==================== dmem_loader
dmem_loader/placement_by_type.png
(2 px per um) Fill, decap, tap and diode cells in gray.
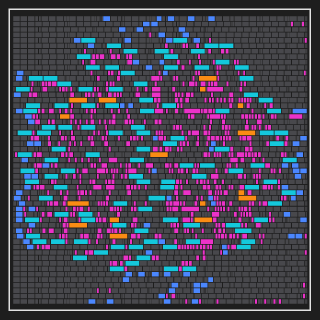
dmem_loader/clocks.png
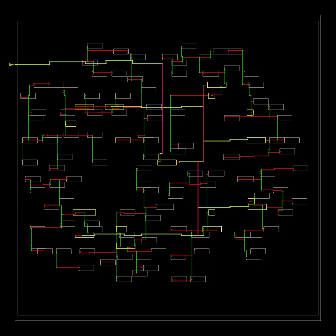
dmem_loader/clk_routes.png
(4 px per um)
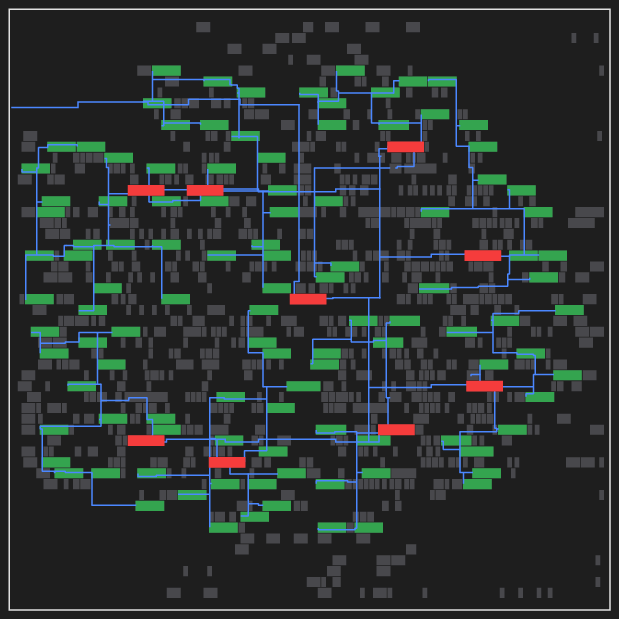
File: src/rtl/dmem_loader_pkg.sv
// dmem_loader_pkg
//   Shared types and constants for the data-memory image loader.
//   state_t           : loader FSM encoding
//   WORD_BYTES        : bytes per assembled memory word
//   ADDR_STEP         : byte-address increment between consecutive words
//   DEFAULT_MAX_WORDS : default upper bound on a legal word_count
package dmem_loader_pkg;

   typedef enum logic [1:0] {
      ST_IDLE  = 2'd0,
      ST_LOAD  = 2'd1,
      ST_WRITE = 2'd2,
      ST_RUN   = 2'd3
   } state_t;

   localparam int WORD_BYTES        = 4;
   localparam int ADDR_STEP         = 4;
   localparam int DEFAULT_MAX_WORDS = 1024;

endpackage

File: src/rtl/dmem_loader_byte_packer.sv
// dmem_loader_byte_packer
//   Assembles a little-endian 32-bit word from a byte stream. The first byte
//   pushed after a clear lands in bits [7:0].
// Ports:
//   i_clk        : system clock
//   i_reset      : synchronous active-high reset
//   i_clear      : drop any partial word and restart at lane 0
//   i_push       : accept i_byte into the current lane this cycle
//   i_byte       : byte to insert
//   o_word_next  : current word with i_byte merged into the current lane
//   o_word_full  : this push fills the last lane (o_word_next is complete)
module dmem_loader_byte_packer
   import dmem_loader_pkg::*;
(
   input  logic        i_clk,
   input  logic        i_reset,
   input  logic        i_clear,
   input  logic        i_push,
   input  logic [7:0]  i_byte,
   output logic [31:0] o_word_next,
   output logic        o_word_full
);

   localparam int LANE_W = $clog2(WORD_BYTES);

   logic [LANE_W-1:0] r_lane;
   logic [31:0]       r_word;

   // The merged word is exposed combinationally so the top can capture the
   // complete word on the same edge that accepts the last byte.
   always_comb begin
      o_word_next                = r_word;
      o_word_next[8*r_lane +: 8] = i_byte;
   end

   assign o_word_full = i_push & (r_lane == LANE_W'(WORD_BYTES - 1));

   // Lane counter wraps to 0 after the last lane, ready for the next word.
   always_ff @(posedge i_clk) begin
      if (i_reset || i_clear) begin
         r_lane <= '0;
         r_word <= '0;
      end else if (i_push) begin
         r_word <= o_word_next;
         r_lane <= r_lane + LANE_W'(1);
      end
   end

endmodule

File: src/rtl/dmem_loader.sv
// dmem_loader
//   Loads a byte stream into data memory through the CPU's external write
//   port, holding the CPU in reset until the image is complete.
//
//   state | meaning
//   ------+---------------------------------------------------------------
//   IDLE  | after reset; CPU held, waiting for start
//   LOAD  | collecting bytes of the current word (byte_ready high)
//   WRITE | one-cycle memory write of the assembled word
//   RUN   | image loaded, CPU released; a new start reloads
//
// Ports:
//   i_clk, i_reset     : clock, synchronous active-high reset
//   i_start            : load request (honoured in IDLE and RUN only)
//   i_word_count       : words to load, latched on an accepted start
//   i_byte_valid       : stream byte valid
//   i_byte_data        : stream byte
//   o_byte_ready       : loader takes a byte this cycle
//   o_Ext_MemWrite     : data-memory write strobe
//   o_Ext_WriteData    : word being written (registered)
//   o_Ext_DataAdr      : byte address being written (registered)
//   o_cpu_reset        : holds the CPU and selects the external port
//   o_busy             : high in LOAD and WRITE
//   o_done             : pulse with the last word's write
//   o_error            : sticky illegal word_count flag
module dmem_loader
   import dmem_loader_pkg::*;
#(
   parameter logic [31:0] BASE_ADDR = 32'h0000_0000,
   parameter int          MAX_WORDS = DEFAULT_MAX_WORDS,
   parameter int          CW        = 16
) (
   input  logic          i_clk,
   input  logic          i_reset,
   input  logic          i_start,
   input  logic [CW-1:0] i_word_count,
   input  logic          i_byte_valid,
   input  logic [7:0]    i_byte_data,
   output logic          o_byte_ready,
   output logic          o_Ext_MemWrite,
   output logic [31:0]   o_Ext_WriteData,
   output logic [31:0]   o_Ext_DataAdr,
   output logic          o_cpu_reset,
   output logic          o_busy,
   output logic          o_done,
   output logic          o_error
);

   localparam logic [31:0] MAX_W32 = 32'(MAX_WORDS);

   state_t        r_state;
   state_t        w_state_next;
   logic [CW-1:0] r_count;
   logic [CW-1:0] r_index;
   logic [31:0]   r_wdata;
   logic [31:0]   r_adr;
   logic          r_error;

   logic          w_push;
   logic          w_word_full;
   logic [31:0]   w_word_next;
   logic          w_start_seen;
   logic          w_illegal;
   logic          w_zero;
   logic          w_load_go;
   logic          w_last;

   assign w_start_seen = i_start & ((r_state == ST_IDLE) | (r_state == ST_RUN));
   assign w_illegal    = 32'(i_word_count) > MAX_W32;
   assign w_zero       = (i_word_count == '0);
   assign w_load_go    = w_start_seen & ~w_illegal & ~w_zero;
   assign w_last       = ((r_index + CW'(1)) == r_count);
   assign w_push       = i_byte_valid & o_byte_ready;

   dmem_loader_byte_packer u_packer (
      .i_clk       (i_clk),
      .i_reset     (i_reset),
      .i_clear     (w_load_go),
      .i_push      (w_push),
      .i_byte      (i_byte_data),
      .o_word_next (w_word_next),
      .o_word_full (w_word_full)
   );

   always_ff @(posedge i_clk) begin
      if (i_reset) begin
         r_state <= ST_IDLE;
      end else begin
         r_state <= w_state_next;
      end
   end

   always_comb begin
      w_state_next   = r_state;
      o_byte_ready   = 1'b0;
      o_Ext_MemWrite = 1'b0;
      o_cpu_reset    = 1'b1;
      o_busy         = 1'b0;
      o_done         = 1'b0;
      case (r_state)
         ST_IDLE, ST_RUN: begin
            o_cpu_reset = (r_state == ST_IDLE);
            if (w_start_seen && !w_illegal) begin
               w_state_next = w_zero ? ST_RUN : ST_LOAD;
            end
         end
         ST_LOAD: begin
            o_byte_ready = 1'b1;
            o_busy       = 1'b1;
            if (w_word_full) begin
               w_state_next = ST_WRITE;
            end
         end
         ST_WRITE: begin
            o_Ext_MemWrite = 1'b1;
            o_busy         = 1'b1;
            if (w_last) begin
               o_done       = 1'b1;
               w_state_next = ST_RUN;
            end else begin
               w_state_next = ST_LOAD;
            end
         end
         default: w_state_next = ST_IDLE;
      endcase
   end

   // Data and address are captured on the edge that enters WRITE, so they
   // are stable for the whole write cycle and held afterwards.
   always_ff @(posedge i_clk) begin
      if (i_reset) begin
         r_count <= '0;
         r_index <= '0;
         r_wdata <= '0;
         r_adr   <= BASE_ADDR;
         r_error <= 1'b0;
      end else begin
         if (w_start_seen) begin
            r_error <= w_illegal;
         end
         if (w_load_go) begin
            r_count <= i_word_count;
            r_index <= '0;
         end else if ((r_state == ST_WRITE) && !w_last) begin
            r_index <= r_index + CW'(1);
         end
         if (w_word_full) begin
            r_wdata <= w_word_next;
            r_adr   <= BASE_ADDR + (32'(r_index) * 32'(ADDR_STEP));
         end
      end
   end

   assign o_Ext_WriteData = r_wdata;
   assign o_Ext_DataAdr   = r_adr;
   assign o_error         = r_error;

endmodule
File: config.mk
export PLATFORM = sky130hd
export DESIGN_NAME = dmem_loader
export DESIGN_NICKNAME = d
export VERILOG_FILES = /design/src/rtl/dmem_loader_pkg.sv /design/src/rtl/dmem_loader_byte_packer.sv /design/src/rtl/dmem_loader.sv
export SDC_FILE = /design/constraint.sdc
export NUM_CORES = 1
export LEC_CHECK = 0
export ABC_AREA = 1
export ABC_CLOCK_PERIOD_IN_PS = 4100
export CAP_MARGIN = 25
export CORE_UTILIZATION = 25
export DETAILED_ROUTE_END_ITERATION = 12
export HOLD_SLACK_MARGIN = 0.05
export PLACE_DENSITY = 0.45
export SETUP_SLACK_MARGIN = 0.5
export SKIP_CTS_REPAIR_TIMING = 1
export SYNTH_ARGS = -nofsm -noshare
export SYNTH_HDL_FRONTEND = slang
export SYNTH_SLANG_ARGS = --single-unit
File: constraint.sdc
create_clock -name i_clk -period 4.1 [get_ports i_clk]
set_clock_uncertainty 0.05 [all_clocks]
set_input_delay 1.025 -clock i_clk [delete_from_list [all_inputs] [get_ports i_clk]]
set_output_delay 1.025 -clock i_clk [all_outputs]
set_load 0.1 [all_outputs]
==> results.sh <==
# implementation run metrics
export IMPL_dr_pass1_iters=4
export IMPL_worstSetupPathType="reg -> out"
export IMPL_worstPathArrival_ps=2360
export IMPL_fmax_mhz=291
export IMPL_hp_start="r_count[13]"
export IMPL_rrSetupSlack_ps=1680
export IMPL_layout_drive_gt1_share=0.0856
export IMPL_worst_hold_slack_ps=426
export IMPL_aoi_share=0.178
export IMPL_taps=275
export IMPL_m1WireLength_um=7660
export IMPL_cp_max_fo=6
export IMPL_slew_violations=0
export IMPL_wl_met3_um=708
export IMPL_use_met2=0.256
export IMPL_grt_busiest_layer="met2"
export IMPL_swShare=0.401
export IMPL_cp_end_kind="primary output"
export IMPL_flop_cell="dfxtp_1"
export IMPL_warning_count=33
export IMPL_cp_startpoint="r_index[0]"
export IMPL_edf_count=0
export IMPL_wirelength_um=16200
export IMPL_yosys_area_sq_um=5460
export IMPL_worst_slack_ps=661
export IMPL_dp_cells=1119
export IMPL_syn_avg_cell_area_sq_um=6.91
export IMPL_logic_area_sq_um=2680
export IMPL_p_leak_nw=2.82
export IMPL_grt_usage=0.153
export IMPL_sh_seq_area=0.319
export IMPL_finalNetCount=897
export IMPL_post_place_ws_ps=521
export IMPL_hp_class="reg -> reg"
export IMPL_path_common_cell="nand2_1"
export IMPL_max_slew_margin=0.326
export IMPL_synth_area_sq_um=5460
export IMPL_numSynthFlops=109
export IMPL_htreeDepth=3
export IMPL_status="completed"
export IMPL_hold_depth=2
## Picture notes: dmem_loader/placement_by_type.png
[combinational and other logic] magenta | cells: 646 | share of their area: 48%
[clock drivers and dummy loads] orange | cells: 16 | share of their area: 4.8%
[other buffers and delay cells] blue | cells: 93 | share of their area: 14%
[flops] cyan | cells: 109 | share of their area: 34%
Core Box Area: 21200 sq um
Core Rows: 53

## Picture notes: dmem_loader/clocks.png
clk sinks: 109
Clock Power: 0.944 mW
worst skew pair latency: 360 ps
clk_buf instances: 11

## Picture notes: dmem_loader/clk_routes.png
[flip-flops] green | count: 109
[clock wires] blue | length: 1580 um
[clock drivers] red | count: 9
routed clock nets: 10
clock share of power: 0.286


==================== prach_hb1_ps_flat
prach_hb1_ps_flat/clk_routes.png
(2 px per um)
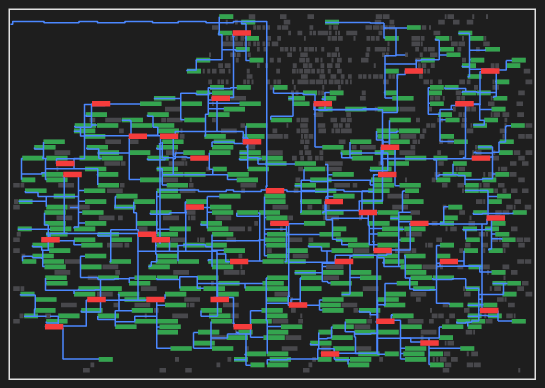
prach_hb1_ps_flat/io_placement.png
(1 px per um) Pins as bars across the die edge, other pins in gray.
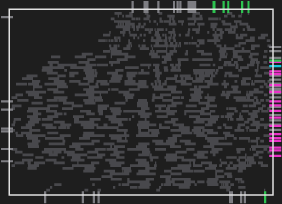
===== src/rtl/prach_hb1_ps_if.sv =====
// rtl/prach_hb1_ps_if.sv - sample-in / pair-out bundle of the half-band polyphase splitter
interface prach_hb1_ps_if #(
    parameter int WIDTH     = 16,
    parameter int CHN_WIDTH = 8
) ();
    logic [WIDTH-1:0]     din_dq;
    logic                 din_dv;
    logic [CHN_WIDTH-1:0] din_chn;
    logic                 sync_in;
    logic [WIDTH-1:0]     dout_dp1;
    logic [WIDTH-1:0]     dout_dp2;
    logic                 dout_dv;
    logic [CHN_WIDTH-1:0] dout_chn;
    logic                 sync_out;
    logic                 err_chn;

    modport master (
        output din_dq, din_dv, din_chn, sync_in,
        input  dout_dp1, dout_dp2, dout_dv, dout_chn, sync_out, err_chn
    );

    modport slave (
        input  din_dq, din_dv, din_chn, sync_in,
        output dout_dp1, dout_dp2, dout_dv, dout_chn, sync_out, err_chn
    );
endinterface


===== src/rtl/prach_hb1_ps.sv =====
// rtl/prach_hb1_ps.sv - per-channel even/odd pairing of a TDM stream for the first half-band stage
module prach_hb1_ps #(
    parameter int NUM_CHANNEL = 16,
    parameter int WIDTH       = 16,
    parameter int CHN_WIDTH   = 8
) (
    input  logic          clk,
    input  logic          rst_n,
    prach_hb1_ps_if.slave bus
);
    localparam int AW = (NUM_CHANNEL > 1) ? $clog2(NUM_CHANNEL) : 1;

    logic [WIDTH-1:0] ram [0:(2**AW)-1];

    logic [NUM_CHANNEL-1:0] phase_q, phase_d;
    logic                   pend_q, pend_d;
    logic                   err_q, err_d;
    logic                   legal;

    logic             s0_wr_q, s0_wr_d, s0_rd_q, s0_rd_d, s0_sync_q, s0_sync_d;
    logic [AW-1:0]    s0_addr_q, s0_addr_d;
    logic [WIDTH-1:0] s0_dq_q, s0_dq_d;

    logic             wr_vld_q, wr_vld_d;
    logic [AW-1:0]    wr_addr_q, wr_addr_d;
    logic [WIDTH-1:0] wr_dq_q, wr_dq_d;

    logic             s1_vld_q, s1_vld_d, s1_sync_q, s1_sync_d;
    logic [AW-1:0]    s1_addr_q, s1_addr_d;
    logic [WIDTH-1:0] s1_dq_q, s1_dq_d, rd_q, rd_d;

    logic                 dv_q, dv_d, sync_q, sync_d;
    logic [WIDTH-1:0]     dp1_q, dp1_d, dp2_q, dp2_d;
    logic [CHN_WIDTH-1:0] chn_q, chn_d;

    // A sync clears every phase before the tagged sample itself is classified.
    always_comb begin
        phase_d   = phase_q;
        pend_d    = pend_q;
        err_d     = err_q;
        legal     = 1'b0;
        s0_wr_d   = 1'b0;
        s0_rd_d   = 1'b0;
        s0_sync_d = 1'b0;
        s0_addr_d = '0;
        s0_dq_d   = bus.din_dq;
        if (bus.din_dv) begin
            if (bus.sync_in) begin
                phase_d = '0;
                pend_d  = 1'b1;
            end
            for (int i = 0; i < NUM_CHANNEL; i++) begin
                if (bus.din_chn == CHN_WIDTH'(i)) begin
                    legal     = 1'b1;
                    s0_addr_d = AW'(i);
                    if (phase_d[i]) begin
                        s0_rd_d   = 1'b1;
                        s0_sync_d = pend_q;
                        pend_d    = 1'b0;
                    end else begin
                        s0_wr_d = 1'b1;
                    end
                    phase_d[i] = ~phase_d[i];
                end
            end
            err_d = err_q | ~legal;
        end
    end

    // Forward the previous cycle's write so a RAM whose write lands late still reads write-first.
    always_comb begin
        wr_vld_d  = s0_wr_q;
        wr_addr_d = s0_addr_q;
        wr_dq_d   = s0_dq_q;
        rd_d      = (wr_vld_q && (wr_addr_q == s0_addr_q)) ? wr_dq_q : ram[s0_addr_q];
        s1_vld_d  = s0_rd_q;
        s1_sync_d = s0_rd_q & s0_sync_q;
        s1_addr_d = s0_addr_q;
        s1_dq_d   = s0_dq_q;
    end

    always_comb begin
        dv_d   = s1_vld_q;
        sync_d = s1_vld_q & s1_sync_q;
        dp1_d  = s1_vld_q ? rd_q : dp1_q;
        dp2_d  = s1_vld_q ? s1_dq_q : dp2_q;
        chn_d  = s1_vld_q ? CHN_WIDTH'(s1_addr_q) : chn_q;
    end

    always_ff @(posedge clk) begin
        if (s0_wr_q) begin
            ram[s0_addr_q] <= s0_dq_q;
        end
    end

    always_ff @(posedge clk) begin
        if (!rst_n) begin
            phase_q   <= '0;
            pend_q    <= 1'b0;
            err_q     <= 1'b0;
            s0_wr_q   <= 1'b0;
            s0_rd_q   <= 1'b0;
            s0_sync_q <= 1'b0;
            s0_addr_q <= '0;
            s0_dq_q   <= '0;
            wr_vld_q  <= 1'b0;
            wr_addr_q <= '0;
            wr_dq_q   <= '0;
            s1_vld_q  <= 1'b0;
            s1_sync_q <= 1'b0;
            s1_addr_q <= '0;
            s1_dq_q   <= '0;
            rd_q      <= '0;
            dv_q      <= 1'b0;
            sync_q    <= 1'b0;
            dp1_q     <= '0;
            dp2_q     <= '0;
            chn_q     <= '0;
        end else begin
            phase_q   <= phase_d;
            pend_q    <= pend_d;
            err_q     <= err_d;
            s0_wr_q   <= s0_wr_d;
            s0_rd_q   <= s0_rd_d;
            s0_sync_q <= s0_sync_d;
            s0_addr_q <= s0_addr_d;
            s0_dq_q   <= s0_dq_d;
            wr_vld_q  <= wr_vld_d;
            wr_addr_q <= wr_addr_d;
            wr_dq_q   <= wr_dq_d;
            s1_vld_q  <= s1_vld_d;
            s1_sync_q <= s1_sync_d;
            s1_addr_q <= s1_addr_d;
            s1_dq_q   <= s1_dq_d;
            rd_q      <= rd_d;
            dv_q      <= dv_d;
            sync_q    <= sync_d;
            dp1_q     <= dp1_d;
            dp2_q     <= dp2_d;
            chn_q     <= chn_d;
        end
    end

    assign bus.dout_dv  = dv_q;
    assign bus.sync_out = sync_q;
    assign bus.dout_dp1 = dp1_q;
    assign bus.dout_dp2 = dp2_q;
    assign bus.dout_chn = chn_q;
    assign bus.err_chn  = err_q;
endmodule

===== src/flat_wrapper.sv =====
// flat-port wrapper written by rule: the top's interface ports become plain ports
module prach_hb1_ps_flat 
#(
    parameter int NUM_CHANNEL = 16,
    parameter int WIDTH       = 16,
    parameter int CHN_WIDTH   = 8
)
  (clk, rst_n, bus_din_dq, bus_din_dv, bus_din_chn, bus_sync_in, bus_dout_dp1, bus_dout_dp2, bus_dout_dv, bus_dout_chn, bus_sync_out, bus_err_chn);
  prach_hb1_ps_if #(.WIDTH(WIDTH), .CHN_WIDTH(CHN_WIDTH)) bus_i ();
  input  logic clk;
  input  logic rst_n;
  input wire logic [$bits(bus_i.din_dq)-1:0] bus_din_dq;
  input wire logic [$bits(bus_i.din_dv)-1:0] bus_din_dv;
  input wire logic [$bits(bus_i.din_chn)-1:0] bus_din_chn;
  input wire logic [$bits(bus_i.sync_in)-1:0] bus_sync_in;
  output wire logic [$bits(bus_i.dout_dp1)-1:0] bus_dout_dp1;
  output wire logic [$bits(bus_i.dout_dp2)-1:0] bus_dout_dp2;
  output wire logic [$bits(bus_i.dout_dv)-1:0] bus_dout_dv;
  output wire logic [$bits(bus_i.dout_chn)-1:0] bus_dout_chn;
  output wire logic [$bits(bus_i.sync_out)-1:0] bus_sync_out;
  output wire logic [$bits(bus_i.err_chn)-1:0] bus_err_chn;
  assign bus_i.din_dq = bus_din_dq;
  assign bus_i.din_dv = bus_din_dv;
  assign bus_i.din_chn = bus_din_chn;
  assign bus_i.sync_in = bus_sync_in;
  assign bus_dout_dp1 = bus_i.dout_dp1;
  assign bus_dout_dp2 = bus_i.dout_dp2;
  assign bus_dout_dv = bus_i.dout_dv;
  assign bus_dout_chn = bus_i.dout_chn;
  assign bus_sync_out = bus_i.sync_out;
  assign bus_err_chn = bus_i.err_chn;
  prach_hb1_ps #(.NUM_CHANNEL(NUM_CHANNEL), .WIDTH(WIDTH), .CHN_WIDTH(CHN_WIDTH)) u_core (.clk(clk), .rst_n(rst_n), .bus(bus_i));
endmodule

===== config.mk =====
export PLATFORM = sky130hd
export DESIGN_NAME = prach_hb1_ps_flat
export DESIGN_NICKNAME = d
export VERILOG_FILES = /design/src/rtl/prach_hb1_ps_if.sv /design/src/rtl/prach_hb1_ps.sv /design/src/flat_wrapper.sv
export SDC_FILE = /design/constraint.sdc
export NUM_CORES = 1
export LEC_CHECK = 0
export CORE_ASPECT_RATIO = 0.7
export CORE_UTILIZATION = 30
export CTS_CLUSTER_SIZE = 28
export DETAILED_ROUTE_END_ITERATION = 12
export PLACE_DENSITY_LB_ADDON = 0.08
export SLEW_MARGIN = 10
export SYNTH_ARGS = -nofsm -noshare
export SYNTH_HDL_FRONTEND = slang
export SYNTH_SLANG_ARGS = --single-unit
export TNS_END_PERCENT = 100

===== constraint.sdc =====
create_clock -name clk -period 4.1 [get_ports clk]
set_input_delay 0.41 -clock clk [delete_from_list [all_inputs] [get_ports clk]]
set_output_delay 0.41 -clock clk [all_outputs]
set_load 0.05 [all_outputs]

==> results.sh <==
# implementation run metrics
export IMPL_power_total_mw=7.96
export IMPL_crit_path_start_kind="flop"
export IMPL_slew_violations=0
export IMPL_grt_busiest_layer="met1"
export IMPL_wl_per_cell_um=23.3
export IMPL_num_vias=7824
export IMPL_rsz0062_at_grt="false"
export IMPL_worstSetupPathType="reg -> reg"
export IMPL_finalCritPeriodShare=0.658
export IMPL_intPower_mw=6.30
export IMPL_top_area_cell_class="sequential cells"
export IMPL_ant_nets=0
export IMPL_hold_end="u_core.wr_dq_q[13]"
export IMPL_wl_met3_um=2200
export IMPL_power_frac_comb=0.022
export IMPL_core_area_sq_um=46700
export IMPL_area_delta_synth_final_pct=19.6
export IMPL_nNonClkBuffers=93
export IMPL_ys_warn_count=0
export IMPL_hp_start="rst_n"
export IMPL_cap_violations=0
export IMPL_status="completed"
export IMPL_critPathTopFamily="flip-flops"
export IMPL_wl_met2_um=14600
export IMPL_p_sw_mw=1.66
export IMPL_postCtsHoldBufs=0
export IMPL_place_congestion=0.830
export IMPL_flops=374
export IMPL_synth_cell_types=60
export IMPL_crit_cells=5
export IMPL_power_density_nw_per_um2=468
export IMPL_grt_max_degree=52
export IMPL_flop_cell="edfxtp_1"
export IMPL_cp_end_kind="flop"
## Picture notes: prach_hb1_ps_flat/clk_routes.png
[flip-flops] green | count: 374
[clock wires] blue | length: 5110 um
[clock drivers] red | count: 40
flops lie: all over the die
routed clock nets: 41
clock share of power: 0.462
Clock Power: 3.68 mW
Final Skew: 18.1 ps
worst skew pair latency: 540 ps

## Picture notes: prach_hb1_ps_flat/io_placement.png
[`bus_dout_dp1`] magenta | pins: 16 | direction: output | edge: east
[`rst_n`] cyan | pins: 1 | direction: input | edge: east
[`bus_dout_chn`] green | pins: 8 | direction: output | edge: 6 north, 1 east, 1 south
all pins by edge: 34 east, 20 north, 10 south, 7 west
# port buffers: 66
Die X: 262 um


==================== mc_controller
mc_controller/io_placement.png
(6 px per um) Pins as bars across the die edge, other pins in gray.
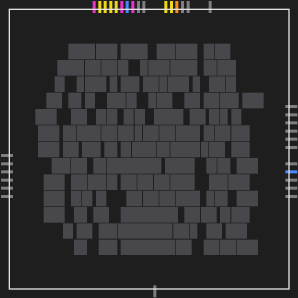
<file path="config.mk">
export PLATFORM = sky130hd
export DESIGN_NAME = mc_controller
export DESIGN_NICKNAME = d
export VERILOG_FILES = /design/src/rtl/mc_controller.sv
export SDC_FILE = /design/constraint.sdc
export NUM_CORES = 1
export LEC_CHECK = 0
export ABC_CLOCK_PERIOD_IN_PS = 1700
export CAP_MARGIN = 10
export CORE_MARGIN = 4
export CORE_UTILIZATION = 34
export CTS_CLUSTER_DIAMETER = 50
export DETAILED_ROUTE_END_ITERATION = 6
export MAX_ROUTING_LAYER = met4
export PLACE_DENSITY = 0.78
export SLEW_MARGIN = 20
export SYNTH_ARGS = -nofsm -noshare
export SYNTH_HDL_FRONTEND = slang
export SYNTH_SLANG_ARGS = --single-unit
</file>
<file path="constraint.sdc">
create_clock -name clk -period 1.7 [get_ports clk]
set_input_delay 0.17 -clock clk [delete_from_list [all_inputs] [get_ports clk]]
set_output_delay 0.17 -clock clk [all_outputs]
set_load 0.01 [all_outputs]
</file>
<file path="src/rtl/mc_controller.sv">
// Multicycle MIPS controller: Moore FSM that sequences datapath control for lw, sw, R-type, beq, addi and j.
// Optional bne support is enabled by defining MC_CONTROLLER_BNE_EN.
module mc_controller (
   input  logic       clk,
   input  logic       reset_n,
   input  logic [5:0] op,
   input  logic [5:0] funct,
   input  logic       zero,
   output logic [2:0] alucontrol,
   output logic       pcen,
   output logic       irwrite,
   output logic       regwrite,
   output logic       memwrite,
   output logic       iord,
   output logic       regdst,
   output logic       memtoreg,
   output logic       alusrca,
   output logic [1:0] alusrcb,
   output logic [1:0] pcsrc,
   output logic [3:0] state
);

   typedef enum logic [3:0] {
      S_FETCH   = 4'd0,
      S_DECODE  = 4'd1,
      S_MEMADR  = 4'd2,
      S_MEMRD   = 4'd3,
      S_MEMWB   = 4'd4,
      S_MEMWR   = 4'd5,
      S_EXECUTE = 4'd6,
      S_ALUWB   = 4'd7,
      S_BEQEX   = 4'd8,
      S_ADDIEX  = 4'd9,
      S_ADDIWB  = 4'd10,
      S_JEX     = 4'd11,
      S_BNEEX   = 4'd12
   } state_t;

   localparam logic [5:0] OP_LW    = 6'b100011;
   localparam logic [5:0] OP_SW    = 6'b101011;
   localparam logic [5:0] OP_RTYPE = 6'b000000;
   localparam logic [5:0] OP_BEQ   = 6'b000100;
   localparam logic [5:0] OP_ADDI  = 6'b001000;
   localparam logic [5:0] OP_J     = 6'b000010;
`ifdef MC_CONTROLLER_BNE_EN
   localparam logic [5:0] OP_BNE   = 6'b000101;
`endif

   localparam logic [2:0] ALU_ADD = 3'b010;
   localparam logic [2:0] ALU_SUB = 3'b110;
   localparam logic [2:0] ALU_AND = 3'b000;
   localparam logic [2:0] ALU_OR  = 3'b001;
   localparam logic [2:0] ALU_SLT = 3'b111;

   state_t     state_q, state_d;
   logic       pcwrite, branch, branch_ne;
   logic       irwrite_s, regwrite_s, memwrite_s;
   logic [2:0] funct_alu;

   // NOTE: sequential state uses non-blocking assignment so every flop samples pre-edge values.
   always_ff @(posedge clk or negedge reset_n) begin
      if (!reset_n) state_q <= S_FETCH;
      else          state_q <= state_d;
   end

   always_comb begin
      funct_alu = ALU_ADD;
      case (funct)
         6'b100000: funct_alu = ALU_ADD;
         6'b100010: funct_alu = ALU_SUB;
         6'b100100: funct_alu = ALU_AND;
         6'b100101: funct_alu = ALU_OR;
         6'b101010: funct_alu = ALU_SLT;
         default:   funct_alu = ALU_ADD;
      endcase
   end

   always_comb begin
      // NOTE: every output gets a default first, so no path through the case can infer a latch.
      state_d    = S_FETCH;
      pcwrite    = 1'b0;
      branch     = 1'b0;
      branch_ne  = 1'b0;
      irwrite_s  = 1'b0;
      regwrite_s = 1'b0;
      memwrite_s = 1'b0;
      iord       = 1'b0;
      regdst     = 1'b0;
      memtoreg   = 1'b0;
      alusrca    = 1'b0;
      alusrcb    = 2'b00;
      pcsrc      = 2'b00;
      alucontrol = ALU_ADD;
      case (state_q)
         S_FETCH: begin
            alusrcb   = 2'b01;
            irwrite_s = 1'b1;
            pcwrite   = 1'b1;
            state_d   = S_DECODE;
         end
         S_DECODE: begin
            alusrcb = 2'b11;
            case (op)
               OP_LW, OP_SW: state_d = S_MEMADR;
               OP_RTYPE:     state_d = S_EXECUTE;
               OP_BEQ:       state_d = S_BEQEX;
               OP_ADDI:      state_d = S_ADDIEX;
               OP_J:         state_d = S_JEX;
`ifdef MC_CONTROLLER_BNE_EN
               OP_BNE:       state_d = S_BNEEX;
`endif
               default:      state_d = S_FETCH;
            endcase
         end
         S_MEMADR: begin
            alusrca = 1'b1;
            alusrcb = 2'b10;
            state_d = (op == OP_LW) ? S_MEMRD : S_MEMWR;
         end
         S_MEMRD: begin
            iord    = 1'b1;
            state_d = S_MEMWB;
         end
         S_MEMWB: begin
            memtoreg   = 1'b1;
            regwrite_s = 1'b1;
         end
         S_MEMWR: begin
            iord       = 1'b1;
            memwrite_s = 1'b1;
         end
         S_EXECUTE: begin
            alusrca    = 1'b1;
            alucontrol = funct_alu;
            state_d    = S_ALUWB;
         end
         S_ALUWB: begin
            regdst     = 1'b1;
            regwrite_s = 1'b1;
         end
         S_BEQEX: begin
            alusrca    = 1'b1;
            alucontrol = ALU_SUB;
            pcsrc      = 2'b01;
            branch     = 1'b1;
         end
         S_ADDIEX: begin
            alusrca = 1'b1;
            alusrcb = 2'b10;
            state_d = S_ADDIWB;
         end
         S_ADDIWB: begin
            regwrite_s = 1'b1;
         end
         S_JEX: begin
            pcsrc   = 2'b10;
            pcwrite = 1'b1;
         end
`ifdef MC_CONTROLLER_BNE_EN
         S_BNEEX: begin
            alusrca    = 1'b1;
            alucontrol = ALU_SUB;
            pcsrc      = 2'b01;
            branch     = 1'b1;
            branch_ne  = 1'b1;
         end
`endif
         default: state_d = S_FETCH;
      endcase
   end

   // Write enables are masked by reset so the async return to FETCH cannot pulse a write.
   assign pcen     = reset_n & (pcwrite | (branch & (branch_ne ? ~zero : zero)));
   assign irwrite  = reset_n & irwrite_s;
   assign regwrite = reset_n & regwrite_s;
   assign memwrite = reset_n & memwrite_s;
   assign state    = state_q;

endmodule

</file>
==> results.sh <==
# implementation run metrics
export IMPL_use_met2=0.398
export IMPL_post_place_ws_ps=-408
export IMPL_synth_top_cell_area_share=0.200
export IMPL_synth_nets=81
export IMPL_worst_slack_ps=72.9
export IMPL_grt_overflow=0
export IMPL_reg2regPathDepth=5
export IMPL_warning_count=26
export IMPL_drc=0
export IMPL_rrSetupSlack_ps=120
export IMPL_grt_first_pass_wirelength_um=3260
export IMPL_dpl_cell_area_sq_um=982
export IMPL_syn_inst=66
export IMPL_yosys_cells=66
export IMPL_lay_top_cells="24 x buf_4, 15 x clkdlybuf4s50_1, 7 x dlygate4sd2_1, 6 x nor3_1, 5 x clkbuf_2"
export IMPL_grt_max_degree=9
export IMPL_core_area_sq_um=1350
export IMPL_clk_power_mw=0.120
export IMPL_nMultiInputCombCells=54
export IMPL_postCtsHoldBufs=0
export IMPL_io_pin_count=34
export IMPL_n_antenna_cell=0
export IMPL_dr_pass1_iters=4
export IMPL_antenna_found_initial=0
export IMPL_period_minus_slack_ps=1630
export IMPL_status="completed"
export IMPL_seq_power_mw=0.169
export IMPL_power_frac_seq=0.175
export IMPL_top_layer_used="met4"
export IMPL_wl_met2_um=1110
## Picture notes: mc_controller/io_placement.png
[`funct`] yellow | pins: 6 | direction: input | edge: north
[`alusrcb`] blue | pins: 2 | direction: output | edge: 1 east, 1 north
[`regwrite`] orange | pins: 1 | direction: output | edge: north
[`alucontrol`] magenta | pins: 3 | direction: output | edge: north
all pins by edge: 16 north, 11 east, 6 west, 1 south
# port buffers: 33
Die Y: 46.4 um
Die X: 46.4 um


==================== ma_crossover_filter
### src/rtl/ma_crossover_filter.sv
// Dual-window (short/long) moving-average filter with crossover buy/sell pulses.
// Latency: 1 cycle from an accepted sample to out_valid and the updated averages/flags.
// No backpressure: every in_valid cycle is accepted at full rate; gaps of any length are allowed.
//
// Ports:
//   clk, rst             single clock, synchronous active-high reset
//   in_valid, in_data    unsigned price sample stream
//   out_valid            results for the sample accepted last cycle
//   ma_short, ma_long    short_sum >> SHORT_LOG2, long_sum >> LONG_LOG2 (hold when idle)
//   short_full/long_full sticky "window filled since reset" flags
//   cross_up/cross_dn    single-cycle crossover pulses, only together with out_valid
module ma_crossover_filter #(
  parameter int DATA_W     = 8,
  parameter int SHORT_LOG2 = 2,
  parameter int LONG_LOG2  = 5
) (
  input  logic              clk,
  input  logic              rst,
  input  logic              in_valid,
  input  logic [DATA_W-1:0] in_data,
  output logic              out_valid,
  output logic [DATA_W-1:0] ma_short,
  output logic [DATA_W-1:0] ma_long,
  output logic              short_full,
  output logic              long_full,
  output logic              cross_up,
  output logic              cross_dn
);

  localparam int DEPTH  = 1 << LONG_LOG2;
  localparam int SWIN   = 1 << SHORT_LOG2;
  localparam int PTR_W  = LONG_LOG2;
  localparam int CNT_W  = LONG_LOG2 + 1;
  localparam int LSUM_W = DATA_W + LONG_LOG2;
  localparam int SSUM_W = DATA_W + SHORT_LOG2;

  typedef enum logic [1:0] {FILL, PRIME, TRACK} state_e;
  typedef enum logic [1:0] {REL_NONE, REL_ABOVE, REL_BELOW} rel_e;

  // Sample history; deliberately not cleared by reset.
  logic [DATA_W-1:0] hist_mem [DEPTH];

  logic [PTR_W-1:0]  wr_ptr_q, wr_ptr_d;
  logic [CNT_W-1:0]  cnt_q, cnt_d;
  logic [LSUM_W-1:0] long_sum_q, long_sum_d;
  logic [SSUM_W-1:0] short_sum_q, short_sum_d;
  logic [DATA_W-1:0] old_long, old_short;
  logic [DATA_W-1:0] ma_short_d, ma_long_d;
  state_e            state_q, state_d;
  rel_e              rel_q, rel_d;
  logic              up_d, dn_d;

  logic              out_valid_q, short_full_q, long_full_q, cross_up_q, cross_dn_q;
  logic [DATA_W-1:0] ma_short_q, ma_long_q;

  always_ff @(posedge clk) begin
    if (in_valid && !rst) begin
      hist_mem[wr_ptr_q] <= in_data;
    end
  end

  // Running sums: retire the sample leaving each window once that window is full.
  // The slot at wr_ptr holds the sample from DEPTH accepts ago, which is exactly
  // the one leaving the long window.
  always_comb begin
    old_long    = (cnt_q == CNT_W'(DEPTH)) ? hist_mem[wr_ptr_q] : '0;
    old_short   = (cnt_q >= CNT_W'(SWIN)) ? hist_mem[wr_ptr_q - PTR_W'(SWIN)] : '0;
    long_sum_d  = long_sum_q;
    short_sum_d = short_sum_q;
    cnt_d       = cnt_q;
    wr_ptr_d    = wr_ptr_q;
    if (in_valid) begin
      // Subtract first so the intermediate never exceeds the window maximum.
      long_sum_d  = long_sum_q - LSUM_W'(old_long) + LSUM_W'(in_data);
      short_sum_d = short_sum_q - SSUM_W'(old_short) + SSUM_W'(in_data);
      cnt_d       = (cnt_q == CNT_W'(DEPTH)) ? cnt_q : cnt_q + 1'b1;
      wr_ptr_d    = wr_ptr_q + 1'b1;
    end
    // Always divide by the full window size, so averages read low while filling.
    ma_short_d = DATA_W'(short_sum_d >> SHORT_LOG2);
    ma_long_d  = DATA_W'(long_sum_d >> LONG_LOG2);
  end

  // FSM: state register
  always_ff @(posedge clk) begin
    if (rst) begin
      state_q <= FILL;
      rel_q   <= REL_NONE;
    end else begin
      state_q <= state_d;
      rel_q   <= rel_d;
    end
  end

  // FSM: next state
  always_comb begin
    state_d = state_q;
    unique case (state_q)
      FILL:    if (in_valid && cnt_q == CNT_W'(DEPTH - 1)) state_d = PRIME;
      PRIME:   if (in_valid) state_d = TRACK;
      TRACK:   state_d = TRACK;
      default: state_d = FILL;
    endcase
  end

  // FSM: outputs (relation tracking and crossover pulses). The L-th sample is
  // still processed in FILL, so the first relation is recorded on the sample
  // after it; equal averages keep the previous relation.
  always_comb begin
    rel_d = rel_q;
    up_d  = 1'b0;
    dn_d  = 1'b0;
    if (in_valid && state_q != FILL) begin
      if (ma_short_d > ma_long_d) begin
        rel_d = REL_ABOVE;
      end else if (ma_short_d < ma_long_d) begin
        rel_d = REL_BELOW;
      end
      up_d = (rel_q == REL_BELOW) && (rel_d == REL_ABOVE);
      dn_d = (rel_q == REL_ABOVE) && (rel_d == REL_BELOW);
    end
  end

  always_ff @(posedge clk) begin
    if (rst) begin
      wr_ptr_q     <= '0;
      cnt_q        <= '0;
      long_sum_q   <= '0;
      short_sum_q  <= '0;
      out_valid_q  <= 1'b0;
      ma_short_q   <= '0;
      ma_long_q    <= '0;
      short_full_q <= 1'b0;
      long_full_q  <= 1'b0;
      cross_up_q   <= 1'b0;
      cross_dn_q   <= 1'b0;
    end else begin
      wr_ptr_q    <= wr_ptr_d;
      cnt_q       <= cnt_d;
      long_sum_q  <= long_sum_d;
      short_sum_q <= short_sum_d;
      out_valid_q <= in_valid;
      cross_up_q  <= up_d;
      cross_dn_q  <= dn_d;
      if (in_valid) begin
        ma_short_q   <= ma_short_d;
        ma_long_q    <= ma_long_d;
        short_full_q <= short_full_q | (cnt_d >= CNT_W'(SWIN));
        long_full_q  <= (cnt_d == CNT_W'(DEPTH));
      end
    end
  end

  assign out_valid  = out_valid_q;
  assign ma_short   = ma_short_q;
  assign ma_long    = ma_long_q;
  assign short_full = short_full_q;
  assign long_full  = long_full_q;
  assign cross_up   = cross_up_q;
  assign cross_dn   = cross_dn_q;

endmodule

### config.mk
export PLATFORM = sky130hd
export DESIGN_NAME = ma_crossover_filter
export DESIGN_NICKNAME = d
export VERILOG_FILES = /design/src/rtl/ma_crossover_filter.sv
export SDC_FILE = /design/constraint.sdc
export NUM_CORES = 1
export LEC_CHECK = 0
export CORE_ASPECT_RATIO = 1.4
export CORE_UTILIZATION = 65
export CTS_BUF_LIST = sky130_fd_sc_hd__clkbuf_8
export DETAILED_ROUTE_END_ITERATION = 7
export MAX_ROUTING_LAYER = met4
export PLACE_DENSITY = 0.83
export SYNTH_ARGS = -nofsm -noshare
export SYNTH_HDL_FRONTEND = slang
export SYNTH_SLANG_ARGS = --single-unit
### constraint.sdc
create_clock -name clk -period 13.4 [get_ports clk]
set_input_delay 2.68 -clock clk [delete_from_list [all_inputs] [get_ports clk]]
set_output_delay 2.68 -clock clk [all_outputs]
set_load 0.005 [all_outputs]
ma_crossover_filter/clk_routes.png
(3 px per um)
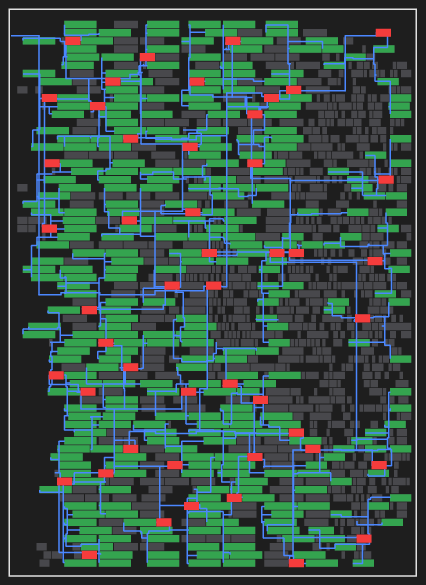
[clock wires] blue | length: 3890 um
[clock drivers] red | count: 48
[flip-flops] green | count: 320
routed clock nets: 49
flops lie: all over the die
Final Skew: 33.4 ps
clock share of power: 0.282
worst skew pair latency: 610 ps

==> results.sh <==
# implementation run metrics
export IMPL_antenna_found_initial=1
export IMPL_core_area_sq_um=24100
export IMPL_drc=0
export IMPL_fin_util=0.727
export IMPL_crit_cells=17
export IMPL_required_ps=13950
export IMPL_max_slew_margin=0.135
export IMPL_seq_power_mw=1.16
export IMPL_io_pin_count=32
export IMPL_area_delta_synth_final_pct=8.69
export IMPL_place_congestion=0.892
export IMPL_inverters_excl_clock=75
export IMPL_use_met1=0.378
export IMPL_worst_slack_ps=6130
export IMPL_logic_area_sq_um=6590
export IMPL_top_cells_by_area="edfxtp_1 48%, mux4_2 22%, dfxtp_1 7.9%, ha_1 3.2%, nor2_1 2.2%"
export IMPL_p_leak_nw=5.87
export IMPL_grt_use_met3=0.0673
export IMPL_rrSetupSlack_ps=6820
export IMPL_slowest_delay_ps=1160
export IMPL_crit_chain="clkdlybuf4s50_1 -> inv_1 -> fa_1 -> inv_1 -> fa_1 -> a211oi_1 -> o21ai_1 -> a21oi_1 -> o21bai_1 -> mux2_2 -> and2_1 -> ha_1 -> a21o_1 -> a21o_1 -> a21oi_1 -> o21a_1 -> and4b_1"
export IMPL_intPower_mw=1.84
export IMPL_clk_power_mw=0.752
export IMPL_lay_top_count="edfxtp_1"
export IMPL_nMultiInputCombCells=600
export IMPL_layout_drive_gt1_share=0.216
export IMPL_dr_pass1_iters=8
export IMPL_use_met2=0.545
export IMPL_dp_cells=1351
export IMPL_xor_area_frac=0.0147
export IMPL_cap_violations=0
export IMPL_yosys_area_sq_um=16100
export IMPL_hold_violations=0
export IMPL_status="completed"
export IMPL_finalNetCount=1159
export IMPL_power_total_mw=2.66
export IMPL_tightest_slew_ps=1290
export IMPL_sh_seq_area=0.512
export IMPL_ant_nets=0
export IMPL_nonClkBufAreaFrac=0.0235
export IMPL_hold_end="ma_short[4]"
export IMPL_critPathTopFamily="AND-OR/OR-AND gates"

==================== cpu_mem_arbiter_flat
cpu_mem_arbiter_flat/io_placement.png
(4 px per um) Pins as bars across the die edge, other pins in gray.
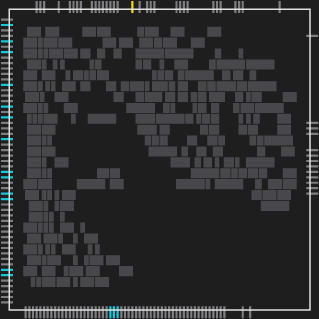
cpu_mem_arbiter_flat/clocks.png
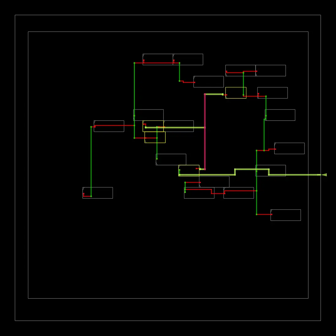
cpu_mem_arbiter_flat/clk_routes.png
(8 px per um)
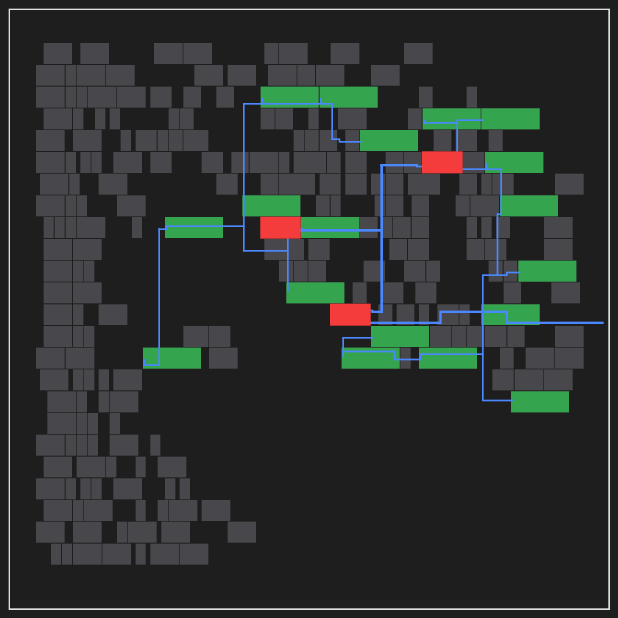
### src/rtl/cpu_mem_arbiter_if.sv
// Bus bundle between the CPU fetch (pc) / load-store (ldst) ports, the arbiter and the unified RAM.
// slave = arbiter side, master = CPU + memory side.
interface cpu_mem_arbiter_if #(
  parameter int AW = 16,
  parameter int DW = 16
);
  logic [AW-1:0] i_pc_addr;
  logic          i_pc_rd;
  logic          o_pc_waitreq;
  logic [DW-1:0] o_pc_rddata;
  logic          o_pc_rdvalid;

  logic [AW-1:0] i_ldst_addr;
  logic          i_ldst_rd;
  logic          i_ldst_wr;
  logic [DW-1:0] i_ldst_wrdata;
  logic          o_ldst_waitreq;
  logic [DW-1:0] o_ldst_rddata;
  logic          o_ldst_rdvalid;

  logic [AW-1:0] o_mem_addr;
  logic          o_mem_rd;
  logic          o_mem_wr;
  logic [DW-1:0] o_mem_wrdata;
  logic [DW-1:0] i_mem_rddata;

  modport slave (
    input  i_pc_addr, i_pc_rd,
    input  i_ldst_addr, i_ldst_rd, i_ldst_wr, i_ldst_wrdata,
    input  i_mem_rddata,
    output o_pc_waitreq, o_pc_rddata, o_pc_rdvalid,
    output o_ldst_waitreq, o_ldst_rddata, o_ldst_rdvalid,
    output o_mem_addr, o_mem_rd, o_mem_wr, o_mem_wrdata
  );

  modport master (
    output i_pc_addr, i_pc_rd,
    output i_ldst_addr, i_ldst_rd, i_ldst_wr, i_ldst_wrdata,
    output i_mem_rddata,
    input  o_pc_waitreq, o_pc_rddata, o_pc_rdvalid,
    input  o_ldst_waitreq, o_ldst_rddata, o_ldst_rdvalid,
    input  o_mem_addr, o_mem_rd, o_mem_wr, o_mem_wrdata
  );
endinterface

### src/rtl/cpu_mem_arbiter.sv
// Single-port memory arbiter for CPU fetch (pc) and load/store ports with 1-cycle read return routing.
// Define CPU_MEM_ARB_RR_EN for round-robin on contention; default is fixed priority (ldst wins).
module cpu_mem_arbiter #(
  parameter int AW    = 16,
  parameter int DW    = 16,
  parameter int CNT_W = 16
) (
  input  logic             clk,
  input  logic             reset,
  cpu_mem_arbiter_if.slave bus,
  output logic [CNT_W-1:0] o_conflict_cnt
);

  typedef struct packed {
    logic vld;
    logic own_ldst;
  } tag_t;

  logic w_pc_req, w_ldst_req, w_both;
  logic w_ldst_wins;
  logic w_gnt_pc, w_gnt_ldst;
  logic w_mem_rd, w_mem_wr;
  tag_t r_tag;
  logic [CNT_W-1:0] r_cnt;

  assign w_pc_req   = bus.i_pc_rd;
  assign w_ldst_req = bus.i_ldst_rd | bus.i_ldst_wr;
  assign w_both     = w_pc_req & w_ldst_req;

`ifdef CPU_MEM_ARB_RR_EN
  // 1 = ldst took the last contended grant, so pc is owed the next one
  logic r_last_ldst;

  always_ff @(posedge clk) begin
    if (reset)
      r_last_ldst <= 1'b0;
    else if (w_both)
      r_last_ldst <= w_gnt_ldst;
  end

  assign w_ldst_wins = ~r_last_ldst;
`else
  assign w_ldst_wins = 1'b1;
`endif

  always_comb begin
    w_gnt_ldst = 1'b0;
    w_gnt_pc   = 1'b0;
    if (!reset) begin
      w_gnt_ldst = w_ldst_req & (~w_pc_req | w_ldst_wins);
      w_gnt_pc   = w_pc_req & ~w_gnt_ldst;
    end
  end

  // write beats read when ldst raises both strobes
  assign w_mem_wr = w_gnt_ldst & bus.i_ldst_wr;
  assign w_mem_rd = w_gnt_pc | (w_gnt_ldst & ~bus.i_ldst_wr);

  always_comb begin
    bus.o_mem_addr   = bus.i_pc_addr;
    bus.o_mem_wrdata = bus.i_ldst_wrdata;
    bus.o_mem_rd     = w_mem_rd;
    bus.o_mem_wr     = w_mem_wr;
    if (w_gnt_ldst)
      bus.o_mem_addr = bus.i_ldst_addr;
  end

  assign bus.o_pc_waitreq   = reset | (w_pc_req & ~w_gnt_pc);
  assign bus.o_ldst_waitreq = reset | (w_ldst_req & ~w_gnt_ldst);

  always_ff @(posedge clk) begin
    if (reset) begin
      r_tag <= '0;
    end else begin
      r_tag.vld      <= w_mem_rd;
      r_tag.own_ldst <= w_gnt_ldst;
    end
  end

  // gating with reset drops a read whose data lands in a reset cycle
  assign bus.o_pc_rdvalid   = ~reset & r_tag.vld & ~r_tag.own_ldst;
  assign bus.o_ldst_rdvalid = ~reset & r_tag.vld & r_tag.own_ldst;
  assign bus.o_pc_rddata    = bus.i_mem_rddata;
  assign bus.o_ldst_rddata  = bus.i_mem_rddata;

  always_ff @(posedge clk) begin
    if (reset)
      r_cnt <= '0;
    else if (w_both && !(&r_cnt))
      r_cnt <= r_cnt + 1'b1;
  end

  assign o_conflict_cnt = r_cnt;

endmodule

### src/flat_wrapper.sv
// flat-port wrapper written by rule: the top's interface ports become plain ports
module cpu_mem_arbiter_flat 
#(
  parameter int AW    = 16,
  parameter int DW    = 16,
  parameter int CNT_W = 16
)
  (clk, reset, o_conflict_cnt, bus_i_pc_addr, bus_i_pc_rd, bus_i_ldst_addr, bus_i_ldst_rd, bus_i_ldst_wr, bus_i_ldst_wrdata, bus_i_mem_rddata, bus_o_pc_waitreq, bus_o_pc_rddata, bus_o_pc_rdvalid, bus_o_ldst_waitreq, bus_o_ldst_rddata, bus_o_ldst_rdvalid, bus_o_mem_addr, bus_o_mem_rd, bus_o_mem_wr, bus_o_mem_wrdata);
  cpu_mem_arbiter_if #(.AW(AW), .DW(DW)) bus_i ();
  input  logic clk;
  input  logic reset;
  output logic [CNT_W-1:0] o_conflict_cnt;
  input wire logic [$bits(bus_i.i_pc_addr)-1:0] bus_i_pc_addr;
  input wire logic [$bits(bus_i.i_pc_rd)-1:0] bus_i_pc_rd;
  input wire logic [$bits(bus_i.i_ldst_addr)-1:0] bus_i_ldst_addr;
  input wire logic [$bits(bus_i.i_ldst_rd)-1:0] bus_i_ldst_rd;
  input wire logic [$bits(bus_i.i_ldst_wr)-1:0] bus_i_ldst_wr;
  input wire logic [$bits(bus_i.i_ldst_wrdata)-1:0] bus_i_ldst_wrdata;
  input wire logic [$bits(bus_i.i_mem_rddata)-1:0] bus_i_mem_rddata;
  output wire logic [$bits(bus_i.o_pc_waitreq)-1:0] bus_o_pc_waitreq;
  output wire logic [$bits(bus_i.o_pc_rddata)-1:0] bus_o_pc_rddata;
  output wire logic [$bits(bus_i.o_pc_rdvalid)-1:0] bus_o_pc_rdvalid;
  output wire logic [$bits(bus_i.o_ldst_waitreq)-1:0] bus_o_ldst_waitreq;
  output wire logic [$bits(bus_i.o_ldst_rddata)-1:0] bus_o_ldst_rddata;
  output wire logic [$bits(bus_i.o_ldst_rdvalid)-1:0] bus_o_ldst_rdvalid;
  output wire logic [$bits(bus_i.o_mem_addr)-1:0] bus_o_mem_addr;
  output wire logic [$bits(bus_i.o_mem_rd)-1:0] bus_o_mem_rd;
  output wire logic [$bits(bus_i.o_mem_wr)-1:0] bus_o_mem_wr;
  output wire logic [$bits(bus_i.o_mem_wrdata)-1:0] bus_o_mem_wrdata;
  assign bus_i.i_pc_addr = bus_i_pc_addr;
  assign bus_i.i_pc_rd = bus_i_pc_rd;
  assign bus_i.i_ldst_addr = bus_i_ldst_addr;
  assign bus_i.i_ldst_rd = bus_i_ldst_rd;
  assign bus_i.i_ldst_wr = bus_i_ldst_wr;
  assign bus_i.i_ldst_wrdata = bus_i_ldst_wrdata;
  assign bus_i.i_mem_rddata = bus_i_mem_rddata;
  assign bus_o_pc_waitreq = bus_i.o_pc_waitreq;
  assign bus_o_pc_rddata = bus_i.o_pc_rddata;
  assign bus_o_pc_rdvalid = bus_i.o_pc_rdvalid;
  assign bus_o_ldst_waitreq = bus_i.o_ldst_waitreq;
  assign bus_o_ldst_rddata = bus_i.o_ldst_rddata;
  assign bus_o_ldst_rdvalid = bus_i.o_ldst_rdvalid;
  assign bus_o_mem_addr = bus_i.o_mem_addr;
  assign bus_o_mem_rd = bus_i.o_mem_rd;
  assign bus_o_mem_wr = bus_i.o_mem_wr;
  assign bus_o_mem_wrdata = bus_i.o_mem_wrdata;
  cpu_mem_arbiter #(.AW(AW), .DW(DW), .CNT_W(CNT_W)) u_core (.clk(clk), .reset(reset), .bus(bus_i), .o_conflict_cnt(o_conflict_cnt));
endmodule
### config.mk
export PLATFORM = sky130hd
export DESIGN_NAME = cpu_mem_arbiter_flat
export DESIGN_NICKNAME = d
export VERILOG_FILES = /design/src/rtl/cpu_mem_arbiter_if.sv /design/src/rtl/cpu_mem_arbiter.sv /design/src/flat_wrapper.sv
export SDC_FILE = /design/constraint.sdc
export NUM_CORES = 1
export LEC_CHECK = 0
export CAP_MARGIN = 20
export CORE_MARGIN = 3
export CORE_UTILIZATION = 31
export DETAILED_ROUTE_END_ITERATION = 12
export PLACE_DENSITY = 0.88
export SLEW_MARGIN = 20
export SYNTH_ARGS = -nofsm -noshare
export SYNTH_HDL_FRONTEND = slang
export SYNTH_SLANG_ARGS = --single-unit
### constraint.sdc
create_clock -name clk -period 3.1 [get_ports clk]
set_input_delay 0.465 -clock clk [delete_from_list [all_inputs] [get_ports clk]]
set_output_delay 0.465 -clock clk [all_outputs]
set_load 0.02 [all_outputs]
==> results.sh <==
# implementation run metrics
export IMPL_status="completed"
export IMPL_edf_count=0
export IMPL_syn_avg_cell_area_sq_um=7.02
export IMPL_tritoncts="done"
export IMPL_period_minus_slack_ps=2910
export IMPL_intPower_mw=0.442
export IMPL_flop_area_sq_um=360
export IMPL_hold_end="u_core.o_conflict_cnt[15]"
export IMPL_n_antenna_cell=0
export IMPL_synth_simple_gate_area_share=0.344
export IMPL_swShare=0.270
export IMPL_worst_hold_slack_ps=509
export IMPL_drt_iter0_markers=65
export IMPL_num_fill_cells=434
export IMPL_lay_top_count="clkdlybuf4s50_1"
export IMPL_inverters_excl_clock=2
export IMPL_worstPathArrival_ps=2450
export IMPL_largest_reg_flops=16
export IMPL_power_total_mw=0.606
export IMPL_clk_pin_slew_worst_paths_ps=70
export IMPL_top_area_cell="dfxtp_1"
export IMPL_place_congestion=0.776
export IMPL_grt_first_pass_wirelength_um=6130
export IMPL_finalNetCount=307
export IMPL_cts_resized=0
export IMPL_ant_nets=0
export IMPL_yosys_cells=209
export IMPL_slew_violations=0
export IMPL_xor_area_frac=0
About cpu_mem_arbiter_flat/io_placement.png:
[`bus_o_pc_waitreq`] yellow | pins: 1 | direction: output | edge: north
[`bus_i_ldst_addr`] cyan | pins: 16 | direction: input | edge: 13 west, 3 south
Die X: 74.8 um
# port buffers: 74
Die Y: 74.8 um

About cpu_mem_arbiter_flat/clocks.png:
Clock Power: 0.194 mW
clk sinks: 18
Final Skew: 3.21 ps
Seq cells: 18
clk_buf instances: 4

About cpu_mem_arbiter_flat/clk_routes.png:
[clock drivers] red | count: 3
[clock wires] blue | length: 248 um
[flip-flops] green | count: 18
routed clock nets: 4
worst skew pair latency: 260 ps
clock share of power: 0.320


==================== key_entry_ctrl
===== src/rtl/key_entry_pkg.sv =====
// Shared types and helpers for the keypad entry sequencer.
package key_entry_pkg;

  typedef enum logic [1:0] {IDLE, PRESS_DB, HELD, REL_DB} key_state_t;

  typedef logic [3:0] key_code_t;

  localparam key_code_t KEY_RESET_CODE = 4'h0;

  // Width needed to count up to the longer of the two timer lengths.
  function automatic int unsigned cnt_width(input int unsigned a, input int unsigned b);
    int unsigned m;
    m = (a > b) ? a : b;
    return (m < 2) ? 1 : $clog2(m);
  endfunction

endpackage


===== src/rtl/key_entry_ctrl_db_timer.sv =====
// Shared saturating debounce/repeat timer with clear, enable and terminal-count flag.
// The terminal count selects the debounce or repeat length.
module db_timer
  import key_entry_pkg::*;
#(
  parameter int unsigned DB_CYCLES     = 120000,
  parameter int unsigned REPEAT_CYCLES = 3000000
) (
  input  logic clk_i,
  input  logic reset_i,
  input  logic clear_i,
  input  logic enable_i,
  input  logic rep_sel_i,
  output logic tc_c_o
);

  localparam int unsigned CNT_W = cnt_width(DB_CYCLES, REPEAT_CYCLES);
  localparam logic [CNT_W-1:0] CNT_MAX  = '1;
  localparam logic [CNT_W-1:0] DB_LAST  = CNT_W'(DB_CYCLES - 1);
  localparam logic [CNT_W-1:0] REP_LAST = CNT_W'(REPEAT_CYCLES - 1);

  logic [CNT_W-1:0] cnt_q;
  logic [CNT_W-1:0] cnt_d;

  // Count saturates at all-ones instead of wrapping.
  always_comb begin
    cnt_d = cnt_q;
    if (clear_i) begin
      cnt_d = '0;
    end else if (enable_i && (cnt_q != CNT_MAX)) begin
      cnt_d = cnt_q + CNT_W'(1);
    end
  end

  always_ff @(posedge clk_i) begin
    if (reset_i) begin
      cnt_q <= '0;
    end else begin
      cnt_q <= cnt_d;
    end
  end

  assign tc_c_o = (cnt_q == (rep_sel_i ? REP_LAST : DB_LAST));

endmodule


===== src/rtl/key_entry_ctrl.sv =====
// Keypad-to-display sequencer: debounces press/release, freezes the scan while held,
// and commits one digit per press. Define KEY_REPEAT_EN for auto-repeat while held.
module key_entry_ctrl
  import key_entry_pkg::*;
#(
  parameter int unsigned DB_CYCLES     = 120000,
  parameter int unsigned REPEAT_CYCLES = 3000000
) (
  input  logic       clk_i,
  input  logic       reset_i,
  input  logic       key_valid_i,
  input  logic [3:0] key_code_i,
  output logic       scan_hold_o,
  output logic [3:0] digit_new_o,
  output logic [3:0] digit_old_o,
  output logic       entry_pulse_o
);

  key_state_t state_q, state_d;
  key_code_t  code_q, code_d;
  key_code_t  new_q, new_d;
  key_code_t  old_q, old_d;
  logic       pulse_q, pulse_d;
  logic       hold_q, hold_d;
  logic       commit;
  logic       tmr_clear, tmr_enable, tmr_rep_sel, tmr_tc;

  db_timer #(
    .DB_CYCLES    (DB_CYCLES),
    .REPEAT_CYCLES(REPEAT_CYCLES)
  ) u_db_timer (
    .clk_i    (clk_i),
    .reset_i  (reset_i),
    .clear_i  (tmr_clear),
    .enable_i (tmr_enable),
    .rep_sel_i(tmr_rep_sel),
    .tc_c_o   (tmr_tc)
  );

`ifdef KEY_REPEAT_EN
  assign tmr_rep_sel = (state_q == HELD);
`else
  assign tmr_rep_sel = 1'b0;
`endif

  // Next-state, timer control and commit decision.
  always_comb begin
    state_d    = state_q;
    code_d     = code_q;
    new_d      = new_q;
    old_d      = old_q;
    pulse_d    = 1'b0;
    commit     = 1'b0;
    tmr_clear  = 1'b0;
    tmr_enable = 1'b0;

    unique case (state_q)
      IDLE: begin
        tmr_clear = 1'b1;
        if (key_valid_i) begin
          state_d = PRESS_DB;
          code_d  = key_code_i;
        end
      end
      PRESS_DB: begin
        if (!key_valid_i || (key_code_i != code_q)) begin
          state_d   = IDLE;
          tmr_clear = 1'b1;
        end else if (tmr_tc) begin
          state_d   = HELD;
          commit    = 1'b1;
          tmr_clear = 1'b1;
        end else begin
          tmr_enable = 1'b1;
        end
      end
      HELD: begin
        if (!key_valid_i) begin
          state_d   = REL_DB;
          tmr_clear = 1'b1;
        end else begin
`ifdef KEY_REPEAT_EN
          if (tmr_tc) begin
            commit    = 1'b1;
            tmr_clear = 1'b1;
          end else begin
            tmr_enable = 1'b1;
          end
`else
          tmr_clear = 1'b1;
`endif
        end
      end
      REL_DB: begin
        if (key_valid_i) begin
          state_d   = HELD;
          tmr_clear = 1'b1;
        end else if (tmr_tc) begin
          state_d   = IDLE;
          tmr_clear = 1'b1;
        end else begin
          tmr_enable = 1'b1;
        end
      end
      default: begin
        state_d   = IDLE;
        tmr_clear = 1'b1;
      end
    endcase

    if (commit) begin
      old_d   = new_q;
      new_d   = code_q;
      pulse_d = 1'b1;
    end

    hold_d = (state_d != IDLE);
  end

  always_ff @(posedge clk_i) begin
    if (reset_i) begin
      state_q <= IDLE;
      code_q  <= KEY_RESET_CODE;
      new_q   <= KEY_RESET_CODE;
      old_q   <= KEY_RESET_CODE;
      pulse_q <= 1'b0;
      hold_q  <= 1'b0;
    end else begin
      state_q <= state_d;
      code_q  <= code_d;
      new_q   <= new_d;
      old_q   <= old_d;
      pulse_q <= pulse_d;
      hold_q  <= hold_d;
    end
  end

  assign scan_hold_o   = hold_q;
  assign digit_new_o   = new_q;
  assign digit_old_o   = old_q;
  assign entry_pulse_o = pulse_q;

endmodule


===== config.mk =====
export PLATFORM = sky130hd
export DESIGN_NAME = key_entry_ctrl
export DESIGN_NICKNAME = d
export VERILOG_FILES = /design/src/rtl/key_entry_pkg.sv /design/src/rtl/key_entry_ctrl_db_timer.sv /design/src/rtl/key_entry_ctrl.sv
export SDC_FILE = /design/constraint.sdc
export NUM_CORES = 1
export LEC_CHECK = 0
export ABC_AREA = 1
export CELL_PAD_IN_SITES_DETAIL_PLACEMENT = 1
export CELL_PAD_IN_SITES_GLOBAL_PLACEMENT = 1
export CORE_MARGIN = 2
export CORE_UTILIZATION = 40
export DETAILED_ROUTE_END_ITERATION = 7
export PLACE_DENSITY = 0.78
export SLEW_MARGIN = 20
export SYNTH_ARGS = -nofsm -noshare
export SYNTH_HDL_FRONTEND = slang
export SYNTH_SLANG_ARGS = --single-unit
export TNS_END_PERCENT = 100

===== constraint.sdc =====
create_clock -name clk_i -period 4.6 [get_ports clk_i]
set_input_delay 0.92 -clock clk_i [delete_from_list [all_inputs] [get_ports clk_i]]
set_output_delay 0.92 -clock clk_i [all_outputs]
set_load 0.005 [all_outputs]

key_entry_ctrl/placement_by_type.png
(4 px per um) Fill, decap, tap and diode cells in gray.
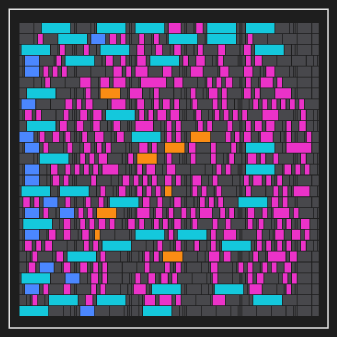
[clock drivers and dummy loads] orange | cells: 8 | share of their area: 3.7%
[flops] cyan | cells: 38 | share of their area: 31%
[other buffers and delay cells] blue | cells: 16 | share of their area: 6.5%
[combinational and other logic] magenta | cells: 301 | share of their area: 59%
Core Box Area: 5510 sq um
Post-Layout Inst Area: 2540 sq um
Core Util, Final: 0.462
Core Rows: 27

==> results.sh <==
# implementation run metrics
export IMPL_power_frac_comb=0.044
export IMPL_status="completed"
export IMPL_crit_cells=10
export IMPL_nonClkBufAreaFrac=0.0630
export IMPL_sh_seq_area=0.299
export IMPL_wl_met2_um=3310
export IMPL_grt_max_degree=24
export IMPL_syn_inst=349
export IMPL_max_flop_register="u_db_timer.cnt_q"
export IMPL_max_slew_margin=0.620
export IMPL_clock_buffers=7
export IMPL_swShare=0.233
export IMPL_num_fill_cells=751
export IMPL_slew_violations=0
export IMPL_post_place_ws_ps=1240
export IMPL_intPower_mw=0.464
export IMPL_p_leak_nw=0.927
export IMPL_path_common_cell="nand2_1"
export IMPL_ant_nets=0
export IMPL_chipArea_sq_um=6290
export IMPL_use_met1=0.263
export IMPL_grt_pass1_vias=2441
export IMPL_postCtsHoldBufs=0
export IMPL_worst_r2r_endpoint="u_db_timer.cnt_q[9]"
export IMPL_ys_warn_count=0
export IMPL_flop_cell="dfxtp_1"
key_entry_ctrl/layer_met2.png
(4 px per um)
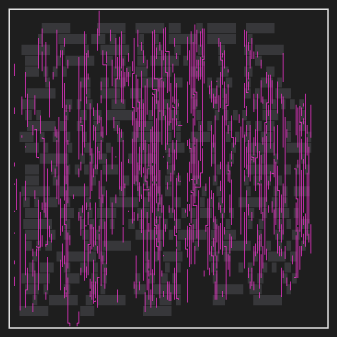
wire length on this layer: 3310 um
share of all routed wire: 52%
final wirelength: 6400 um
met2 Use GR: 0.414
DR vias: 2346


==================== alu_op_sequencer_flat
alu_op_sequencer_flat/layer_met2.png
(4 px per um)
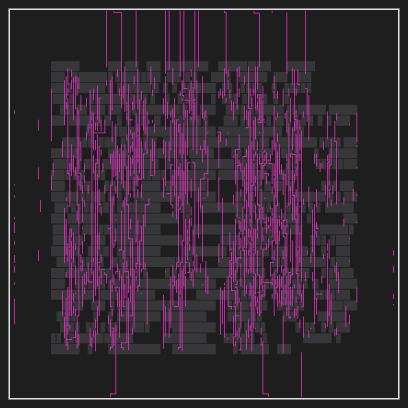
alu_op_sequencer_flat/placement_by_type.png
(4 px per um) Fill, decap, tap and diode cells in gray.
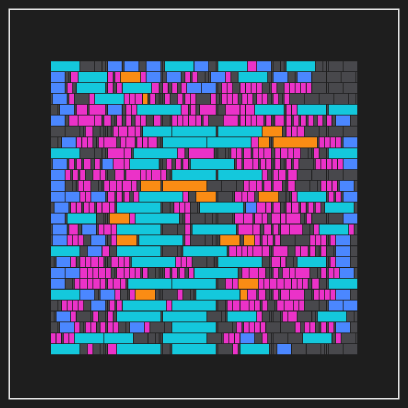
===== src/rtl/alu_op_sequencer_if.sv =====
// Command, response and ALU-side signals between the sequencer and its environment.
// The sequencer connects through the slave modport; the command source, response sink and ALU use master.
interface alu_op_sequencer_if #(
    parameter int DATA_W = 8,
    parameter int REG_AW = 2
);
    logic              cmd_valid;
    logic              cmd_ready;
    logic [2:0]        cmd_op;
    logic [REG_AW-1:0] cmd_dst;
    logic [REG_AW-1:0] cmd_src_a;
    logic [REG_AW-1:0] cmd_src_b;
    logic [DATA_W-1:0] cmd_imm;
    logic [DATA_W-1:0] alu_a;
    logic [DATA_W-1:0] alu_b;
    logic [1:0]        alu_sel;
    logic [DATA_W-1:0] alu_result;
    logic              rsp_valid;
    logic              rsp_ready;
    logic [DATA_W-1:0] rsp_data;
    logic              rsp_err;
    logic              busy;

    modport master (
        output cmd_valid, cmd_op, cmd_dst, cmd_src_a, cmd_src_b, cmd_imm,
        output alu_result, rsp_ready,
        input  cmd_ready, alu_a, alu_b, alu_sel, rsp_valid, rsp_data, rsp_err, busy
    );

    modport slave (
        input  cmd_valid, cmd_op, cmd_dst, cmd_src_a, cmd_src_b, cmd_imm,
        input  alu_result, rsp_ready,
        output cmd_ready, alu_a, alu_b, alu_sel, rsp_valid, rsp_data, rsp_err, busy
    );
endinterface


===== src/rtl/alu_op_sequencer.sv =====
// Command sequencer for an external combinational ALU: small operand register file,
// one-cycle ALU settle, write-back and response handshake, with a divide-by-zero guard.
module alu_op_sequencer #(
    parameter int DATA_W = 8,
    parameter int REG_AW = 2
) (
    input  logic              clk,
    input  logic              rst,
    alu_op_sequencer_if.slave bus
);
    localparam int         NREGS   = 2 ** REG_AW;
    localparam logic [2:0] OP_DIV  = 3'd3;
    localparam logic [2:0] OP_LOAD = 3'd4;

    typedef enum logic [1:0] {IDLE, EXEC, RESP} state_e;

    state_e            state_q;
    logic [DATA_W-1:0] regs_q [NREGS];
    logic [REG_AW-1:0] dst_q;
    logic [DATA_W-1:0] alu_a_q;
    logic [DATA_W-1:0] alu_b_q;
    logic [1:0]        alu_sel_q;
    logic [DATA_W-1:0] rsp_data_q;
    logic              rsp_err_q;

    logic              accept;
    logic              div_zero;
    logic [DATA_W-1:0] opa_d;
    logic [DATA_W-1:0] opb_d;
    logic              wr_en_d;
    logic [REG_AW-1:0] wr_addr_d;
    logic [DATA_W-1:0] wr_data_d;

    assign bus.cmd_ready = (state_q == IDLE) && !rst;
    assign accept        = bus.cmd_valid && bus.cmd_ready;
    assign opa_d         = regs_q[bus.cmd_src_a];
    assign opb_d         = regs_q[bus.cmd_src_b];
    assign div_zero      = (bus.cmd_op == OP_DIV) && (opb_d == '0);

    assign bus.alu_a     = alu_a_q;
    assign bus.alu_b     = alu_b_q;
    assign bus.alu_sel   = alu_sel_q;
    assign bus.rsp_valid = (state_q == RESP);
    assign bus.rsp_data  = rsp_data_q;
    assign bus.rsp_err   = rsp_err_q;
    assign bus.busy      = (state_q != IDLE);

    // Single write port shared by LOAD (at acceptance) and ALU write-back (leaving EXEC).
    always_comb begin
        wr_en_d   = 1'b0;
        wr_addr_d = dst_q;
        wr_data_d = bus.alu_result;
        if (state_q == EXEC) begin
            wr_en_d = 1'b1;
        end else if (accept && bus.cmd_op == OP_LOAD) begin
            wr_en_d   = 1'b1;
            wr_addr_d = bus.cmd_dst;
            wr_data_d = bus.cmd_imm;
        end
    end

    always_ff @(posedge clk) begin
        if (rst) begin
            for (int i = 0; i < NREGS; i++) begin
                regs_q[i] <= '0;
            end
        end else if (wr_en_d) begin
            regs_q[wr_addr_d] <= wr_data_d;
        end
    end

    always_ff @(posedge clk) begin
        if (rst) begin
            state_q    <= IDLE;
            dst_q      <= '0;
            alu_a_q    <= '0;
            alu_b_q    <= '0;
            alu_sel_q  <= '0;
            rsp_data_q <= '0;
            rsp_err_q  <= 1'b0;
        end else begin
            case (state_q)
                IDLE: begin
                    if (accept) begin
                        dst_q <= bus.cmd_dst;
                        if (!bus.cmd_op[2]) begin
                            if (div_zero) begin
                                rsp_data_q <= {DATA_W{1'b1}};
                                rsp_err_q  <= 1'b1;
                                state_q    <= RESP;
                            end else begin
                                alu_a_q   <= opa_d;
                                alu_b_q   <= opb_d;
                                alu_sel_q <= bus.cmd_op[1:0];
                                state_q   <= EXEC;
                            end
                        end else if (bus.cmd_op == OP_LOAD) begin
                            rsp_data_q <= bus.cmd_imm;
                            rsp_err_q  <= 1'b0;
                            state_q    <= RESP;
                        end else begin
                            rsp_data_q <= '0;
                            rsp_err_q  <= 1'b1;
                            state_q    <= RESP;
                        end
                    end
                end
                EXEC: begin
                    rsp_data_q <= bus.alu_result;
                    rsp_err_q  <= 1'b0;
                    state_q    <= RESP;
                end
                RESP: begin
                    if (bus.rsp_ready) begin
                        state_q <= IDLE;
                    end
                end
                default: state_q <= IDLE;
            endcase
        end
    end
endmodule


===== src/flat_wrapper.sv =====
// flat-port wrapper written by rule: the top's interface ports become plain ports
module alu_op_sequencer_flat 
#(
    parameter int DATA_W = 8,
    parameter int REG_AW = 2
)
  (clk, rst, bus_cmd_valid, bus_cmd_op, bus_cmd_dst, bus_cmd_src_a, bus_cmd_src_b, bus_cmd_imm, bus_alu_result, bus_rsp_ready, bus_cmd_ready, bus_alu_a, bus_alu_b, bus_alu_sel, bus_rsp_valid, bus_rsp_data, bus_rsp_err, bus_busy);
  alu_op_sequencer_if #(.DATA_W(DATA_W), .REG_AW(REG_AW)) bus_i ();
  input  logic clk;
  input  logic rst;
  input wire logic [$bits(bus_i.cmd_valid)-1:0] bus_cmd_valid;
  input wire logic [$bits(bus_i.cmd_op)-1:0] bus_cmd_op;
  input wire logic [$bits(bus_i.cmd_dst)-1:0] bus_cmd_dst;
  input wire logic [$bits(bus_i.cmd_src_a)-1:0] bus_cmd_src_a;
  input wire logic [$bits(bus_i.cmd_src_b)-1:0] bus_cmd_src_b;
  input wire logic [$bits(bus_i.cmd_imm)-1:0] bus_cmd_imm;
  input wire logic [$bits(bus_i.alu_result)-1:0] bus_alu_result;
  input wire logic [$bits(bus_i.rsp_ready)-1:0] bus_rsp_ready;
  output wire logic [$bits(bus_i.cmd_ready)-1:0] bus_cmd_ready;
  output wire logic [$bits(bus_i.alu_a)-1:0] bus_alu_a;
  output wire logic [$bits(bus_i.alu_b)-1:0] bus_alu_b;
  output wire logic [$bits(bus_i.alu_sel)-1:0] bus_alu_sel;
  output wire logic [$bits(bus_i.rsp_valid)-1:0] bus_rsp_valid;
  output wire logic [$bits(bus_i.rsp_data)-1:0] bus_rsp_data;
  output wire logic [$bits(bus_i.rsp_err)-1:0] bus_rsp_err;
  output wire logic [$bits(bus_i.busy)-1:0] bus_busy;
  assign bus_i.cmd_valid = bus_cmd_valid;
  assign bus_i.cmd_op = bus_cmd_op;
  assign bus_i.cmd_dst = bus_cmd_dst;
  assign bus_i.cmd_src_a = bus_cmd_src_a;
  assign bus_i.cmd_src_b = bus_cmd_src_b;
  assign bus_i.cmd_imm = bus_cmd_imm;
  assign bus_i.alu_result = bus_alu_result;
  assign bus_i.rsp_ready = bus_rsp_ready;
  assign bus_cmd_ready = bus_i.cmd_ready;
  assign bus_alu_a = bus_i.alu_a;
  assign bus_alu_b = bus_i.alu_b;
  assign bus_alu_sel = bus_i.alu_sel;
  assign bus_rsp_valid = bus_i.rsp_valid;
  assign bus_rsp_data = bus_i.rsp_data;
  assign bus_rsp_err = bus_i.rsp_err;
  assign bus_busy = bus_i.busy;
  alu_op_sequencer #(.DATA_W(DATA_W), .REG_AW(REG_AW)) u_core (.clk(clk), .rst(rst), .bus(bus_i));
endmodule

===== config.mk =====
export PLATFORM = sky130hd
export DESIGN_NAME = alu_op_sequencer_flat
export DESIGN_NICKNAME = d
export VERILOG_FILES = /design/src/rtl/alu_op_sequencer_if.sv /design/src/rtl/alu_op_sequencer.sv /design/src/flat_wrapper.sv
export SDC_FILE = /design/constraint.sdc
export NUM_CORES = 1
export LEC_CHECK = 0
export ABC_AREA = 1
export CAP_MARGIN = 20
export CORE_MARGIN = 10
export CORE_UTILIZATION = 57
export DETAILED_ROUTE_END_ITERATION = 10
export PLACE_DENSITY = 0.84
export REMOVE_ABC_BUFFERS = 1
export SLEW_MARGIN = 20
export SYNTH_ARGS = -nofsm -noshare
export SYNTH_HDL_FRONTEND = slang
export SYNTH_SLANG_ARGS = --single-unit
export TNS_END_PERCENT = 30

===== constraint.sdc =====
create_clock -name clk -period 3.6 [get_ports clk]
set_input_delay 0.9 -clock clk [delete_from_list [all_inputs] [get_ports clk]]
set_output_delay 0.9 -clock clk [all_outputs]
set_load 0.02 [all_outputs]

==> results.sh <==
# implementation run metrics
export IMPL_area_delta_synth_final_pct=23.2
export IMPL_intPower_mw=1.33
export IMPL_seq_power_mw=0.827
export IMPL_core_area_sq_um=5640
export IMPL_flops=63
export IMPL_cts_buffers=9
export IMPL_dpl_cell_area_sq_um=3940
export IMPL_flop_cell="edfxtp_1"
export IMPL_layout_drive_gt1_share=0.110
export IMPL_xor_area_frac=0
export IMPL_nNonClkBuffers=60
export IMPL_synth_simple_gate_area_share=0.354
export IMPL_drt_iter0_markers=185
export IMPL_fmax_mhz=321
export IMPL_slew_violations=0
export IMPL_reg2regPathDepth=13
export IMPL_power_frac_comb=0.168
export IMPL_edf_count=32
export IMPL_tns_ps=0
export IMPL_status="completed"
export IMPL_cts_resized=0
Notes on alu_op_sequencer_flat/layer_met2.png above:
wire length on this layer: 3780 um
longest straight run: 37.6 um
nets with wire on the layer: 427
met2 Use GR: 0.275
DR vias: 3060

Notes on alu_op_sequencer_flat/placement_by_type.png above:
[combinational and other logic] magenta | cells: 378 | share of their area: 41%
[other buffers and delay cells] blue | cells: 60 | share of their area: 15%
[flops] cyan | cells: 63 | share of their area: 39%
[clock drivers and dummy loads] orange | cells: 16 | share of their area: 5.4%
Seq/total area: 0.380
Post-Layout Inst Area: 4160 sq um
Core Util, Final: 0.738
Core Rows: 27


==================== mem_arb
mem_arb/clocks.png
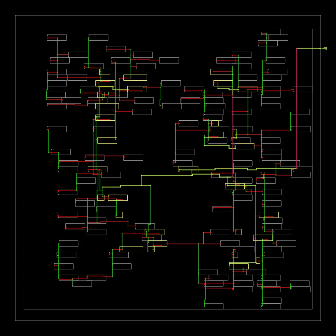
### src/rtl/mem_arb.sv
// Two-port memory arbiter: instruction fetch and data (load/store) share one memory port.
// Define MEM_ARB_RR_EN to replace fixed data priority on ties with round-robin arbitration.
module mem_arb #(
  parameter int MEM_LAT = 2
) (
  input  logic        clk,
  input  logic        rst_f,
  input  logic        if_req,
  input  logic [15:0] if_addr,
  output logic        if_ack,
  output logic [31:0] if_rdata,
  input  logic        d_req,
  input  logic        d_we,
  input  logic [15:0] d_addr,
  input  logic [31:0] d_wdata,
  output logic        d_ack,
  output logic [31:0] d_rdata,
  output logic        mem_en,
  output logic        mem_we,
  output logic [15:0] mem_addr,
  output logic [31:0] mem_wdata,
  input  logic [31:0] mem_rdata,
  output logic        busy
);

  // A latency of 0 behaves as 1; anything beyond the 4-bit counter saturates at 15.
  localparam int EFF_LAT = (MEM_LAT < 1) ? 1 : ((MEM_LAT > 15) ? 15 : MEM_LAT);
  localparam logic [3:0] CNT_LOAD = 4'(EFF_LAT - 1);

  typedef enum logic [1:0] {IDLE, IACC, DACC, ACK} state_t;

  state_t      state_reg, state_next;
  logic [3:0]  cnt_reg, cnt_next;
  logic [15:0] addr_reg, addr_next;
  logic        we_reg, we_next;
  logic [31:0] wdata_reg, wdata_next;
  logic        gnt_d_reg, gnt_d_next;
  logic [31:0] if_rdata_reg, if_rdata_next;
  logic [31:0] d_rdata_reg, d_rdata_next;
  logic        grant_d;

`ifdef MEM_ARB_RR_EN
  // last_d_reg = 1 when the most recent grant went to the data port.
  logic last_d_reg, last_d_next;

  assign grant_d = d_req & (~if_req | ~last_d_reg);

  always_comb begin
    last_d_next = last_d_reg;
    if (state_reg == IDLE && (d_req || if_req)) begin
      last_d_next = grant_d;
    end
  end

  always_ff @(posedge clk or negedge rst_f) begin
    if (!rst_f) begin
      last_d_reg <= 1'b0;
    end else begin
      last_d_reg <= last_d_next;
    end
  end
`else
  assign grant_d = d_req;
`endif

  always_ff @(posedge clk or negedge rst_f) begin
    if (!rst_f) begin
      state_reg    <= IDLE;
      cnt_reg      <= 4'd0;
      addr_reg     <= 16'd0;
      we_reg       <= 1'b0;
      wdata_reg    <= 32'd0;
      gnt_d_reg    <= 1'b0;
      if_rdata_reg <= 32'd0;
      d_rdata_reg  <= 32'd0;
    end else begin
      state_reg    <= state_next;
      cnt_reg      <= cnt_next;
      addr_reg     <= addr_next;
      we_reg       <= we_next;
      wdata_reg    <= wdata_next;
      gnt_d_reg    <= gnt_d_next;
      if_rdata_reg <= if_rdata_next;
      d_rdata_reg  <= d_rdata_next;
    end
  end

  always_comb begin
    state_next    = state_reg;
    cnt_next      = cnt_reg;
    addr_next     = addr_reg;
    we_next       = we_reg;
    wdata_next    = wdata_reg;
    gnt_d_next    = gnt_d_reg;
    if_rdata_next = if_rdata_reg;
    d_rdata_next  = d_rdata_reg;
    case (state_reg)
      IDLE: begin
        if (d_req || if_req) begin
          cnt_next   = CNT_LOAD;
          gnt_d_next = grant_d;
          if (grant_d) begin
            state_next = DACC;
            addr_next  = d_addr;
            we_next    = d_we;
            wdata_next = d_wdata;
          end else begin
            state_next = IACC;
            addr_next  = if_addr;
            we_next    = 1'b0;
            wdata_next = 32'd0;
          end
        end
      end
      IACC, DACC: begin
        if (cnt_reg == 4'd0) begin
          state_next = ACK;
          // mem_rdata is only valid on the final access cycle.
          if (state_reg == IACC) begin
            if_rdata_next = mem_rdata;
          end else if (!we_reg) begin
            d_rdata_next = mem_rdata;
          end
        end else begin
          cnt_next = cnt_reg - 4'd1;
        end
      end
      ACK: state_next = IDLE;
      default: state_next = IDLE;
    endcase
  end

  assign busy      = (state_reg != IDLE);
  assign mem_en    = (state_reg == IACC) || (state_reg == DACC);
  assign mem_we    = (state_reg == DACC) && we_reg;
  assign mem_addr  = mem_en ? addr_reg : 16'd0;
  assign mem_wdata = (state_reg == DACC) ? wdata_reg : 32'd0;
  assign if_ack    = (state_reg == ACK) && !gnt_d_reg;
  assign d_ack     = (state_reg == ACK) && gnt_d_reg;
  assign if_rdata  = if_rdata_reg;
  assign d_rdata   = d_rdata_reg;

endmodule

### config.mk
export PLATFORM = sky130hd
export DESIGN_NAME = mem_arb
export DESIGN_NICKNAME = d
export VERILOG_FILES = /design/src/rtl/mem_arb.sv
export SDC_FILE = /design/constraint.sdc
export NUM_CORES = 1
export LEC_CHECK = 0
export CELL_PAD_IN_SITES_DETAIL_PLACEMENT = 2
export CELL_PAD_IN_SITES_GLOBAL_PLACEMENT = 2
export CORE_MARGIN = 4
export CORE_UTILIZATION = 28
export DETAILED_ROUTE_END_ITERATION = 10
export GPL_TIMING_DRIVEN = 0
export PLACE_DENSITY = 0.84
export SETUP_SLACK_MARGIN = 0.5
export SLEW_MARGIN = 10
export SYNTH_ARGS = -nofsm -noshare
export SYNTH_HDL_FRONTEND = slang
export SYNTH_SLANG_ARGS = --single-unit
### constraint.sdc
create_clock -name clk -period 4 [get_ports clk]
set_clock_uncertainty 0.05 [all_clocks]
set_input_delay 0.8 -clock clk [delete_from_list [all_inputs] [get_ports clk]]
set_output_delay 0.8 -clock clk [all_outputs]
set_load 0.01 [all_outputs]
==> results.sh <==
# implementation run metrics
export IMPL_status="completed"
export IMPL_cp_end_kind="primary output"
export IMPL_cp_max_fo=10
export IMPL_use_met1=0.204
export IMPL_nonClkBufAreaFrac=0.281
export IMPL_finalNetCount=810
export IMPL_antenna_found_initial=2
export IMPL_top_area_cell="dfrtp_1"
export IMPL_tritoncts="done"
export IMPL_final_clk_cell_share=0.0753
export IMPL_synth_cell_types=33
export IMPL_worstPathArrival_ps=2490
export IMPL_wl_met3_um=1380
export IMPL_grt_max_degree=71
export IMPL_nMultiInputCombCells=309
export IMPL_cts_resized=3
export IMPL_finalCritPeriodShare=0.834
export IMPL_power_total_mw=6.79
export IMPL_taps=229
Notes on mem_arb/clocks.png above:
CTS Buf Count: 17
clk sinks: 120


==================== lwir_compression_ctrl
lwir_compression_ctrl/clocks.png
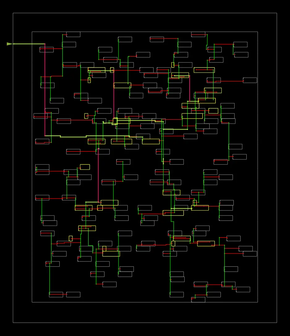
lwir_compression_ctrl/placement_by_type.png
(2 px per um) Fill, decap, tap and diode cells in gray.
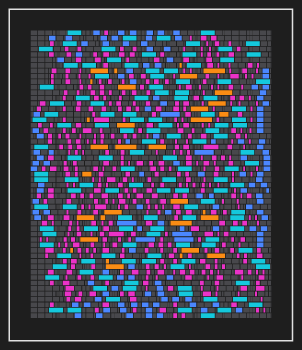
lwir_compression_ctrl/clk_routes.png
(3 px per um)
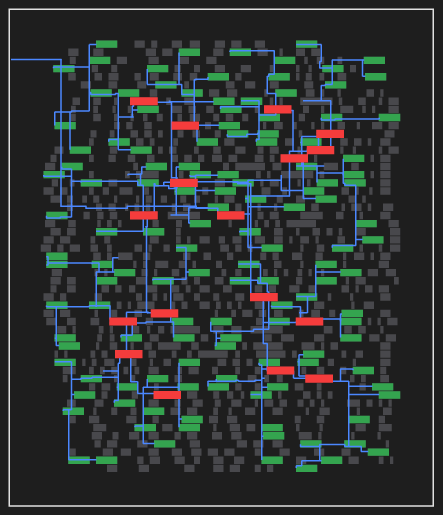
==> config.mk <==
export PLATFORM = sky130hd
export DESIGN_NAME = lwir_compression_ctrl
export DESIGN_NICKNAME = d
export VERILOG_FILES = /design/src/rtl/lwir_ctrl_pkg.sv /design/src/rtl/lwir_idle_timer.sv /design/src/rtl/lwir_compression_ctrl.sv
export SDC_FILE = /design/constraint.sdc
export NUM_CORES = 1
export LEC_CHECK = 0
export CAP_MARGIN = 30
export CELL_PAD_IN_SITES_DETAIL_PLACEMENT = 2
export CELL_PAD_IN_SITES_GLOBAL_PLACEMENT = 2
export CORE_ASPECT_RATIO = 1.2
export CORE_MARGIN = 10
export CORE_UTILIZATION = 33
export DETAILED_ROUTE_END_ITERATION = 10
export MAX_ROUTING_LAYER = met4
export PLACE_DENSITY_LB_ADDON = 0.1
export SLEW_MARGIN = 0
export SYNTH_ARGS = -nofsm -noshare
export SYNTH_HDL_FRONTEND = slang
export SYNTH_SLANG_ARGS = --single-unit
==> constraint.sdc <==
create_clock -name clk -period 4.7 [get_ports clk]
set_input_delay 1.175 -clock clk [delete_from_list [all_inputs] [get_ports clk]]
set_output_delay 1.175 -clock clk [all_outputs]
set_load 0.1 [all_outputs]
==> src/rtl/lwir_ctrl_pkg.sv <==
// Shared types and constants for the LWIR compression frame controller.
// Holds the FSM state encoding and the header word layout.
package lwir_ctrl_pkg;

  typedef enum logic [2:0] {
    IDLE    = 3'd0,
    CLEAR   = 3'd1,
    HEADER  = 3'd2,
    STREAM  = 3'd3,
    DRAIN   = 3'd4,
    TRAILER = 3'd5
  } ctrl_state_t;

  localparam logic [15:0] MAGIC_DEFAULT = 16'h4C57;

  localparam int HDR_MAGIC_MSB = 31;
  localparam int HDR_MAGIC_LSB = 16;
  localparam int HDR_FRAME_MSB = 15;
  localparam int HDR_FRAME_LSB = 0;

  function automatic logic [31:0] make_header(input logic [15:0] magic,
                                              input logic [15:0] frame);
    logic [31:0] word;
    word = '0;
    word[HDR_MAGIC_MSB:HDR_MAGIC_LSB] = magic;
    word[HDR_FRAME_MSB:HDR_FRAME_LSB] = frame;
    return word;
  endfunction

endpackage

==> src/rtl/lwir_idle_timer.sv <==
// Counts consecutive idle cycles of the core output; done fires on the
// DRAIN_CYCLES-th idle cycle in a row while enabled.
module lwir_idle_timer #(
  parameter int DRAIN_CYCLES = 16
) (
  input  logic clk,
  input  logic rst,
  input  logic clear,
  input  logic enable,
  input  logic valid,
  output logic done
);

  localparam int CNT_W = $clog2(DRAIN_CYCLES + 1);
  localparam logic [CNT_W-1:0] LAST_IDLE = CNT_W'(DRAIN_CYCLES - 1);

  logic [CNT_W-1:0] idle_cnt_reg;

  always_ff @(posedge clk) begin
    if (!rst || clear) begin
      idle_cnt_reg <= '0;
    end else if (enable) begin
      if (valid) begin
        idle_cnt_reg <= '0;
      end else if (idle_cnt_reg != LAST_IDLE) begin
        idle_cnt_reg <= idle_cnt_reg + CNT_W'(1);
      end
    end
  end

  assign done = enable && !valid && (idle_cnt_reg == LAST_IDLE);

endmodule

==> src/rtl/lwir_compression_ctrl.sv <==
// Frame sequencer around the LWIR lossless compression core: header, payload, trailer.
// Define LWIR_CTRL_CHECKSUM_EN to append a payload checksum word to the trailer.
module lwir_compression_ctrl
  import lwir_ctrl_pkg::*;
#(
  parameter int          IMG_W        = 640,
  parameter int          IMG_H        = 512,
  parameter int          DRAIN_CYCLES = 16,
  parameter int          CLEAR_CYCLES = 2,
  parameter logic [15:0] MAGIC        = MAGIC_DEFAULT
) (
  input  logic        clk,
  input  logic        rst,
  input  logic        start,
  input  logic        src_valid,
  input  logic [15:0] src_pixel,
  output logic        src_ready,
  output logic        cmp_rst,
  output logic        cmp_valid_in,
  output logic [15:0] cmp_pixel_in,
  input  logic        cmp_valid_out,
  input  logic [31:0] cmp_stream_out,
  output logic        out_valid,
  output logic [31:0] out_data,
  output logic        out_sof,
  output logic        out_eof,
  output logic        busy,
  output logic [15:0] frame_cnt,
  output logic        err_stray
);

  localparam int NPIX  = IMG_W * IMG_H;
  localparam int PIX_W = (NPIX > 1) ? $clog2(NPIX) : 1;
  localparam int CLR_W = $clog2(CLEAR_CYCLES + 1);
  localparam logic [PIX_W-1:0] LAST_PIX  = PIX_W'(NPIX - 1);
  localparam logic [CLR_W-1:0] LAST_CLR  = CLR_W'(CLEAR_CYCLES - 1);

  ctrl_state_t state_reg, state_next;

  logic [CLR_W-1:0] clr_cnt_reg;
  logic [PIX_W-1:0] pix_cnt_reg;
  logic [31:0]      pay_cnt_reg;
  logic [15:0]      frame_cnt_reg;
  logic             err_stray_reg;
  logic             cmp_rst_reg;
  logic             cmp_valid_in_reg;
  logic [15:0]      cmp_pixel_in_reg;

  logic             out_valid_reg, out_valid_next;
  logic [31:0]      out_data_reg,  out_data_next;
  logic             out_sof_reg,   out_sof_next;
  logic             out_eof_reg,   out_eof_next;

  logic in_payload;
  logic pix_accept;
  logic last_pix;
  logic drain_done;
  logic trailer_end;

`ifdef LWIR_CTRL_CHECKSUM_EN
  logic        trl_idx_reg;
  logic [31:0] sum_reg;
`endif

  assign src_ready  = (state_reg == STREAM);
  assign in_payload = (state_reg == STREAM) || (state_reg == DRAIN);
  assign pix_accept = src_valid && src_ready;
  assign last_pix   = (pix_cnt_reg == LAST_PIX);
  assign busy       = (state_reg != IDLE);

`ifdef LWIR_CTRL_CHECKSUM_EN
  assign trailer_end = (state_reg == TRAILER) && trl_idx_reg;
`else
  assign trailer_end = (state_reg == TRAILER);
`endif

  lwir_idle_timer #(
    .DRAIN_CYCLES(DRAIN_CYCLES)
  ) u_idle_timer (
    .clk    (clk),
    .rst    (rst),
    .clear  (state_reg != DRAIN),
    .enable (state_reg == DRAIN),
    .valid  (cmp_valid_out),
    .done   (drain_done)
  );

  always_ff @(posedge clk) begin
    if (!rst) begin
      state_reg <= IDLE;
    end else begin
      state_reg <= state_next;
    end
  end

  always_comb begin
    state_next     = state_reg;
    out_valid_next = 1'b0;
    out_data_next  = '0;
    out_sof_next   = 1'b0;
    out_eof_next   = 1'b0;

    // Core words are forwarded only while a frame is open; elsewhere they are strays.
    if (in_payload && cmp_valid_out) begin
      out_valid_next = 1'b1;
      out_data_next  = cmp_stream_out;
    end

    case (state_reg)
      IDLE: begin
        if (start) state_next = CLEAR;
      end
      CLEAR: begin
        if (clr_cnt_reg == LAST_CLR) state_next = HEADER;
      end
      HEADER: begin
        out_valid_next = 1'b1;
        out_data_next  = make_header(MAGIC, frame_cnt_reg);
        out_sof_next   = 1'b1;
        state_next     = STREAM;
      end
      STREAM: begin
        if (pix_accept && last_pix) state_next = DRAIN;
      end
      DRAIN: begin
        if (drain_done) state_next = TRAILER;
      end
      TRAILER: begin
        out_valid_next = 1'b1;
`ifdef LWIR_CTRL_CHECKSUM_EN
        if (!trl_idx_reg) begin
          out_data_next = pay_cnt_reg;
        end else begin
          out_data_next = sum_reg;
          out_eof_next  = 1'b1;
          state_next    = IDLE;
        end
`else
        out_data_next = pay_cnt_reg;
        out_eof_next  = 1'b1;
        state_next    = IDLE;
`endif
      end
      default: state_next = IDLE;
    endcase
  end

  always_ff @(posedge clk) begin
    if (!rst) begin
      clr_cnt_reg      <= '0;
      pix_cnt_reg      <= '0;
      pay_cnt_reg      <= '0;
      frame_cnt_reg    <= '0;
      err_stray_reg    <= 1'b0;
      cmp_rst_reg      <= 1'b1;
      cmp_valid_in_reg <= 1'b0;
      cmp_pixel_in_reg <= '0;
      out_valid_reg    <= 1'b0;
      out_data_reg     <= '0;
      out_sof_reg      <= 1'b0;
      out_eof_reg      <= 1'b0;
    end else begin
      // Registered from the next state so the core reset spans exactly the CLEAR cycles.
      cmp_rst_reg <= (state_next == CLEAR);
      clr_cnt_reg <= (state_reg == CLEAR) ? clr_cnt_reg + CLR_W'(1) : '0;

      cmp_valid_in_reg <= pix_accept;
      if (pix_accept) begin
        cmp_pixel_in_reg <= src_pixel;
        pix_cnt_reg      <= last_pix ? '0 : pix_cnt_reg + PIX_W'(1);
      end

      if (in_payload && cmp_valid_out && (pay_cnt_reg != 32'hFFFF_FFFF)) begin
        pay_cnt_reg <= pay_cnt_reg + 32'd1;
      end

      if (!in_payload && cmp_valid_out) begin
        err_stray_reg <= 1'b1;
      end

      if (trailer_end) begin
        frame_cnt_reg <= frame_cnt_reg + 16'd1;
        pay_cnt_reg   <= '0;
      end

      out_valid_reg <= out_valid_next;
      out_data_reg  <= out_data_next;
      out_sof_reg   <= out_sof_next;
      out_eof_reg   <= out_eof_next;
    end
  end

`ifdef LWIR_CTRL_CHECKSUM_EN
  always_ff @(posedge clk) begin
    if (!rst) begin
      trl_idx_reg <= 1'b0;
      sum_reg     <= '0;
    end else begin
      trl_idx_reg <= (state_reg == TRAILER) ? !trl_idx_reg : 1'b0;
      if (trailer_end) begin
        sum_reg <= '0;
      end else if (in_payload && cmp_valid_out) begin
        sum_reg <= sum_reg + cmp_stream_out;
      end
    end
  end
`endif

  assign cmp_rst      = cmp_rst_reg;
  assign cmp_valid_in = cmp_valid_in_reg;
  assign cmp_pixel_in = cmp_pixel_in_reg;
  assign out_valid    = out_valid_reg;
  assign out_data     = out_data_reg;
  assign out_sof      = out_sof_reg;
  assign out_eof      = out_eof_reg;
  assign frame_cnt    = frame_cnt_reg;
  assign err_stray    = err_stray_reg;

endmodule
==> results.sh <==
# implementation run metrics
export IMPL_status="completed"
export IMPL_worst_slack_ps=960
export IMPL_finalCritPeriodShare=0.796
export IMPL_setup_viol=0
export IMPL_yosys_area_sq_um=5790
export IMPL_nMultiInputCombCells=461
export IMPL_yosys_cells=638
export IMPL_finalNetCount=815
export IMPL_syn_avg_cell_area_sq_um=9.07
export IMPL_yosys_top_cells_count="131 x dfxtp_1, 78 x nand2_1, 39 x nor2b_1"
export IMPL_nNonClkBuffers=137
export IMPL_tightest_slew_ps=1050
export IMPL_flop_area_sq_um=2620
export IMPL_clk_pin_slew_worst_paths_ps=60
export IMPL_top_layer_used="met4"
export IMPL_mux_share=0.00865
export IMPL_dr_pass1_iters=6
export IMPL_slowest_delay_ps=1180
export IMPL_intPower_mw=2.09
## Picture notes: lwir_compression_ctrl/clocks.png
Seq cells: 131
clk sinks: 131
worst skew pair latency: 420 ps

## Picture notes: lwir_compression_ctrl/placement_by_type.png
[other buffers and delay cells] blue | cells: 137 | share of their area: 19%
[combinational and other logic] magenta | cells: 469 | share of their area: 39%
[flops] cyan | cells: 131 | share of their area: 34%
[clock drivers and dummy loads] orange | cells: 32 | share of their area: 8.1%
Core Util, Final: 0.457
Seq/total area: 0.330
Core Box Area: 17400 sq um
Core Rows: 53

## Picture notes: lwir_compression_ctrl/clk_routes.png
[clock drivers] red | count: 17
[clock wires] blue | length: 1880 um
[flip-flops] green | count: 131
routed clock nets: 18
flops lie: all over the die
Final Skew: 8.15 ps
clock share of power: 0.524
Clock Power: 1.40 mW


==================== register_bus_master
`src/rtl/register_bus_pkg.sv`:
```
// Shared types and constants for the register W/R bus initiator.
// The command struct describes one FIFO entry at the default bus widths.
package register_bus_pkg;

   typedef enum logic [1:0] {
      ST_IDLE  = 2'd0,
      ST_ISSUE = 2'd1,
      ST_WAIT  = 2'd2,
      ST_RESP  = 2'd3
   } state_t;

   localparam logic OP_WRITE = 1'b0;
   localparam logic OP_READ  = 1'b1;

   localparam int DEFAULT_ADDR_WIDTH  = 33;
   localparam int DEFAULT_WDATA_WIDTH = 33;
   localparam int DEFAULT_RDATA_WIDTH = 21;

   typedef struct packed {
      logic                           is_read;
      logic [DEFAULT_ADDR_WIDTH-1:0]  addr;
      logic [DEFAULT_WDATA_WIDTH-1:0] wdata;
   } cmd_t;

endpackage

```
`src/rtl/register_bus_cmd_fifo.sv`:
```
// Synchronous command FIFO with occupancy count; head word is visible
// combinationally on dout whenever the FIFO is non-empty.
module register_bus_cmd_fifo #(
   parameter int DEPTH = 4,
   parameter int WIDTH = 67
) (
   input  logic                       clock,
   input  logic                       reset,
   input  logic                       push,
   input  logic                       pop,
   input  logic [WIDTH-1:0]           din,
   output logic [WIDTH-1:0]           dout,
   output logic                       full,
   output logic                       empty,
   output logic [$clog2(DEPTH):0]     level
);

   localparam int PTR_W = $clog2(DEPTH);
   localparam logic [PTR_W:0] FULL_LEVEL = (PTR_W + 1)'(DEPTH);

   logic [WIDTH-1:0] mem [DEPTH];
   logic [PTR_W-1:0] wr_ptr;
   logic [PTR_W-1:0] rd_ptr;
   logic             do_push;
   logic             do_pop;

   assign full    = (level == FULL_LEVEL);
   assign empty   = (level == '0);
   assign do_push = push && !full;
   assign do_pop  = pop && !empty;
   assign dout    = mem[rd_ptr];

   // NOTE: storage has no reset; validity is tracked by level, and leaving
   // the array out of the reset network keeps it mappable to plain RAM.
   always_ff @(posedge clock) begin
      if (do_push) mem[wr_ptr] <= din;
   end

   // NOTE: state is updated with non-blocking assignments only, so every
   // flop samples the pre-edge value regardless of statement order.
   always_ff @(posedge clock or negedge reset) begin
      if (!reset) begin
         wr_ptr <= '0;
         rd_ptr <= '0;
         level  <= '0;
      end else begin
         if (do_push) wr_ptr <= wr_ptr + 1'b1;
         if (do_pop)  rd_ptr <= rd_ptr + 1'b1;
         case ({do_push, do_pop})
            2'b10:   level <= level + 1'b1;
            2'b01:   level <= level - 1'b1;
            default: level <= level;
         endcase
      end
   end

endmodule

```
`src/rtl/register_bus_master.sv`:
```
// Register W/R bus initiator: queues commands, issues them in order on the
// bus and returns read results through a valid/ready response port.
module register_bus_master
   import register_bus_pkg::*;
#(
   parameter int ADDR_WIDTH   = DEFAULT_ADDR_WIDTH,
   parameter int WDATA_WIDTH  = DEFAULT_WDATA_WIDTH,
   parameter int RDATA_WIDTH  = DEFAULT_RDATA_WIDTH,
   parameter int FIFO_DEPTH   = 4,
   parameter int READ_LATENCY = 0
) (
   input  logic                          clock,
   input  logic                          reset,
   input  logic                          cmd_valid,
   output logic                          cmd_ready,
   input  logic                          cmd_is_read,
   input  logic [ADDR_WIDTH-1:0]         cmd_addr,
   input  logic [WDATA_WIDTH-1:0]        cmd_wdata,
   output logic                          rsp_valid,
   input  logic                          rsp_ready,
   output logic [ADDR_WIDTH-1:0]         rsp_addr,
   output logic [RDATA_WIDTH-1:0]        rsp_rdata,
   output logic [ADDR_WIDTH-1:0]         address,
   output logic                          write_enable,
   output logic [WDATA_WIDTH-1:0]        write_data,
   output logic                          read_enable,
   input  logic [RDATA_WIDTH-1:0]        read_data,
   output logic                          busy,
   output logic [$clog2(FIFO_DEPTH):0]   cmd_level
);

   localparam int         CMD_WIDTH = 1 + ADDR_WIDTH + WDATA_WIDTH;
   localparam logic [2:0] LAT       = 3'(READ_LATENCY);

   logic [CMD_WIDTH-1:0]   head;
   logic                   head_is_read;
   logic [ADDR_WIDTH-1:0]  head_addr;
   logic [WDATA_WIDTH-1:0] head_wdata;
   logic                   full;
   logic                   empty;
   logic                   pop;

   state_t                 state, state_nxt;
   logic [ADDR_WIDTH-1:0]  address_nxt, rsp_addr_nxt;
   logic [WDATA_WIDTH-1:0] write_data_nxt;
   logic [RDATA_WIDTH-1:0] rsp_rdata_nxt;
   logic                   write_enable_nxt, read_enable_nxt;
   logic [2:0]             lat_cnt, lat_cnt_nxt;
   logic                   load_head;
   logic                   capture;

   assign {head_is_read, head_addr, head_wdata} = head;

   register_bus_cmd_fifo #(
      .DEPTH (FIFO_DEPTH),
      .WIDTH (CMD_WIDTH)
   ) u_cmd_fifo (
      .clock (clock),
      .reset (reset),
      .push  (cmd_valid),
      .pop   (pop),
      .din   ({cmd_is_read, cmd_addr, cmd_wdata}),
      .dout  (head),
      .full  (full),
      .empty (empty),
      .level (cmd_level)
   );

   assign cmd_ready = !full;
   assign rsp_valid = (state == ST_RESP);
   assign busy      = !empty || (state != ST_IDLE);

   // NOTE: every signal written below gets its hold value first, so no path
   // through the case statement can leave one unassigned and infer a latch.
   always_comb begin
      state_nxt        = state;
      address_nxt      = address;
      write_data_nxt   = write_data;
      write_enable_nxt = write_enable;
      read_enable_nxt  = read_enable;
      rsp_addr_nxt     = rsp_addr;
      rsp_rdata_nxt    = rsp_rdata;
      lat_cnt_nxt      = lat_cnt;
      load_head        = 1'b0;
      capture          = 1'b0;
      pop              = 1'b0;

      case (state)
         ST_IDLE: load_head = !empty;
         ST_ISSUE: begin
            if (write_enable) begin
               if (!empty) begin
                  load_head = 1'b1;
               end else begin
                  write_enable_nxt = 1'b0;
                  state_nxt        = ST_IDLE;
               end
            end else if (READ_LATENCY == 0) begin
               capture = 1'b1;
            end else begin
               lat_cnt_nxt = LAT;
               state_nxt   = ST_WAIT;
            end
         end
         ST_WAIT: begin
            lat_cnt_nxt = lat_cnt - 3'd1;
            capture     = (lat_cnt == 3'd1);
         end
         ST_RESP: begin
            if (rsp_ready) begin
               if (!empty) load_head = 1'b1;
               else        state_nxt = ST_IDLE;
            end
         end
         default: state_nxt = ST_IDLE;
      endcase

      if (capture) begin
         rsp_addr_nxt    = address;
         rsp_rdata_nxt   = read_data;
         read_enable_nxt = 1'b0;
         state_nxt       = ST_RESP;
      end

      // The write strobe from the previous ISSUE cycle is replaced, never
      // merged, so only one strobe is ever set.
      if (load_head) begin
         pop              = 1'b1;
         address_nxt      = head_addr;
         write_data_nxt   = head_wdata;
         write_enable_nxt = (head_is_read == OP_WRITE);
         read_enable_nxt  = (head_is_read == OP_READ);
         state_nxt        = ST_ISSUE;
      end
   end

   always_ff @(posedge clock or negedge reset) begin
      if (!reset) begin
         state        <= ST_IDLE;
         address      <= '0;
         write_data   <= '0;
         write_enable <= 1'b0;
         read_enable  <= 1'b0;
         rsp_addr     <= '0;
         rsp_rdata    <= '0;
         lat_cnt      <= '0;
      end else begin
         state        <= state_nxt;
         address      <= address_nxt;
         write_data   <= write_data_nxt;
         write_enable <= write_enable_nxt;
         read_enable  <= read_enable_nxt;
         rsp_addr     <= rsp_addr_nxt;
         rsp_rdata    <= rsp_rdata_nxt;
         lat_cnt      <= lat_cnt_nxt;
      end
   end

endmodule

```
`config.mk`:
```
export PLATFORM = sky130hd
export DESIGN_NAME = register_bus_master
export DESIGN_NICKNAME = d
export VERILOG_FILES = /design/src/rtl/register_bus_pkg.sv /design/src/rtl/register_bus_cmd_fifo.sv /design/src/rtl/register_bus_master.sv
export SDC_FILE = /design/constraint.sdc
export NUM_CORES = 1
export LEC_CHECK = 0
export CORE_MARGIN = 1
export CORE_UTILIZATION = 25
export DETAILED_ROUTE_END_ITERATION = 8
export GPL_TIMING_DRIVEN = 1
export PLACE_DENSITY_LB_ADDON = 0.08
export SYNTH_ARGS = -nofsm -noshare
export SYNTH_HDL_FRONTEND = slang
export SYNTH_SLANG_ARGS = --single-unit
```
`constraint.sdc`:
```
create_clock -name clock -period 2.4 [get_ports clock]
set_input_delay 0.48 -clock clock [delete_from_list [all_inputs] [get_ports clock]]
set_output_delay 0.48 -clock clock [all_outputs]
set_load 0.02 [all_outputs]
```
register_bus_master/layer_met2.png
(1.5 px per um)
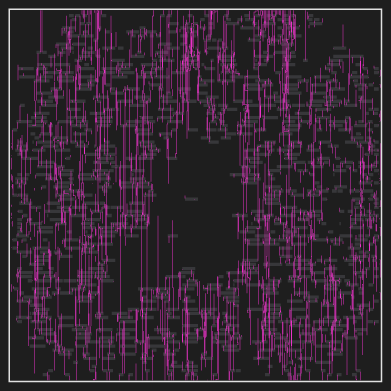
wire length on this layer: 16100 um
main direction: vertical
nets with wire on the layer: 967
share of all routed wire: 46%
DR vias: 7298
final wirelength: 35100 um
met2 Use GR: 0.181

register_bus_master/io_placement.png
(1 px per um) Pins as bars across the die edge, other pins in gray.
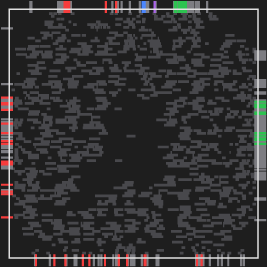
[`cmd_level`] blue | pins: 3 | direction: output | edge: north
[`cmd_valid`] purple | pins: 1 | direction: input | edge: north
[`read_data`] green | pins: 21 | direction: input | edge: 11 east, 10 north
[`cmd_wdata`] red | pins: 33 | direction: input | edge: 15 west, 12 south, 6 north
# port buffers: 219
Die X: 247 um
Die Y: 247 um

==> results.sh <==
# implementation run metrics
export IMPL_status="finished, violations left"
export IMPL_violations="DRC"
export IMPL_hp_class="in -> async"
export IMPL_inverters_excl_clock=13
export IMPL_cap_violations=0
export IMPL_synth_area_sq_um=15000
export IMPL_syn_inst=684
export IMPL_swShare=0.309
export IMPL_worst_hold_slack_ps=468
export IMPL_grt_pass1_vias=8043
export IMPL_drc=17
export IMPL_htreeDepth=2
export IMPL_seq_power_mw=10.8
export IMPL_skew_ps=15.2
export IMPL_cp_startpoint="state[1]"
export IMPL_wl_per_cell_um=19.9
export IMPL_ys_warn_count=0
export IMPL_crit_chain="ha_2 -> clkdlybuf4s50_1"
export IMPL_max_slew_margin=0.629
export IMPL_antenna_found_initial=4
export IMPL_cts_sinks=402
export IMPL_grt_first_pass_wirelength_um=52100
export IMPL_m1WireLength_um=15800
export IMPL_dr_pass1_iters=7
export IMPL_clock_latency_ps=570
export IMPL_wl_met3_um=2240
export IMPL_setup_viol=0
export IMPL_power_frac_clock=0.249
export IMPL_finalNetCount=1058
export IMPL_synth_top_cell_area_share=0.536
export IMPL_top_logic_kind="multiplexers"
export IMPL_numSynthFlops=402
export IMPL_top_layer_used="met5"
export IMPL_dpl_cell_area_sq_um=18500
export IMPL_syn_avg_cell_area_sq_um=22.0
export IMPL_clock_buffers=66
export IMPL_num_fill_cells=5680

==================== nes_flash_rd_ctrl
nes_flash_rd_ctrl/clk_routes.png
(6 px per um)
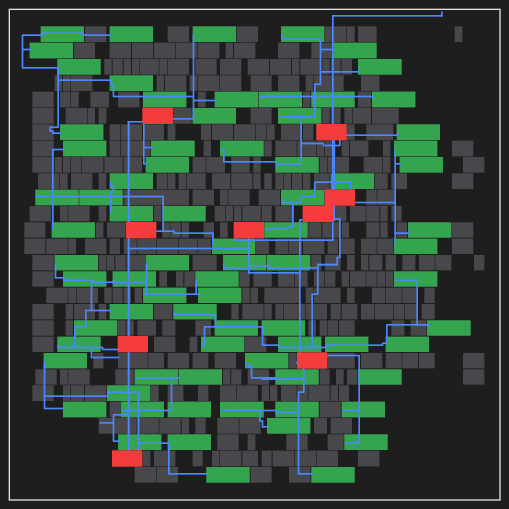
nes_flash_rd_ctrl/layer_met2.png
(4 px per um)
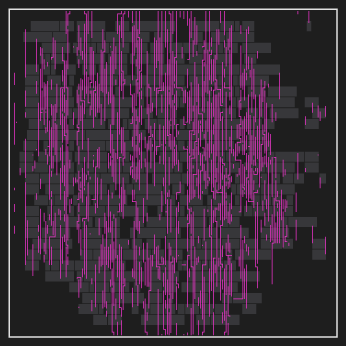
[src/rtl/nes_flash_rd_ctrl.sv]
// rtl/nes_flash_rd_ctrl.sv - read-only NOR flash sequencer with wait states,
// a one-entry last-address cache and post-reset flash reset pulse.
module nes_flash_rd_ctrl #(
  parameter int ACC_CYCLES = 7,
  parameter int REC_CYCLES = 1,
  parameter int RST_CYCLES = 16
) (
  input  logic        i_clk,
  input  logic        i_rst,
  input  logic        i_rd_req,
  input  logic [22:0] i_fl_addr,
  input  logic        i_cache_inv,
  output logic [7:0]  o_rd_data,
  output logic        o_rd_valid,
  output logic        o_busy,
  output logic [22:0] o_fl_a,
  output logic        o_fl_ce_n,
  output logic        o_fl_oe_n,
  output logic        o_fl_we_n,
  output logic        o_fl_rst_n,
  input  logic [7:0]  i_fl_dq
);

  typedef enum logic [1:0] {RSTF, IDLE, ACCESS, RECOVER} state_e;

  state_e      state_q, state_d;
  logic [7:0]  cnt_q, cnt_d;

  logic [22:0] fl_a_q, fl_a_d;
  logic        ce_oe_n_q, ce_oe_n_d;
  logic        fl_rst_n_q, fl_rst_n_d;
  logic [7:0]  rd_data_q, rd_data_d;
  logic        rd_valid_q, rd_valid_d;
  logic        busy_q, busy_d;
  logic        c_valid_q, c_valid_d;
  logic [22:0] c_tag_q, c_tag_d;
  logic [7:0]  c_data_q, c_data_d;

  logic cache_hit;
  logic acc_done;

  assign cache_hit = c_valid_q && (c_tag_q == i_fl_addr) && !i_cache_inv;
  assign acc_done  = (state_q == ACCESS) && (cnt_q == 8'd0);

  always_ff @(posedge i_clk) begin
    if (i_rst) begin
      state_q <= RSTF;
      cnt_q   <= 8'(RST_CYCLES - 1);
    end else begin
      state_q <= state_d;
      cnt_q   <= cnt_d;
    end
  end

  always_comb begin
    state_d = state_q;
    cnt_d   = cnt_q;
    case (state_q)
      RSTF, RECOVER: begin
        if (cnt_q == 8'd0) state_d = IDLE;
        else               cnt_d   = cnt_q - 8'd1;
      end
      IDLE: begin
        if (i_rd_req && !cache_hit) begin
          state_d = ACCESS;
          cnt_d   = 8'(ACC_CYCLES - 1);
        end
      end
      ACCESS: begin
        if (cnt_q != 8'd0) begin
          cnt_d = cnt_q - 8'd1;
        end else if (REC_CYCLES > 0) begin
          state_d = RECOVER;
          cnt_d   = 8'(REC_CYCLES - 1);
        end else begin
          state_d = IDLE;
        end
      end
      default: state_d = RSTF;
    endcase
  end

  // Pin and status levels follow the next state so every output is a flop.
  always_comb begin
    fl_a_d     = fl_a_q;
    ce_oe_n_d  = (state_d != ACCESS);
    fl_rst_n_d = (state_d != RSTF);
    busy_d     = (state_d != IDLE);
    rd_data_d  = rd_data_q;
    rd_valid_d = 1'b0;
    c_valid_d  = c_valid_q && !i_cache_inv;
    c_tag_d    = c_tag_q;
    c_data_d   = c_data_q;
    if (state_q == IDLE && i_rd_req) begin
      if (cache_hit) begin
        rd_data_d  = c_data_q;
        rd_valid_d = 1'b1;
      end else begin
        fl_a_d = i_fl_addr;
      end
    end
    if (acc_done) begin
      // A fill completing on the same edge as an invalidate still lands.
      rd_data_d  = i_fl_dq;
      rd_valid_d = 1'b1;
      c_valid_d  = 1'b1;
      c_tag_d    = fl_a_q;
      c_data_d   = i_fl_dq;
    end
  end

  always_ff @(posedge i_clk) begin
    if (i_rst) begin
      fl_a_q     <= '0;
      ce_oe_n_q  <= 1'b1;
      fl_rst_n_q <= 1'b0;
      rd_data_q  <= 8'h00;
      rd_valid_q <= 1'b0;
      busy_q     <= 1'b1;
      c_valid_q  <= 1'b0;
      c_tag_q    <= '0;
      c_data_q   <= 8'h00;
    end else begin
      fl_a_q     <= fl_a_d;
      ce_oe_n_q  <= ce_oe_n_d;
      fl_rst_n_q <= fl_rst_n_d;
      rd_data_q  <= rd_data_d;
      rd_valid_q <= rd_valid_d;
      busy_q     <= busy_d;
      c_valid_q  <= c_valid_d;
      c_tag_q    <= c_tag_d;
      c_data_q   <= c_data_d;
    end
  end

  assign o_rd_data  = rd_data_q;
  assign o_rd_valid = rd_valid_q;
  assign o_busy     = busy_q;
  assign o_fl_a     = fl_a_q;
  assign o_fl_ce_n  = ce_oe_n_q;
  assign o_fl_oe_n  = ce_oe_n_q;
  assign o_fl_we_n  = 1'b1;
  assign o_fl_rst_n = fl_rst_n_q;

endmodule

[config.mk]
export PLATFORM = sky130hd
export DESIGN_NAME = nes_flash_rd_ctrl
export DESIGN_NICKNAME = d
export VERILOG_FILES = /design/src/rtl/nes_flash_rd_ctrl.sv
export SDC_FILE = /design/constraint.sdc
export NUM_CORES = 1
export LEC_CHECK = 0
export CAP_MARGIN = 30
export CORE_MARGIN = 2
export CORE_UTILIZATION = 54
export DETAILED_ROUTE_END_ITERATION = 8
export PLACE_DENSITY = 0.95
export SETUP_SLACK_MARGIN = 0.3
export SYNTH_ARGS = -nofsm -noshare
export SYNTH_HDL_FRONTEND = slang
export SYNTH_SLANG_ARGS = --single-unit
[constraint.sdc]
create_clock -name i_clk -period 5.05 [get_ports i_clk]
set_clock_uncertainty 0.2 [all_clocks]
set_input_delay 0.7575 -clock i_clk [delete_from_list [all_inputs] [get_ports i_clk]]
set_output_delay 0.7575 -clock i_clk [all_outputs]
set_load 0.05 [all_outputs]
==> results.sh <==
# implementation run metrics
export IMPL_nNonClkBuffers=72
export IMPL_aoi_share=0.125
export IMPL_power_frac_comb=0.054
export IMPL_slowest_delay_ps=850
export IMPL_logic_area_sq_um=1580
export IMPL_top_cells_by_area="dfxtp_1 47%, mux2i_1 10%, nand2_1 6.1%, nor2_1 4.7%, a21oi_1 4.3%"
export IMPL_yosys_top_cells_count="77 x dfxtp_1, 53 x nand2_1, 41 x nor2_1"
export IMPL_status="completed"
export IMPL_tns_ps=0
export IMPL_post_place_ws_ps=1520
export IMPL_cp_max_fo=23
export IMPL_syn_avg_cell_area_sq_um=8.95
export IMPL_synth_nets=401
export IMPL_use_met1=0.289
export IMPL_period_minus_slack_ps=3220
export IMPL_nMultiInputCombCells=257
export IMPL_power_frac_seq=0.525
export IMPL_dp_cells=487
export IMPL_taps=75
Notes on nes_flash_rd_ctrl/clk_routes.png above:
[clock wires] blue | length: 918 um
[flip-flops] green | count: 77
[clock drivers] red | count: 9
routed clock nets: 10
flops lie: all over the die
worst skew pair latency: 350 ps
Clock Power: 0.490 mW
clock share of power: 0.421

Notes on nes_flash_rd_ctrl/layer_met2.png above:
nets with wire on the layer: 401
share of all routed wire: 52%
main direction: vertical
final wirelength: 7780 um
DR vias: 2815
met2 Use GR: 0.426


==================== arbitro2_demux
arbitro2_demux/clk_routes.png
(6 px per um)
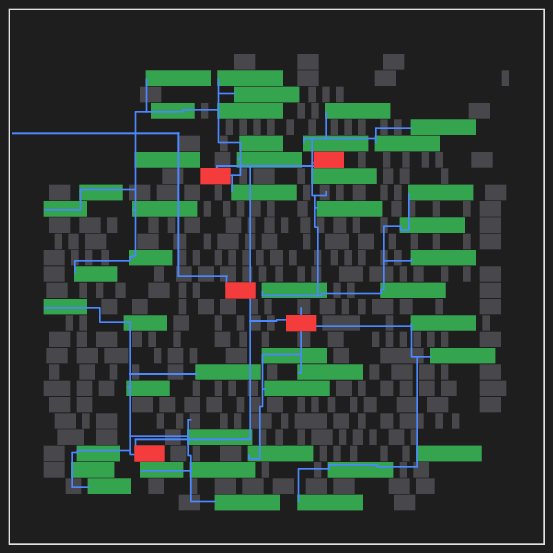
## config.mk

```make
export PLATFORM = sky130hd
export DESIGN_NAME = arbitro2_demux
export DESIGN_NICKNAME = d
export VERILOG_FILES = /design/src/rtl/arbitro2_demux.sv
export SDC_FILE = /design/constraint.sdc
export NUM_CORES = 1
export LEC_CHECK = 0
export ABC_AREA = 1
export CAP_MARGIN = 20
export CELL_PAD_IN_SITES_DETAIL_PLACEMENT = 1
export CELL_PAD_IN_SITES_GLOBAL_PLACEMENT = 1
export CORE_MARGIN = 5
export CORE_UTILIZATION = 35
export DETAILED_ROUTE_END_ITERATION = 6
export GPL_TIMING_DRIVEN = 1
export PLACE_DENSITY = 0.9
export SYNTH_ARGS = -nofsm -noshare
export SYNTH_HDL_FRONTEND = slang
export SYNTH_SLANG_ARGS = --single-unit
```

## constraint.sdc

```tcl
create_clock -name clk -period 1.8 [get_ports clk]
set_input_delay 0.27 -clock clk [delete_from_list [all_inputs] [get_ports clk]]
set_output_delay 0.27 -clock clk [all_outputs]
set_load 0.01 [all_outputs]
```

## src/rtl/arbitro2_demux.sv

```systemverilog
// Receive-side demux for the 4-channel weighted arbiter: pops the merged FIFO and routes each word by its 2-bit destination field.
// Optional weighted-sequence checker enabled by defining ARBITRO2_PATTERN_CHECK_EN.
module arbitro2_demux #(
    parameter int DATA_WIDTH = 6,
    parameter int CNT_WIDTH  = 8
) (
    input  logic                  clk,
    input  logic                  reset,
    input  logic                  emptyFIFO_in,
    input  logic [DATA_WIDTH-1:0] data_in,
    input  logic [3:0]            almost_fullFIFO,
    output logic                  pop_in,
    output logic [3:0]            push,
    output logic [DATA_WIDTH-1:0] data_out,
    output logic [1:0]            state,
    output logic [CNT_WIDTH-1:0]  cnt0,
    output logic [CNT_WIDTH-1:0]  cnt1,
    output logic [CNT_WIDTH-1:0]  cnt2,
    output logic [CNT_WIDTH-1:0]  cnt3,
    output logic                  err_pattern
);

    typedef enum logic [1:0] {
        IDLE   = 2'd0,
        ACTIVE = 2'd1,
        STALL  = 2'd2
    } state_t;

    state_t                state_q, state_d;
    logic                  valid_q;
    logic [1:0]            dest;
    logic [3:0]            push_q;
    logic [DATA_WIDTH-1:0] data_q;
    logic [CNT_WIDTH-1:0]  cnt_q [4];

    // Destination is unknown before the pop, so any almost_full blocks every channel.
    assign pop_in = ~reset & ~emptyFIFO_in & ~(|almost_fullFIFO);
    assign dest   = data_in[DATA_WIDTH-1 -: 2];

    // NOTE: combinational block assigns a default first so no path can infer a latch.
    always_comb begin
        state_d = ACTIVE;
        if (|almost_fullFIFO) begin
            state_d = STALL;
        end else if (emptyFIFO_in) begin
            state_d = IDLE;
        end
    end

    // NOTE: sequential state uses non-blocking assignments so every register samples pre-edge values.
    always_ff @(posedge clk) begin
        if (reset) begin
            valid_q <= 1'b0;
            push_q  <= 4'b0000;
            data_q  <= '0;
            state_q <= IDLE;
            for (int i = 0; i < 4; i++) begin
                cnt_q[i] <= '0;
            end
        end else begin
            valid_q <= pop_in;
            state_q <= state_d;
            if (valid_q) begin
                push_q       <= 4'b0001 << dest;
                data_q       <= data_in;
                cnt_q[dest]  <= cnt_q[dest] + CNT_WIDTH'(1);
            end else begin
                push_q <= 4'b0000;
            end
        end
    end

    assign push     = push_q;
    assign data_out = data_q;
    assign state    = state_q;
    assign cnt0     = cnt_q[0];
    assign cnt1     = cnt_q[1];
    assign cnt2     = cnt_q[2];
    assign cnt3     = cnt_q[3];

`ifdef ARBITRO2_PATTERN_CHECK_EN
    logic [3:0] pos_q;
    logic       err_q;
    logic [1:0] exp_dest;
    logic [3:0] resync_pos;

    // Expected order 0,0,0,0,1,1,1,2,2,3 mirrors the 4/3/2/1 arbiter weights.
    always_comb begin
        exp_dest = 2'd3;
        case (pos_q)
            4'd0, 4'd1, 4'd2, 4'd3: exp_dest = 2'd0;
            4'd4, 4'd5, 4'd6:       exp_dest = 2'd1;
            4'd7, 4'd8:             exp_dest = 2'd2;
            default:                exp_dest = 2'd3;
        endcase
    end

    always_comb begin
        resync_pos = 4'd0;
        case (dest)
            2'd0:    resync_pos = 4'd1;
            2'd1:    resync_pos = 4'd5;
            2'd2:    resync_pos = 4'd8;
            default: resync_pos = 4'd0;
        endcase
    end

    always_ff @(posedge clk) begin
        if (reset) begin
            pos_q <= 4'd0;
            err_q <= 1'b0;
        end else if (valid_q) begin
            if (dest == exp_dest) begin
                pos_q <= (pos_q == 4'd9) ? 4'd0 : pos_q + 4'd1;
            end else begin
                err_q <= 1'b1;
                pos_q <= resync_pos;
            end
        end
    end

    assign err_pattern = err_q;
`else
    assign err_pattern = 1'b0;
`endif

endmodule

```

==> results.sh <==
# implementation run metrics
export IMPL_crit_cells=5
export IMPL_grt_overflow=0
export IMPL_viasPerCell=4.77
export IMPL_top_layer_used="met4"
export IMPL_critPathSlowestCell="clkdlybuf4s50_1"
export IMPL_tns_ps=0
export IMPL_edf_count=32
export IMPL_hp_start="data_out[1]"
export IMPL_cts_sinks=45
export IMPL_tritoncts="done"
export IMPL_nNonClkBuffers=93
export IMPL_final_cell_area_sq_um=3170
export IMPL_num_fill_cells=698
export IMPL_status="completed"
export IMPL_top_cells_by_area="edfxtp_1 44%, dfxtp_1 12%, nand2_1 9.6%, inv_1 7.4%, nor2_1 6.7%"
export IMPL_synth_cell_types=27
export IMPL_hp_class="reg -> reg"
export IMPL_wl_per_cell_um=16.1
export IMPL_slowest_delay_ps=410
export IMPL_layout_drive_gt1_share=0.214
export IMPL_synth_seq_share=0.561
export IMPL_top_area_cell="edfxtp_1"
## Picture notes: arbitro2_demux/clk_routes.png
[clock wires] blue | length: 593 um
[flip-flops] green | count: 45
[clock drivers] red | count: 5
routed clock nets: 6
flops lie: all over the die
Clock Power: 0.630 mW
worst skew pair latency: 300 ps
clock share of power: 0.299



==> notes/layouts.md <==
Pictures saved along the way, in no particular order.

Routed clock nets over the placement.
(a)
(2 px per um)
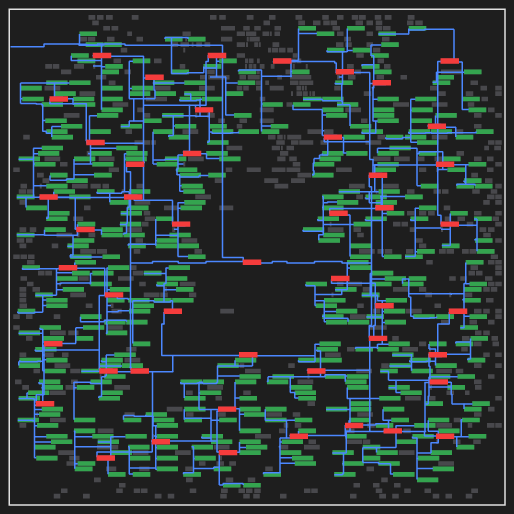
(b)
(8 px per um)
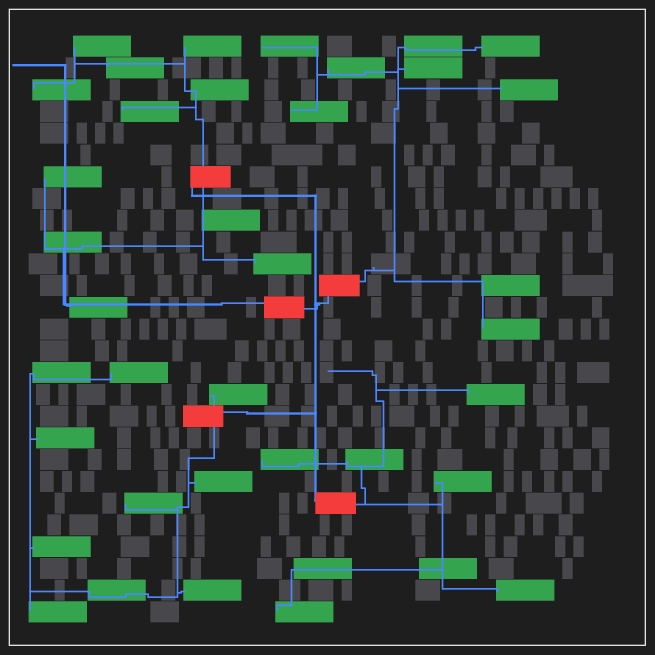
(c)
(4 px per um)
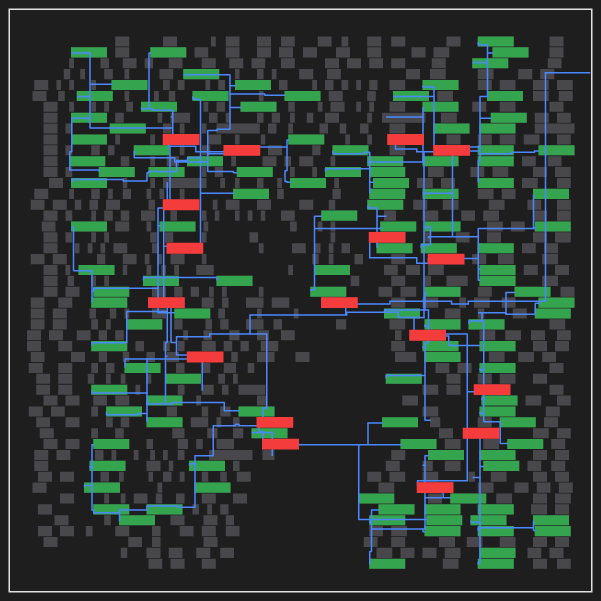
(d)
(12 px per um)
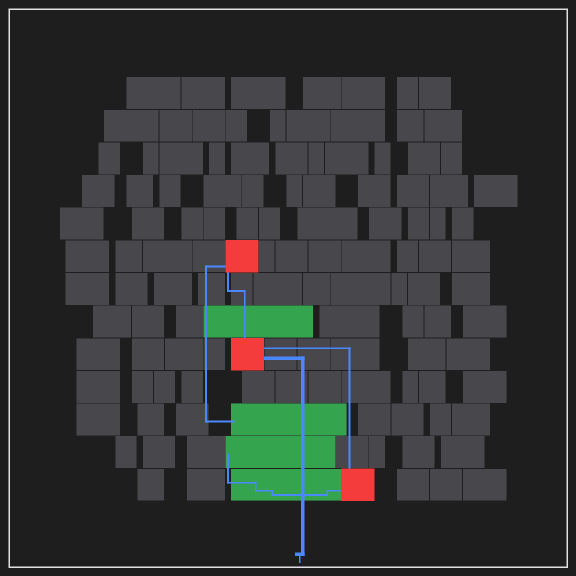
(e)
(6 px per um)
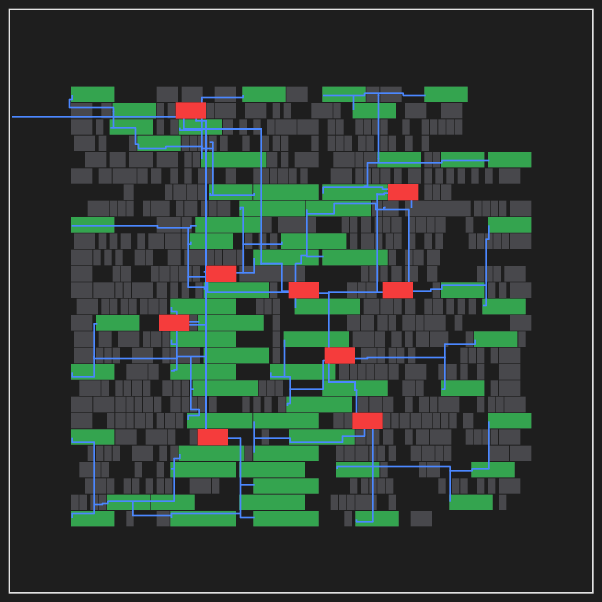
- largest die: (a)
| from | picture |
|---|---|
| mem_arb | (c) |
| key_entry_ctrl | (b) |
| register_bus_master | (a) |
| mc_controller | (d) |
| alu_op_sequencer_flat | (e) |

Key to (e):
[flip-flops] green | count: 63
[clock wires] blue | length: 822 um
[clock drivers] red | count: 9
routed clock nets: 10


==> notes/layouts.md <==
Pictures saved along the way, in no particular order.

Cells colored by class.
picture 1
(4 px per um) Fill, decap, tap and diode cells in gray.
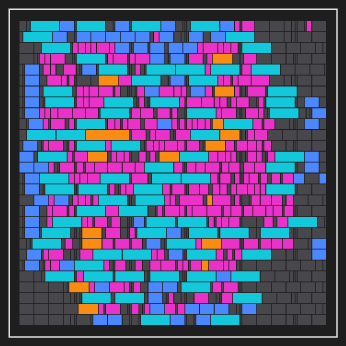
picture 2
(4 px per um) Fill, decap, tap and diode cells in gray.
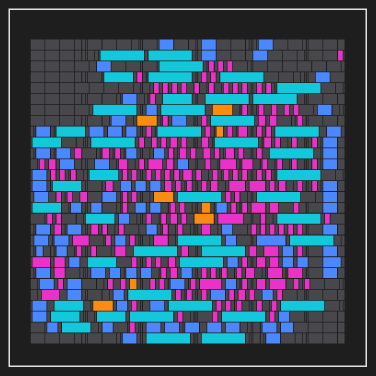
picture 3
(8 px per um) Fill, decap, tap and diode cells in gray.
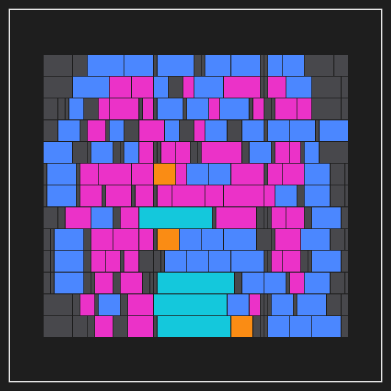
picture 4
(1.5 px per um) Fill, decap, tap and diode cells in gray.
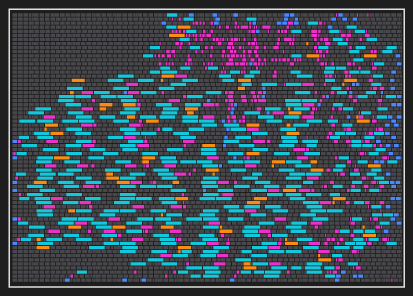
picture 5
(2 px per um) Fill, decap, tap and diode cells in gray.
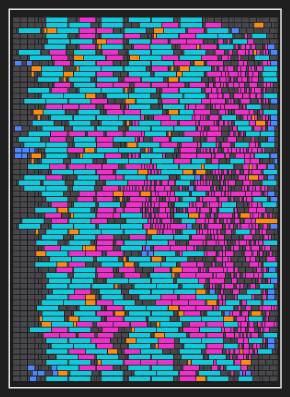
picture 6
(4 px per um) Fill, decap, tap and diode cells in gray.
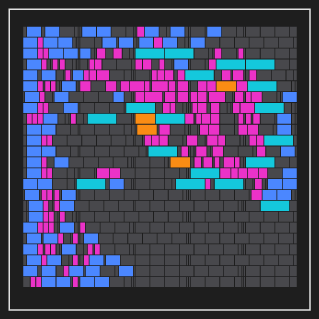
Of these, fewest sequential cells: picture 3
Of these, lowest utilization: picture 4
picture 4: prach_hb1_ps_flat
picture 2: arbitro2_demux
picture 5: ma_crossover_filter
picture 6: cpu_mem_arbiter_flat
picture 1: nes_flash_rd_ctrl
picture 3: mc_controller

Power and IR drop assume default switching activity.
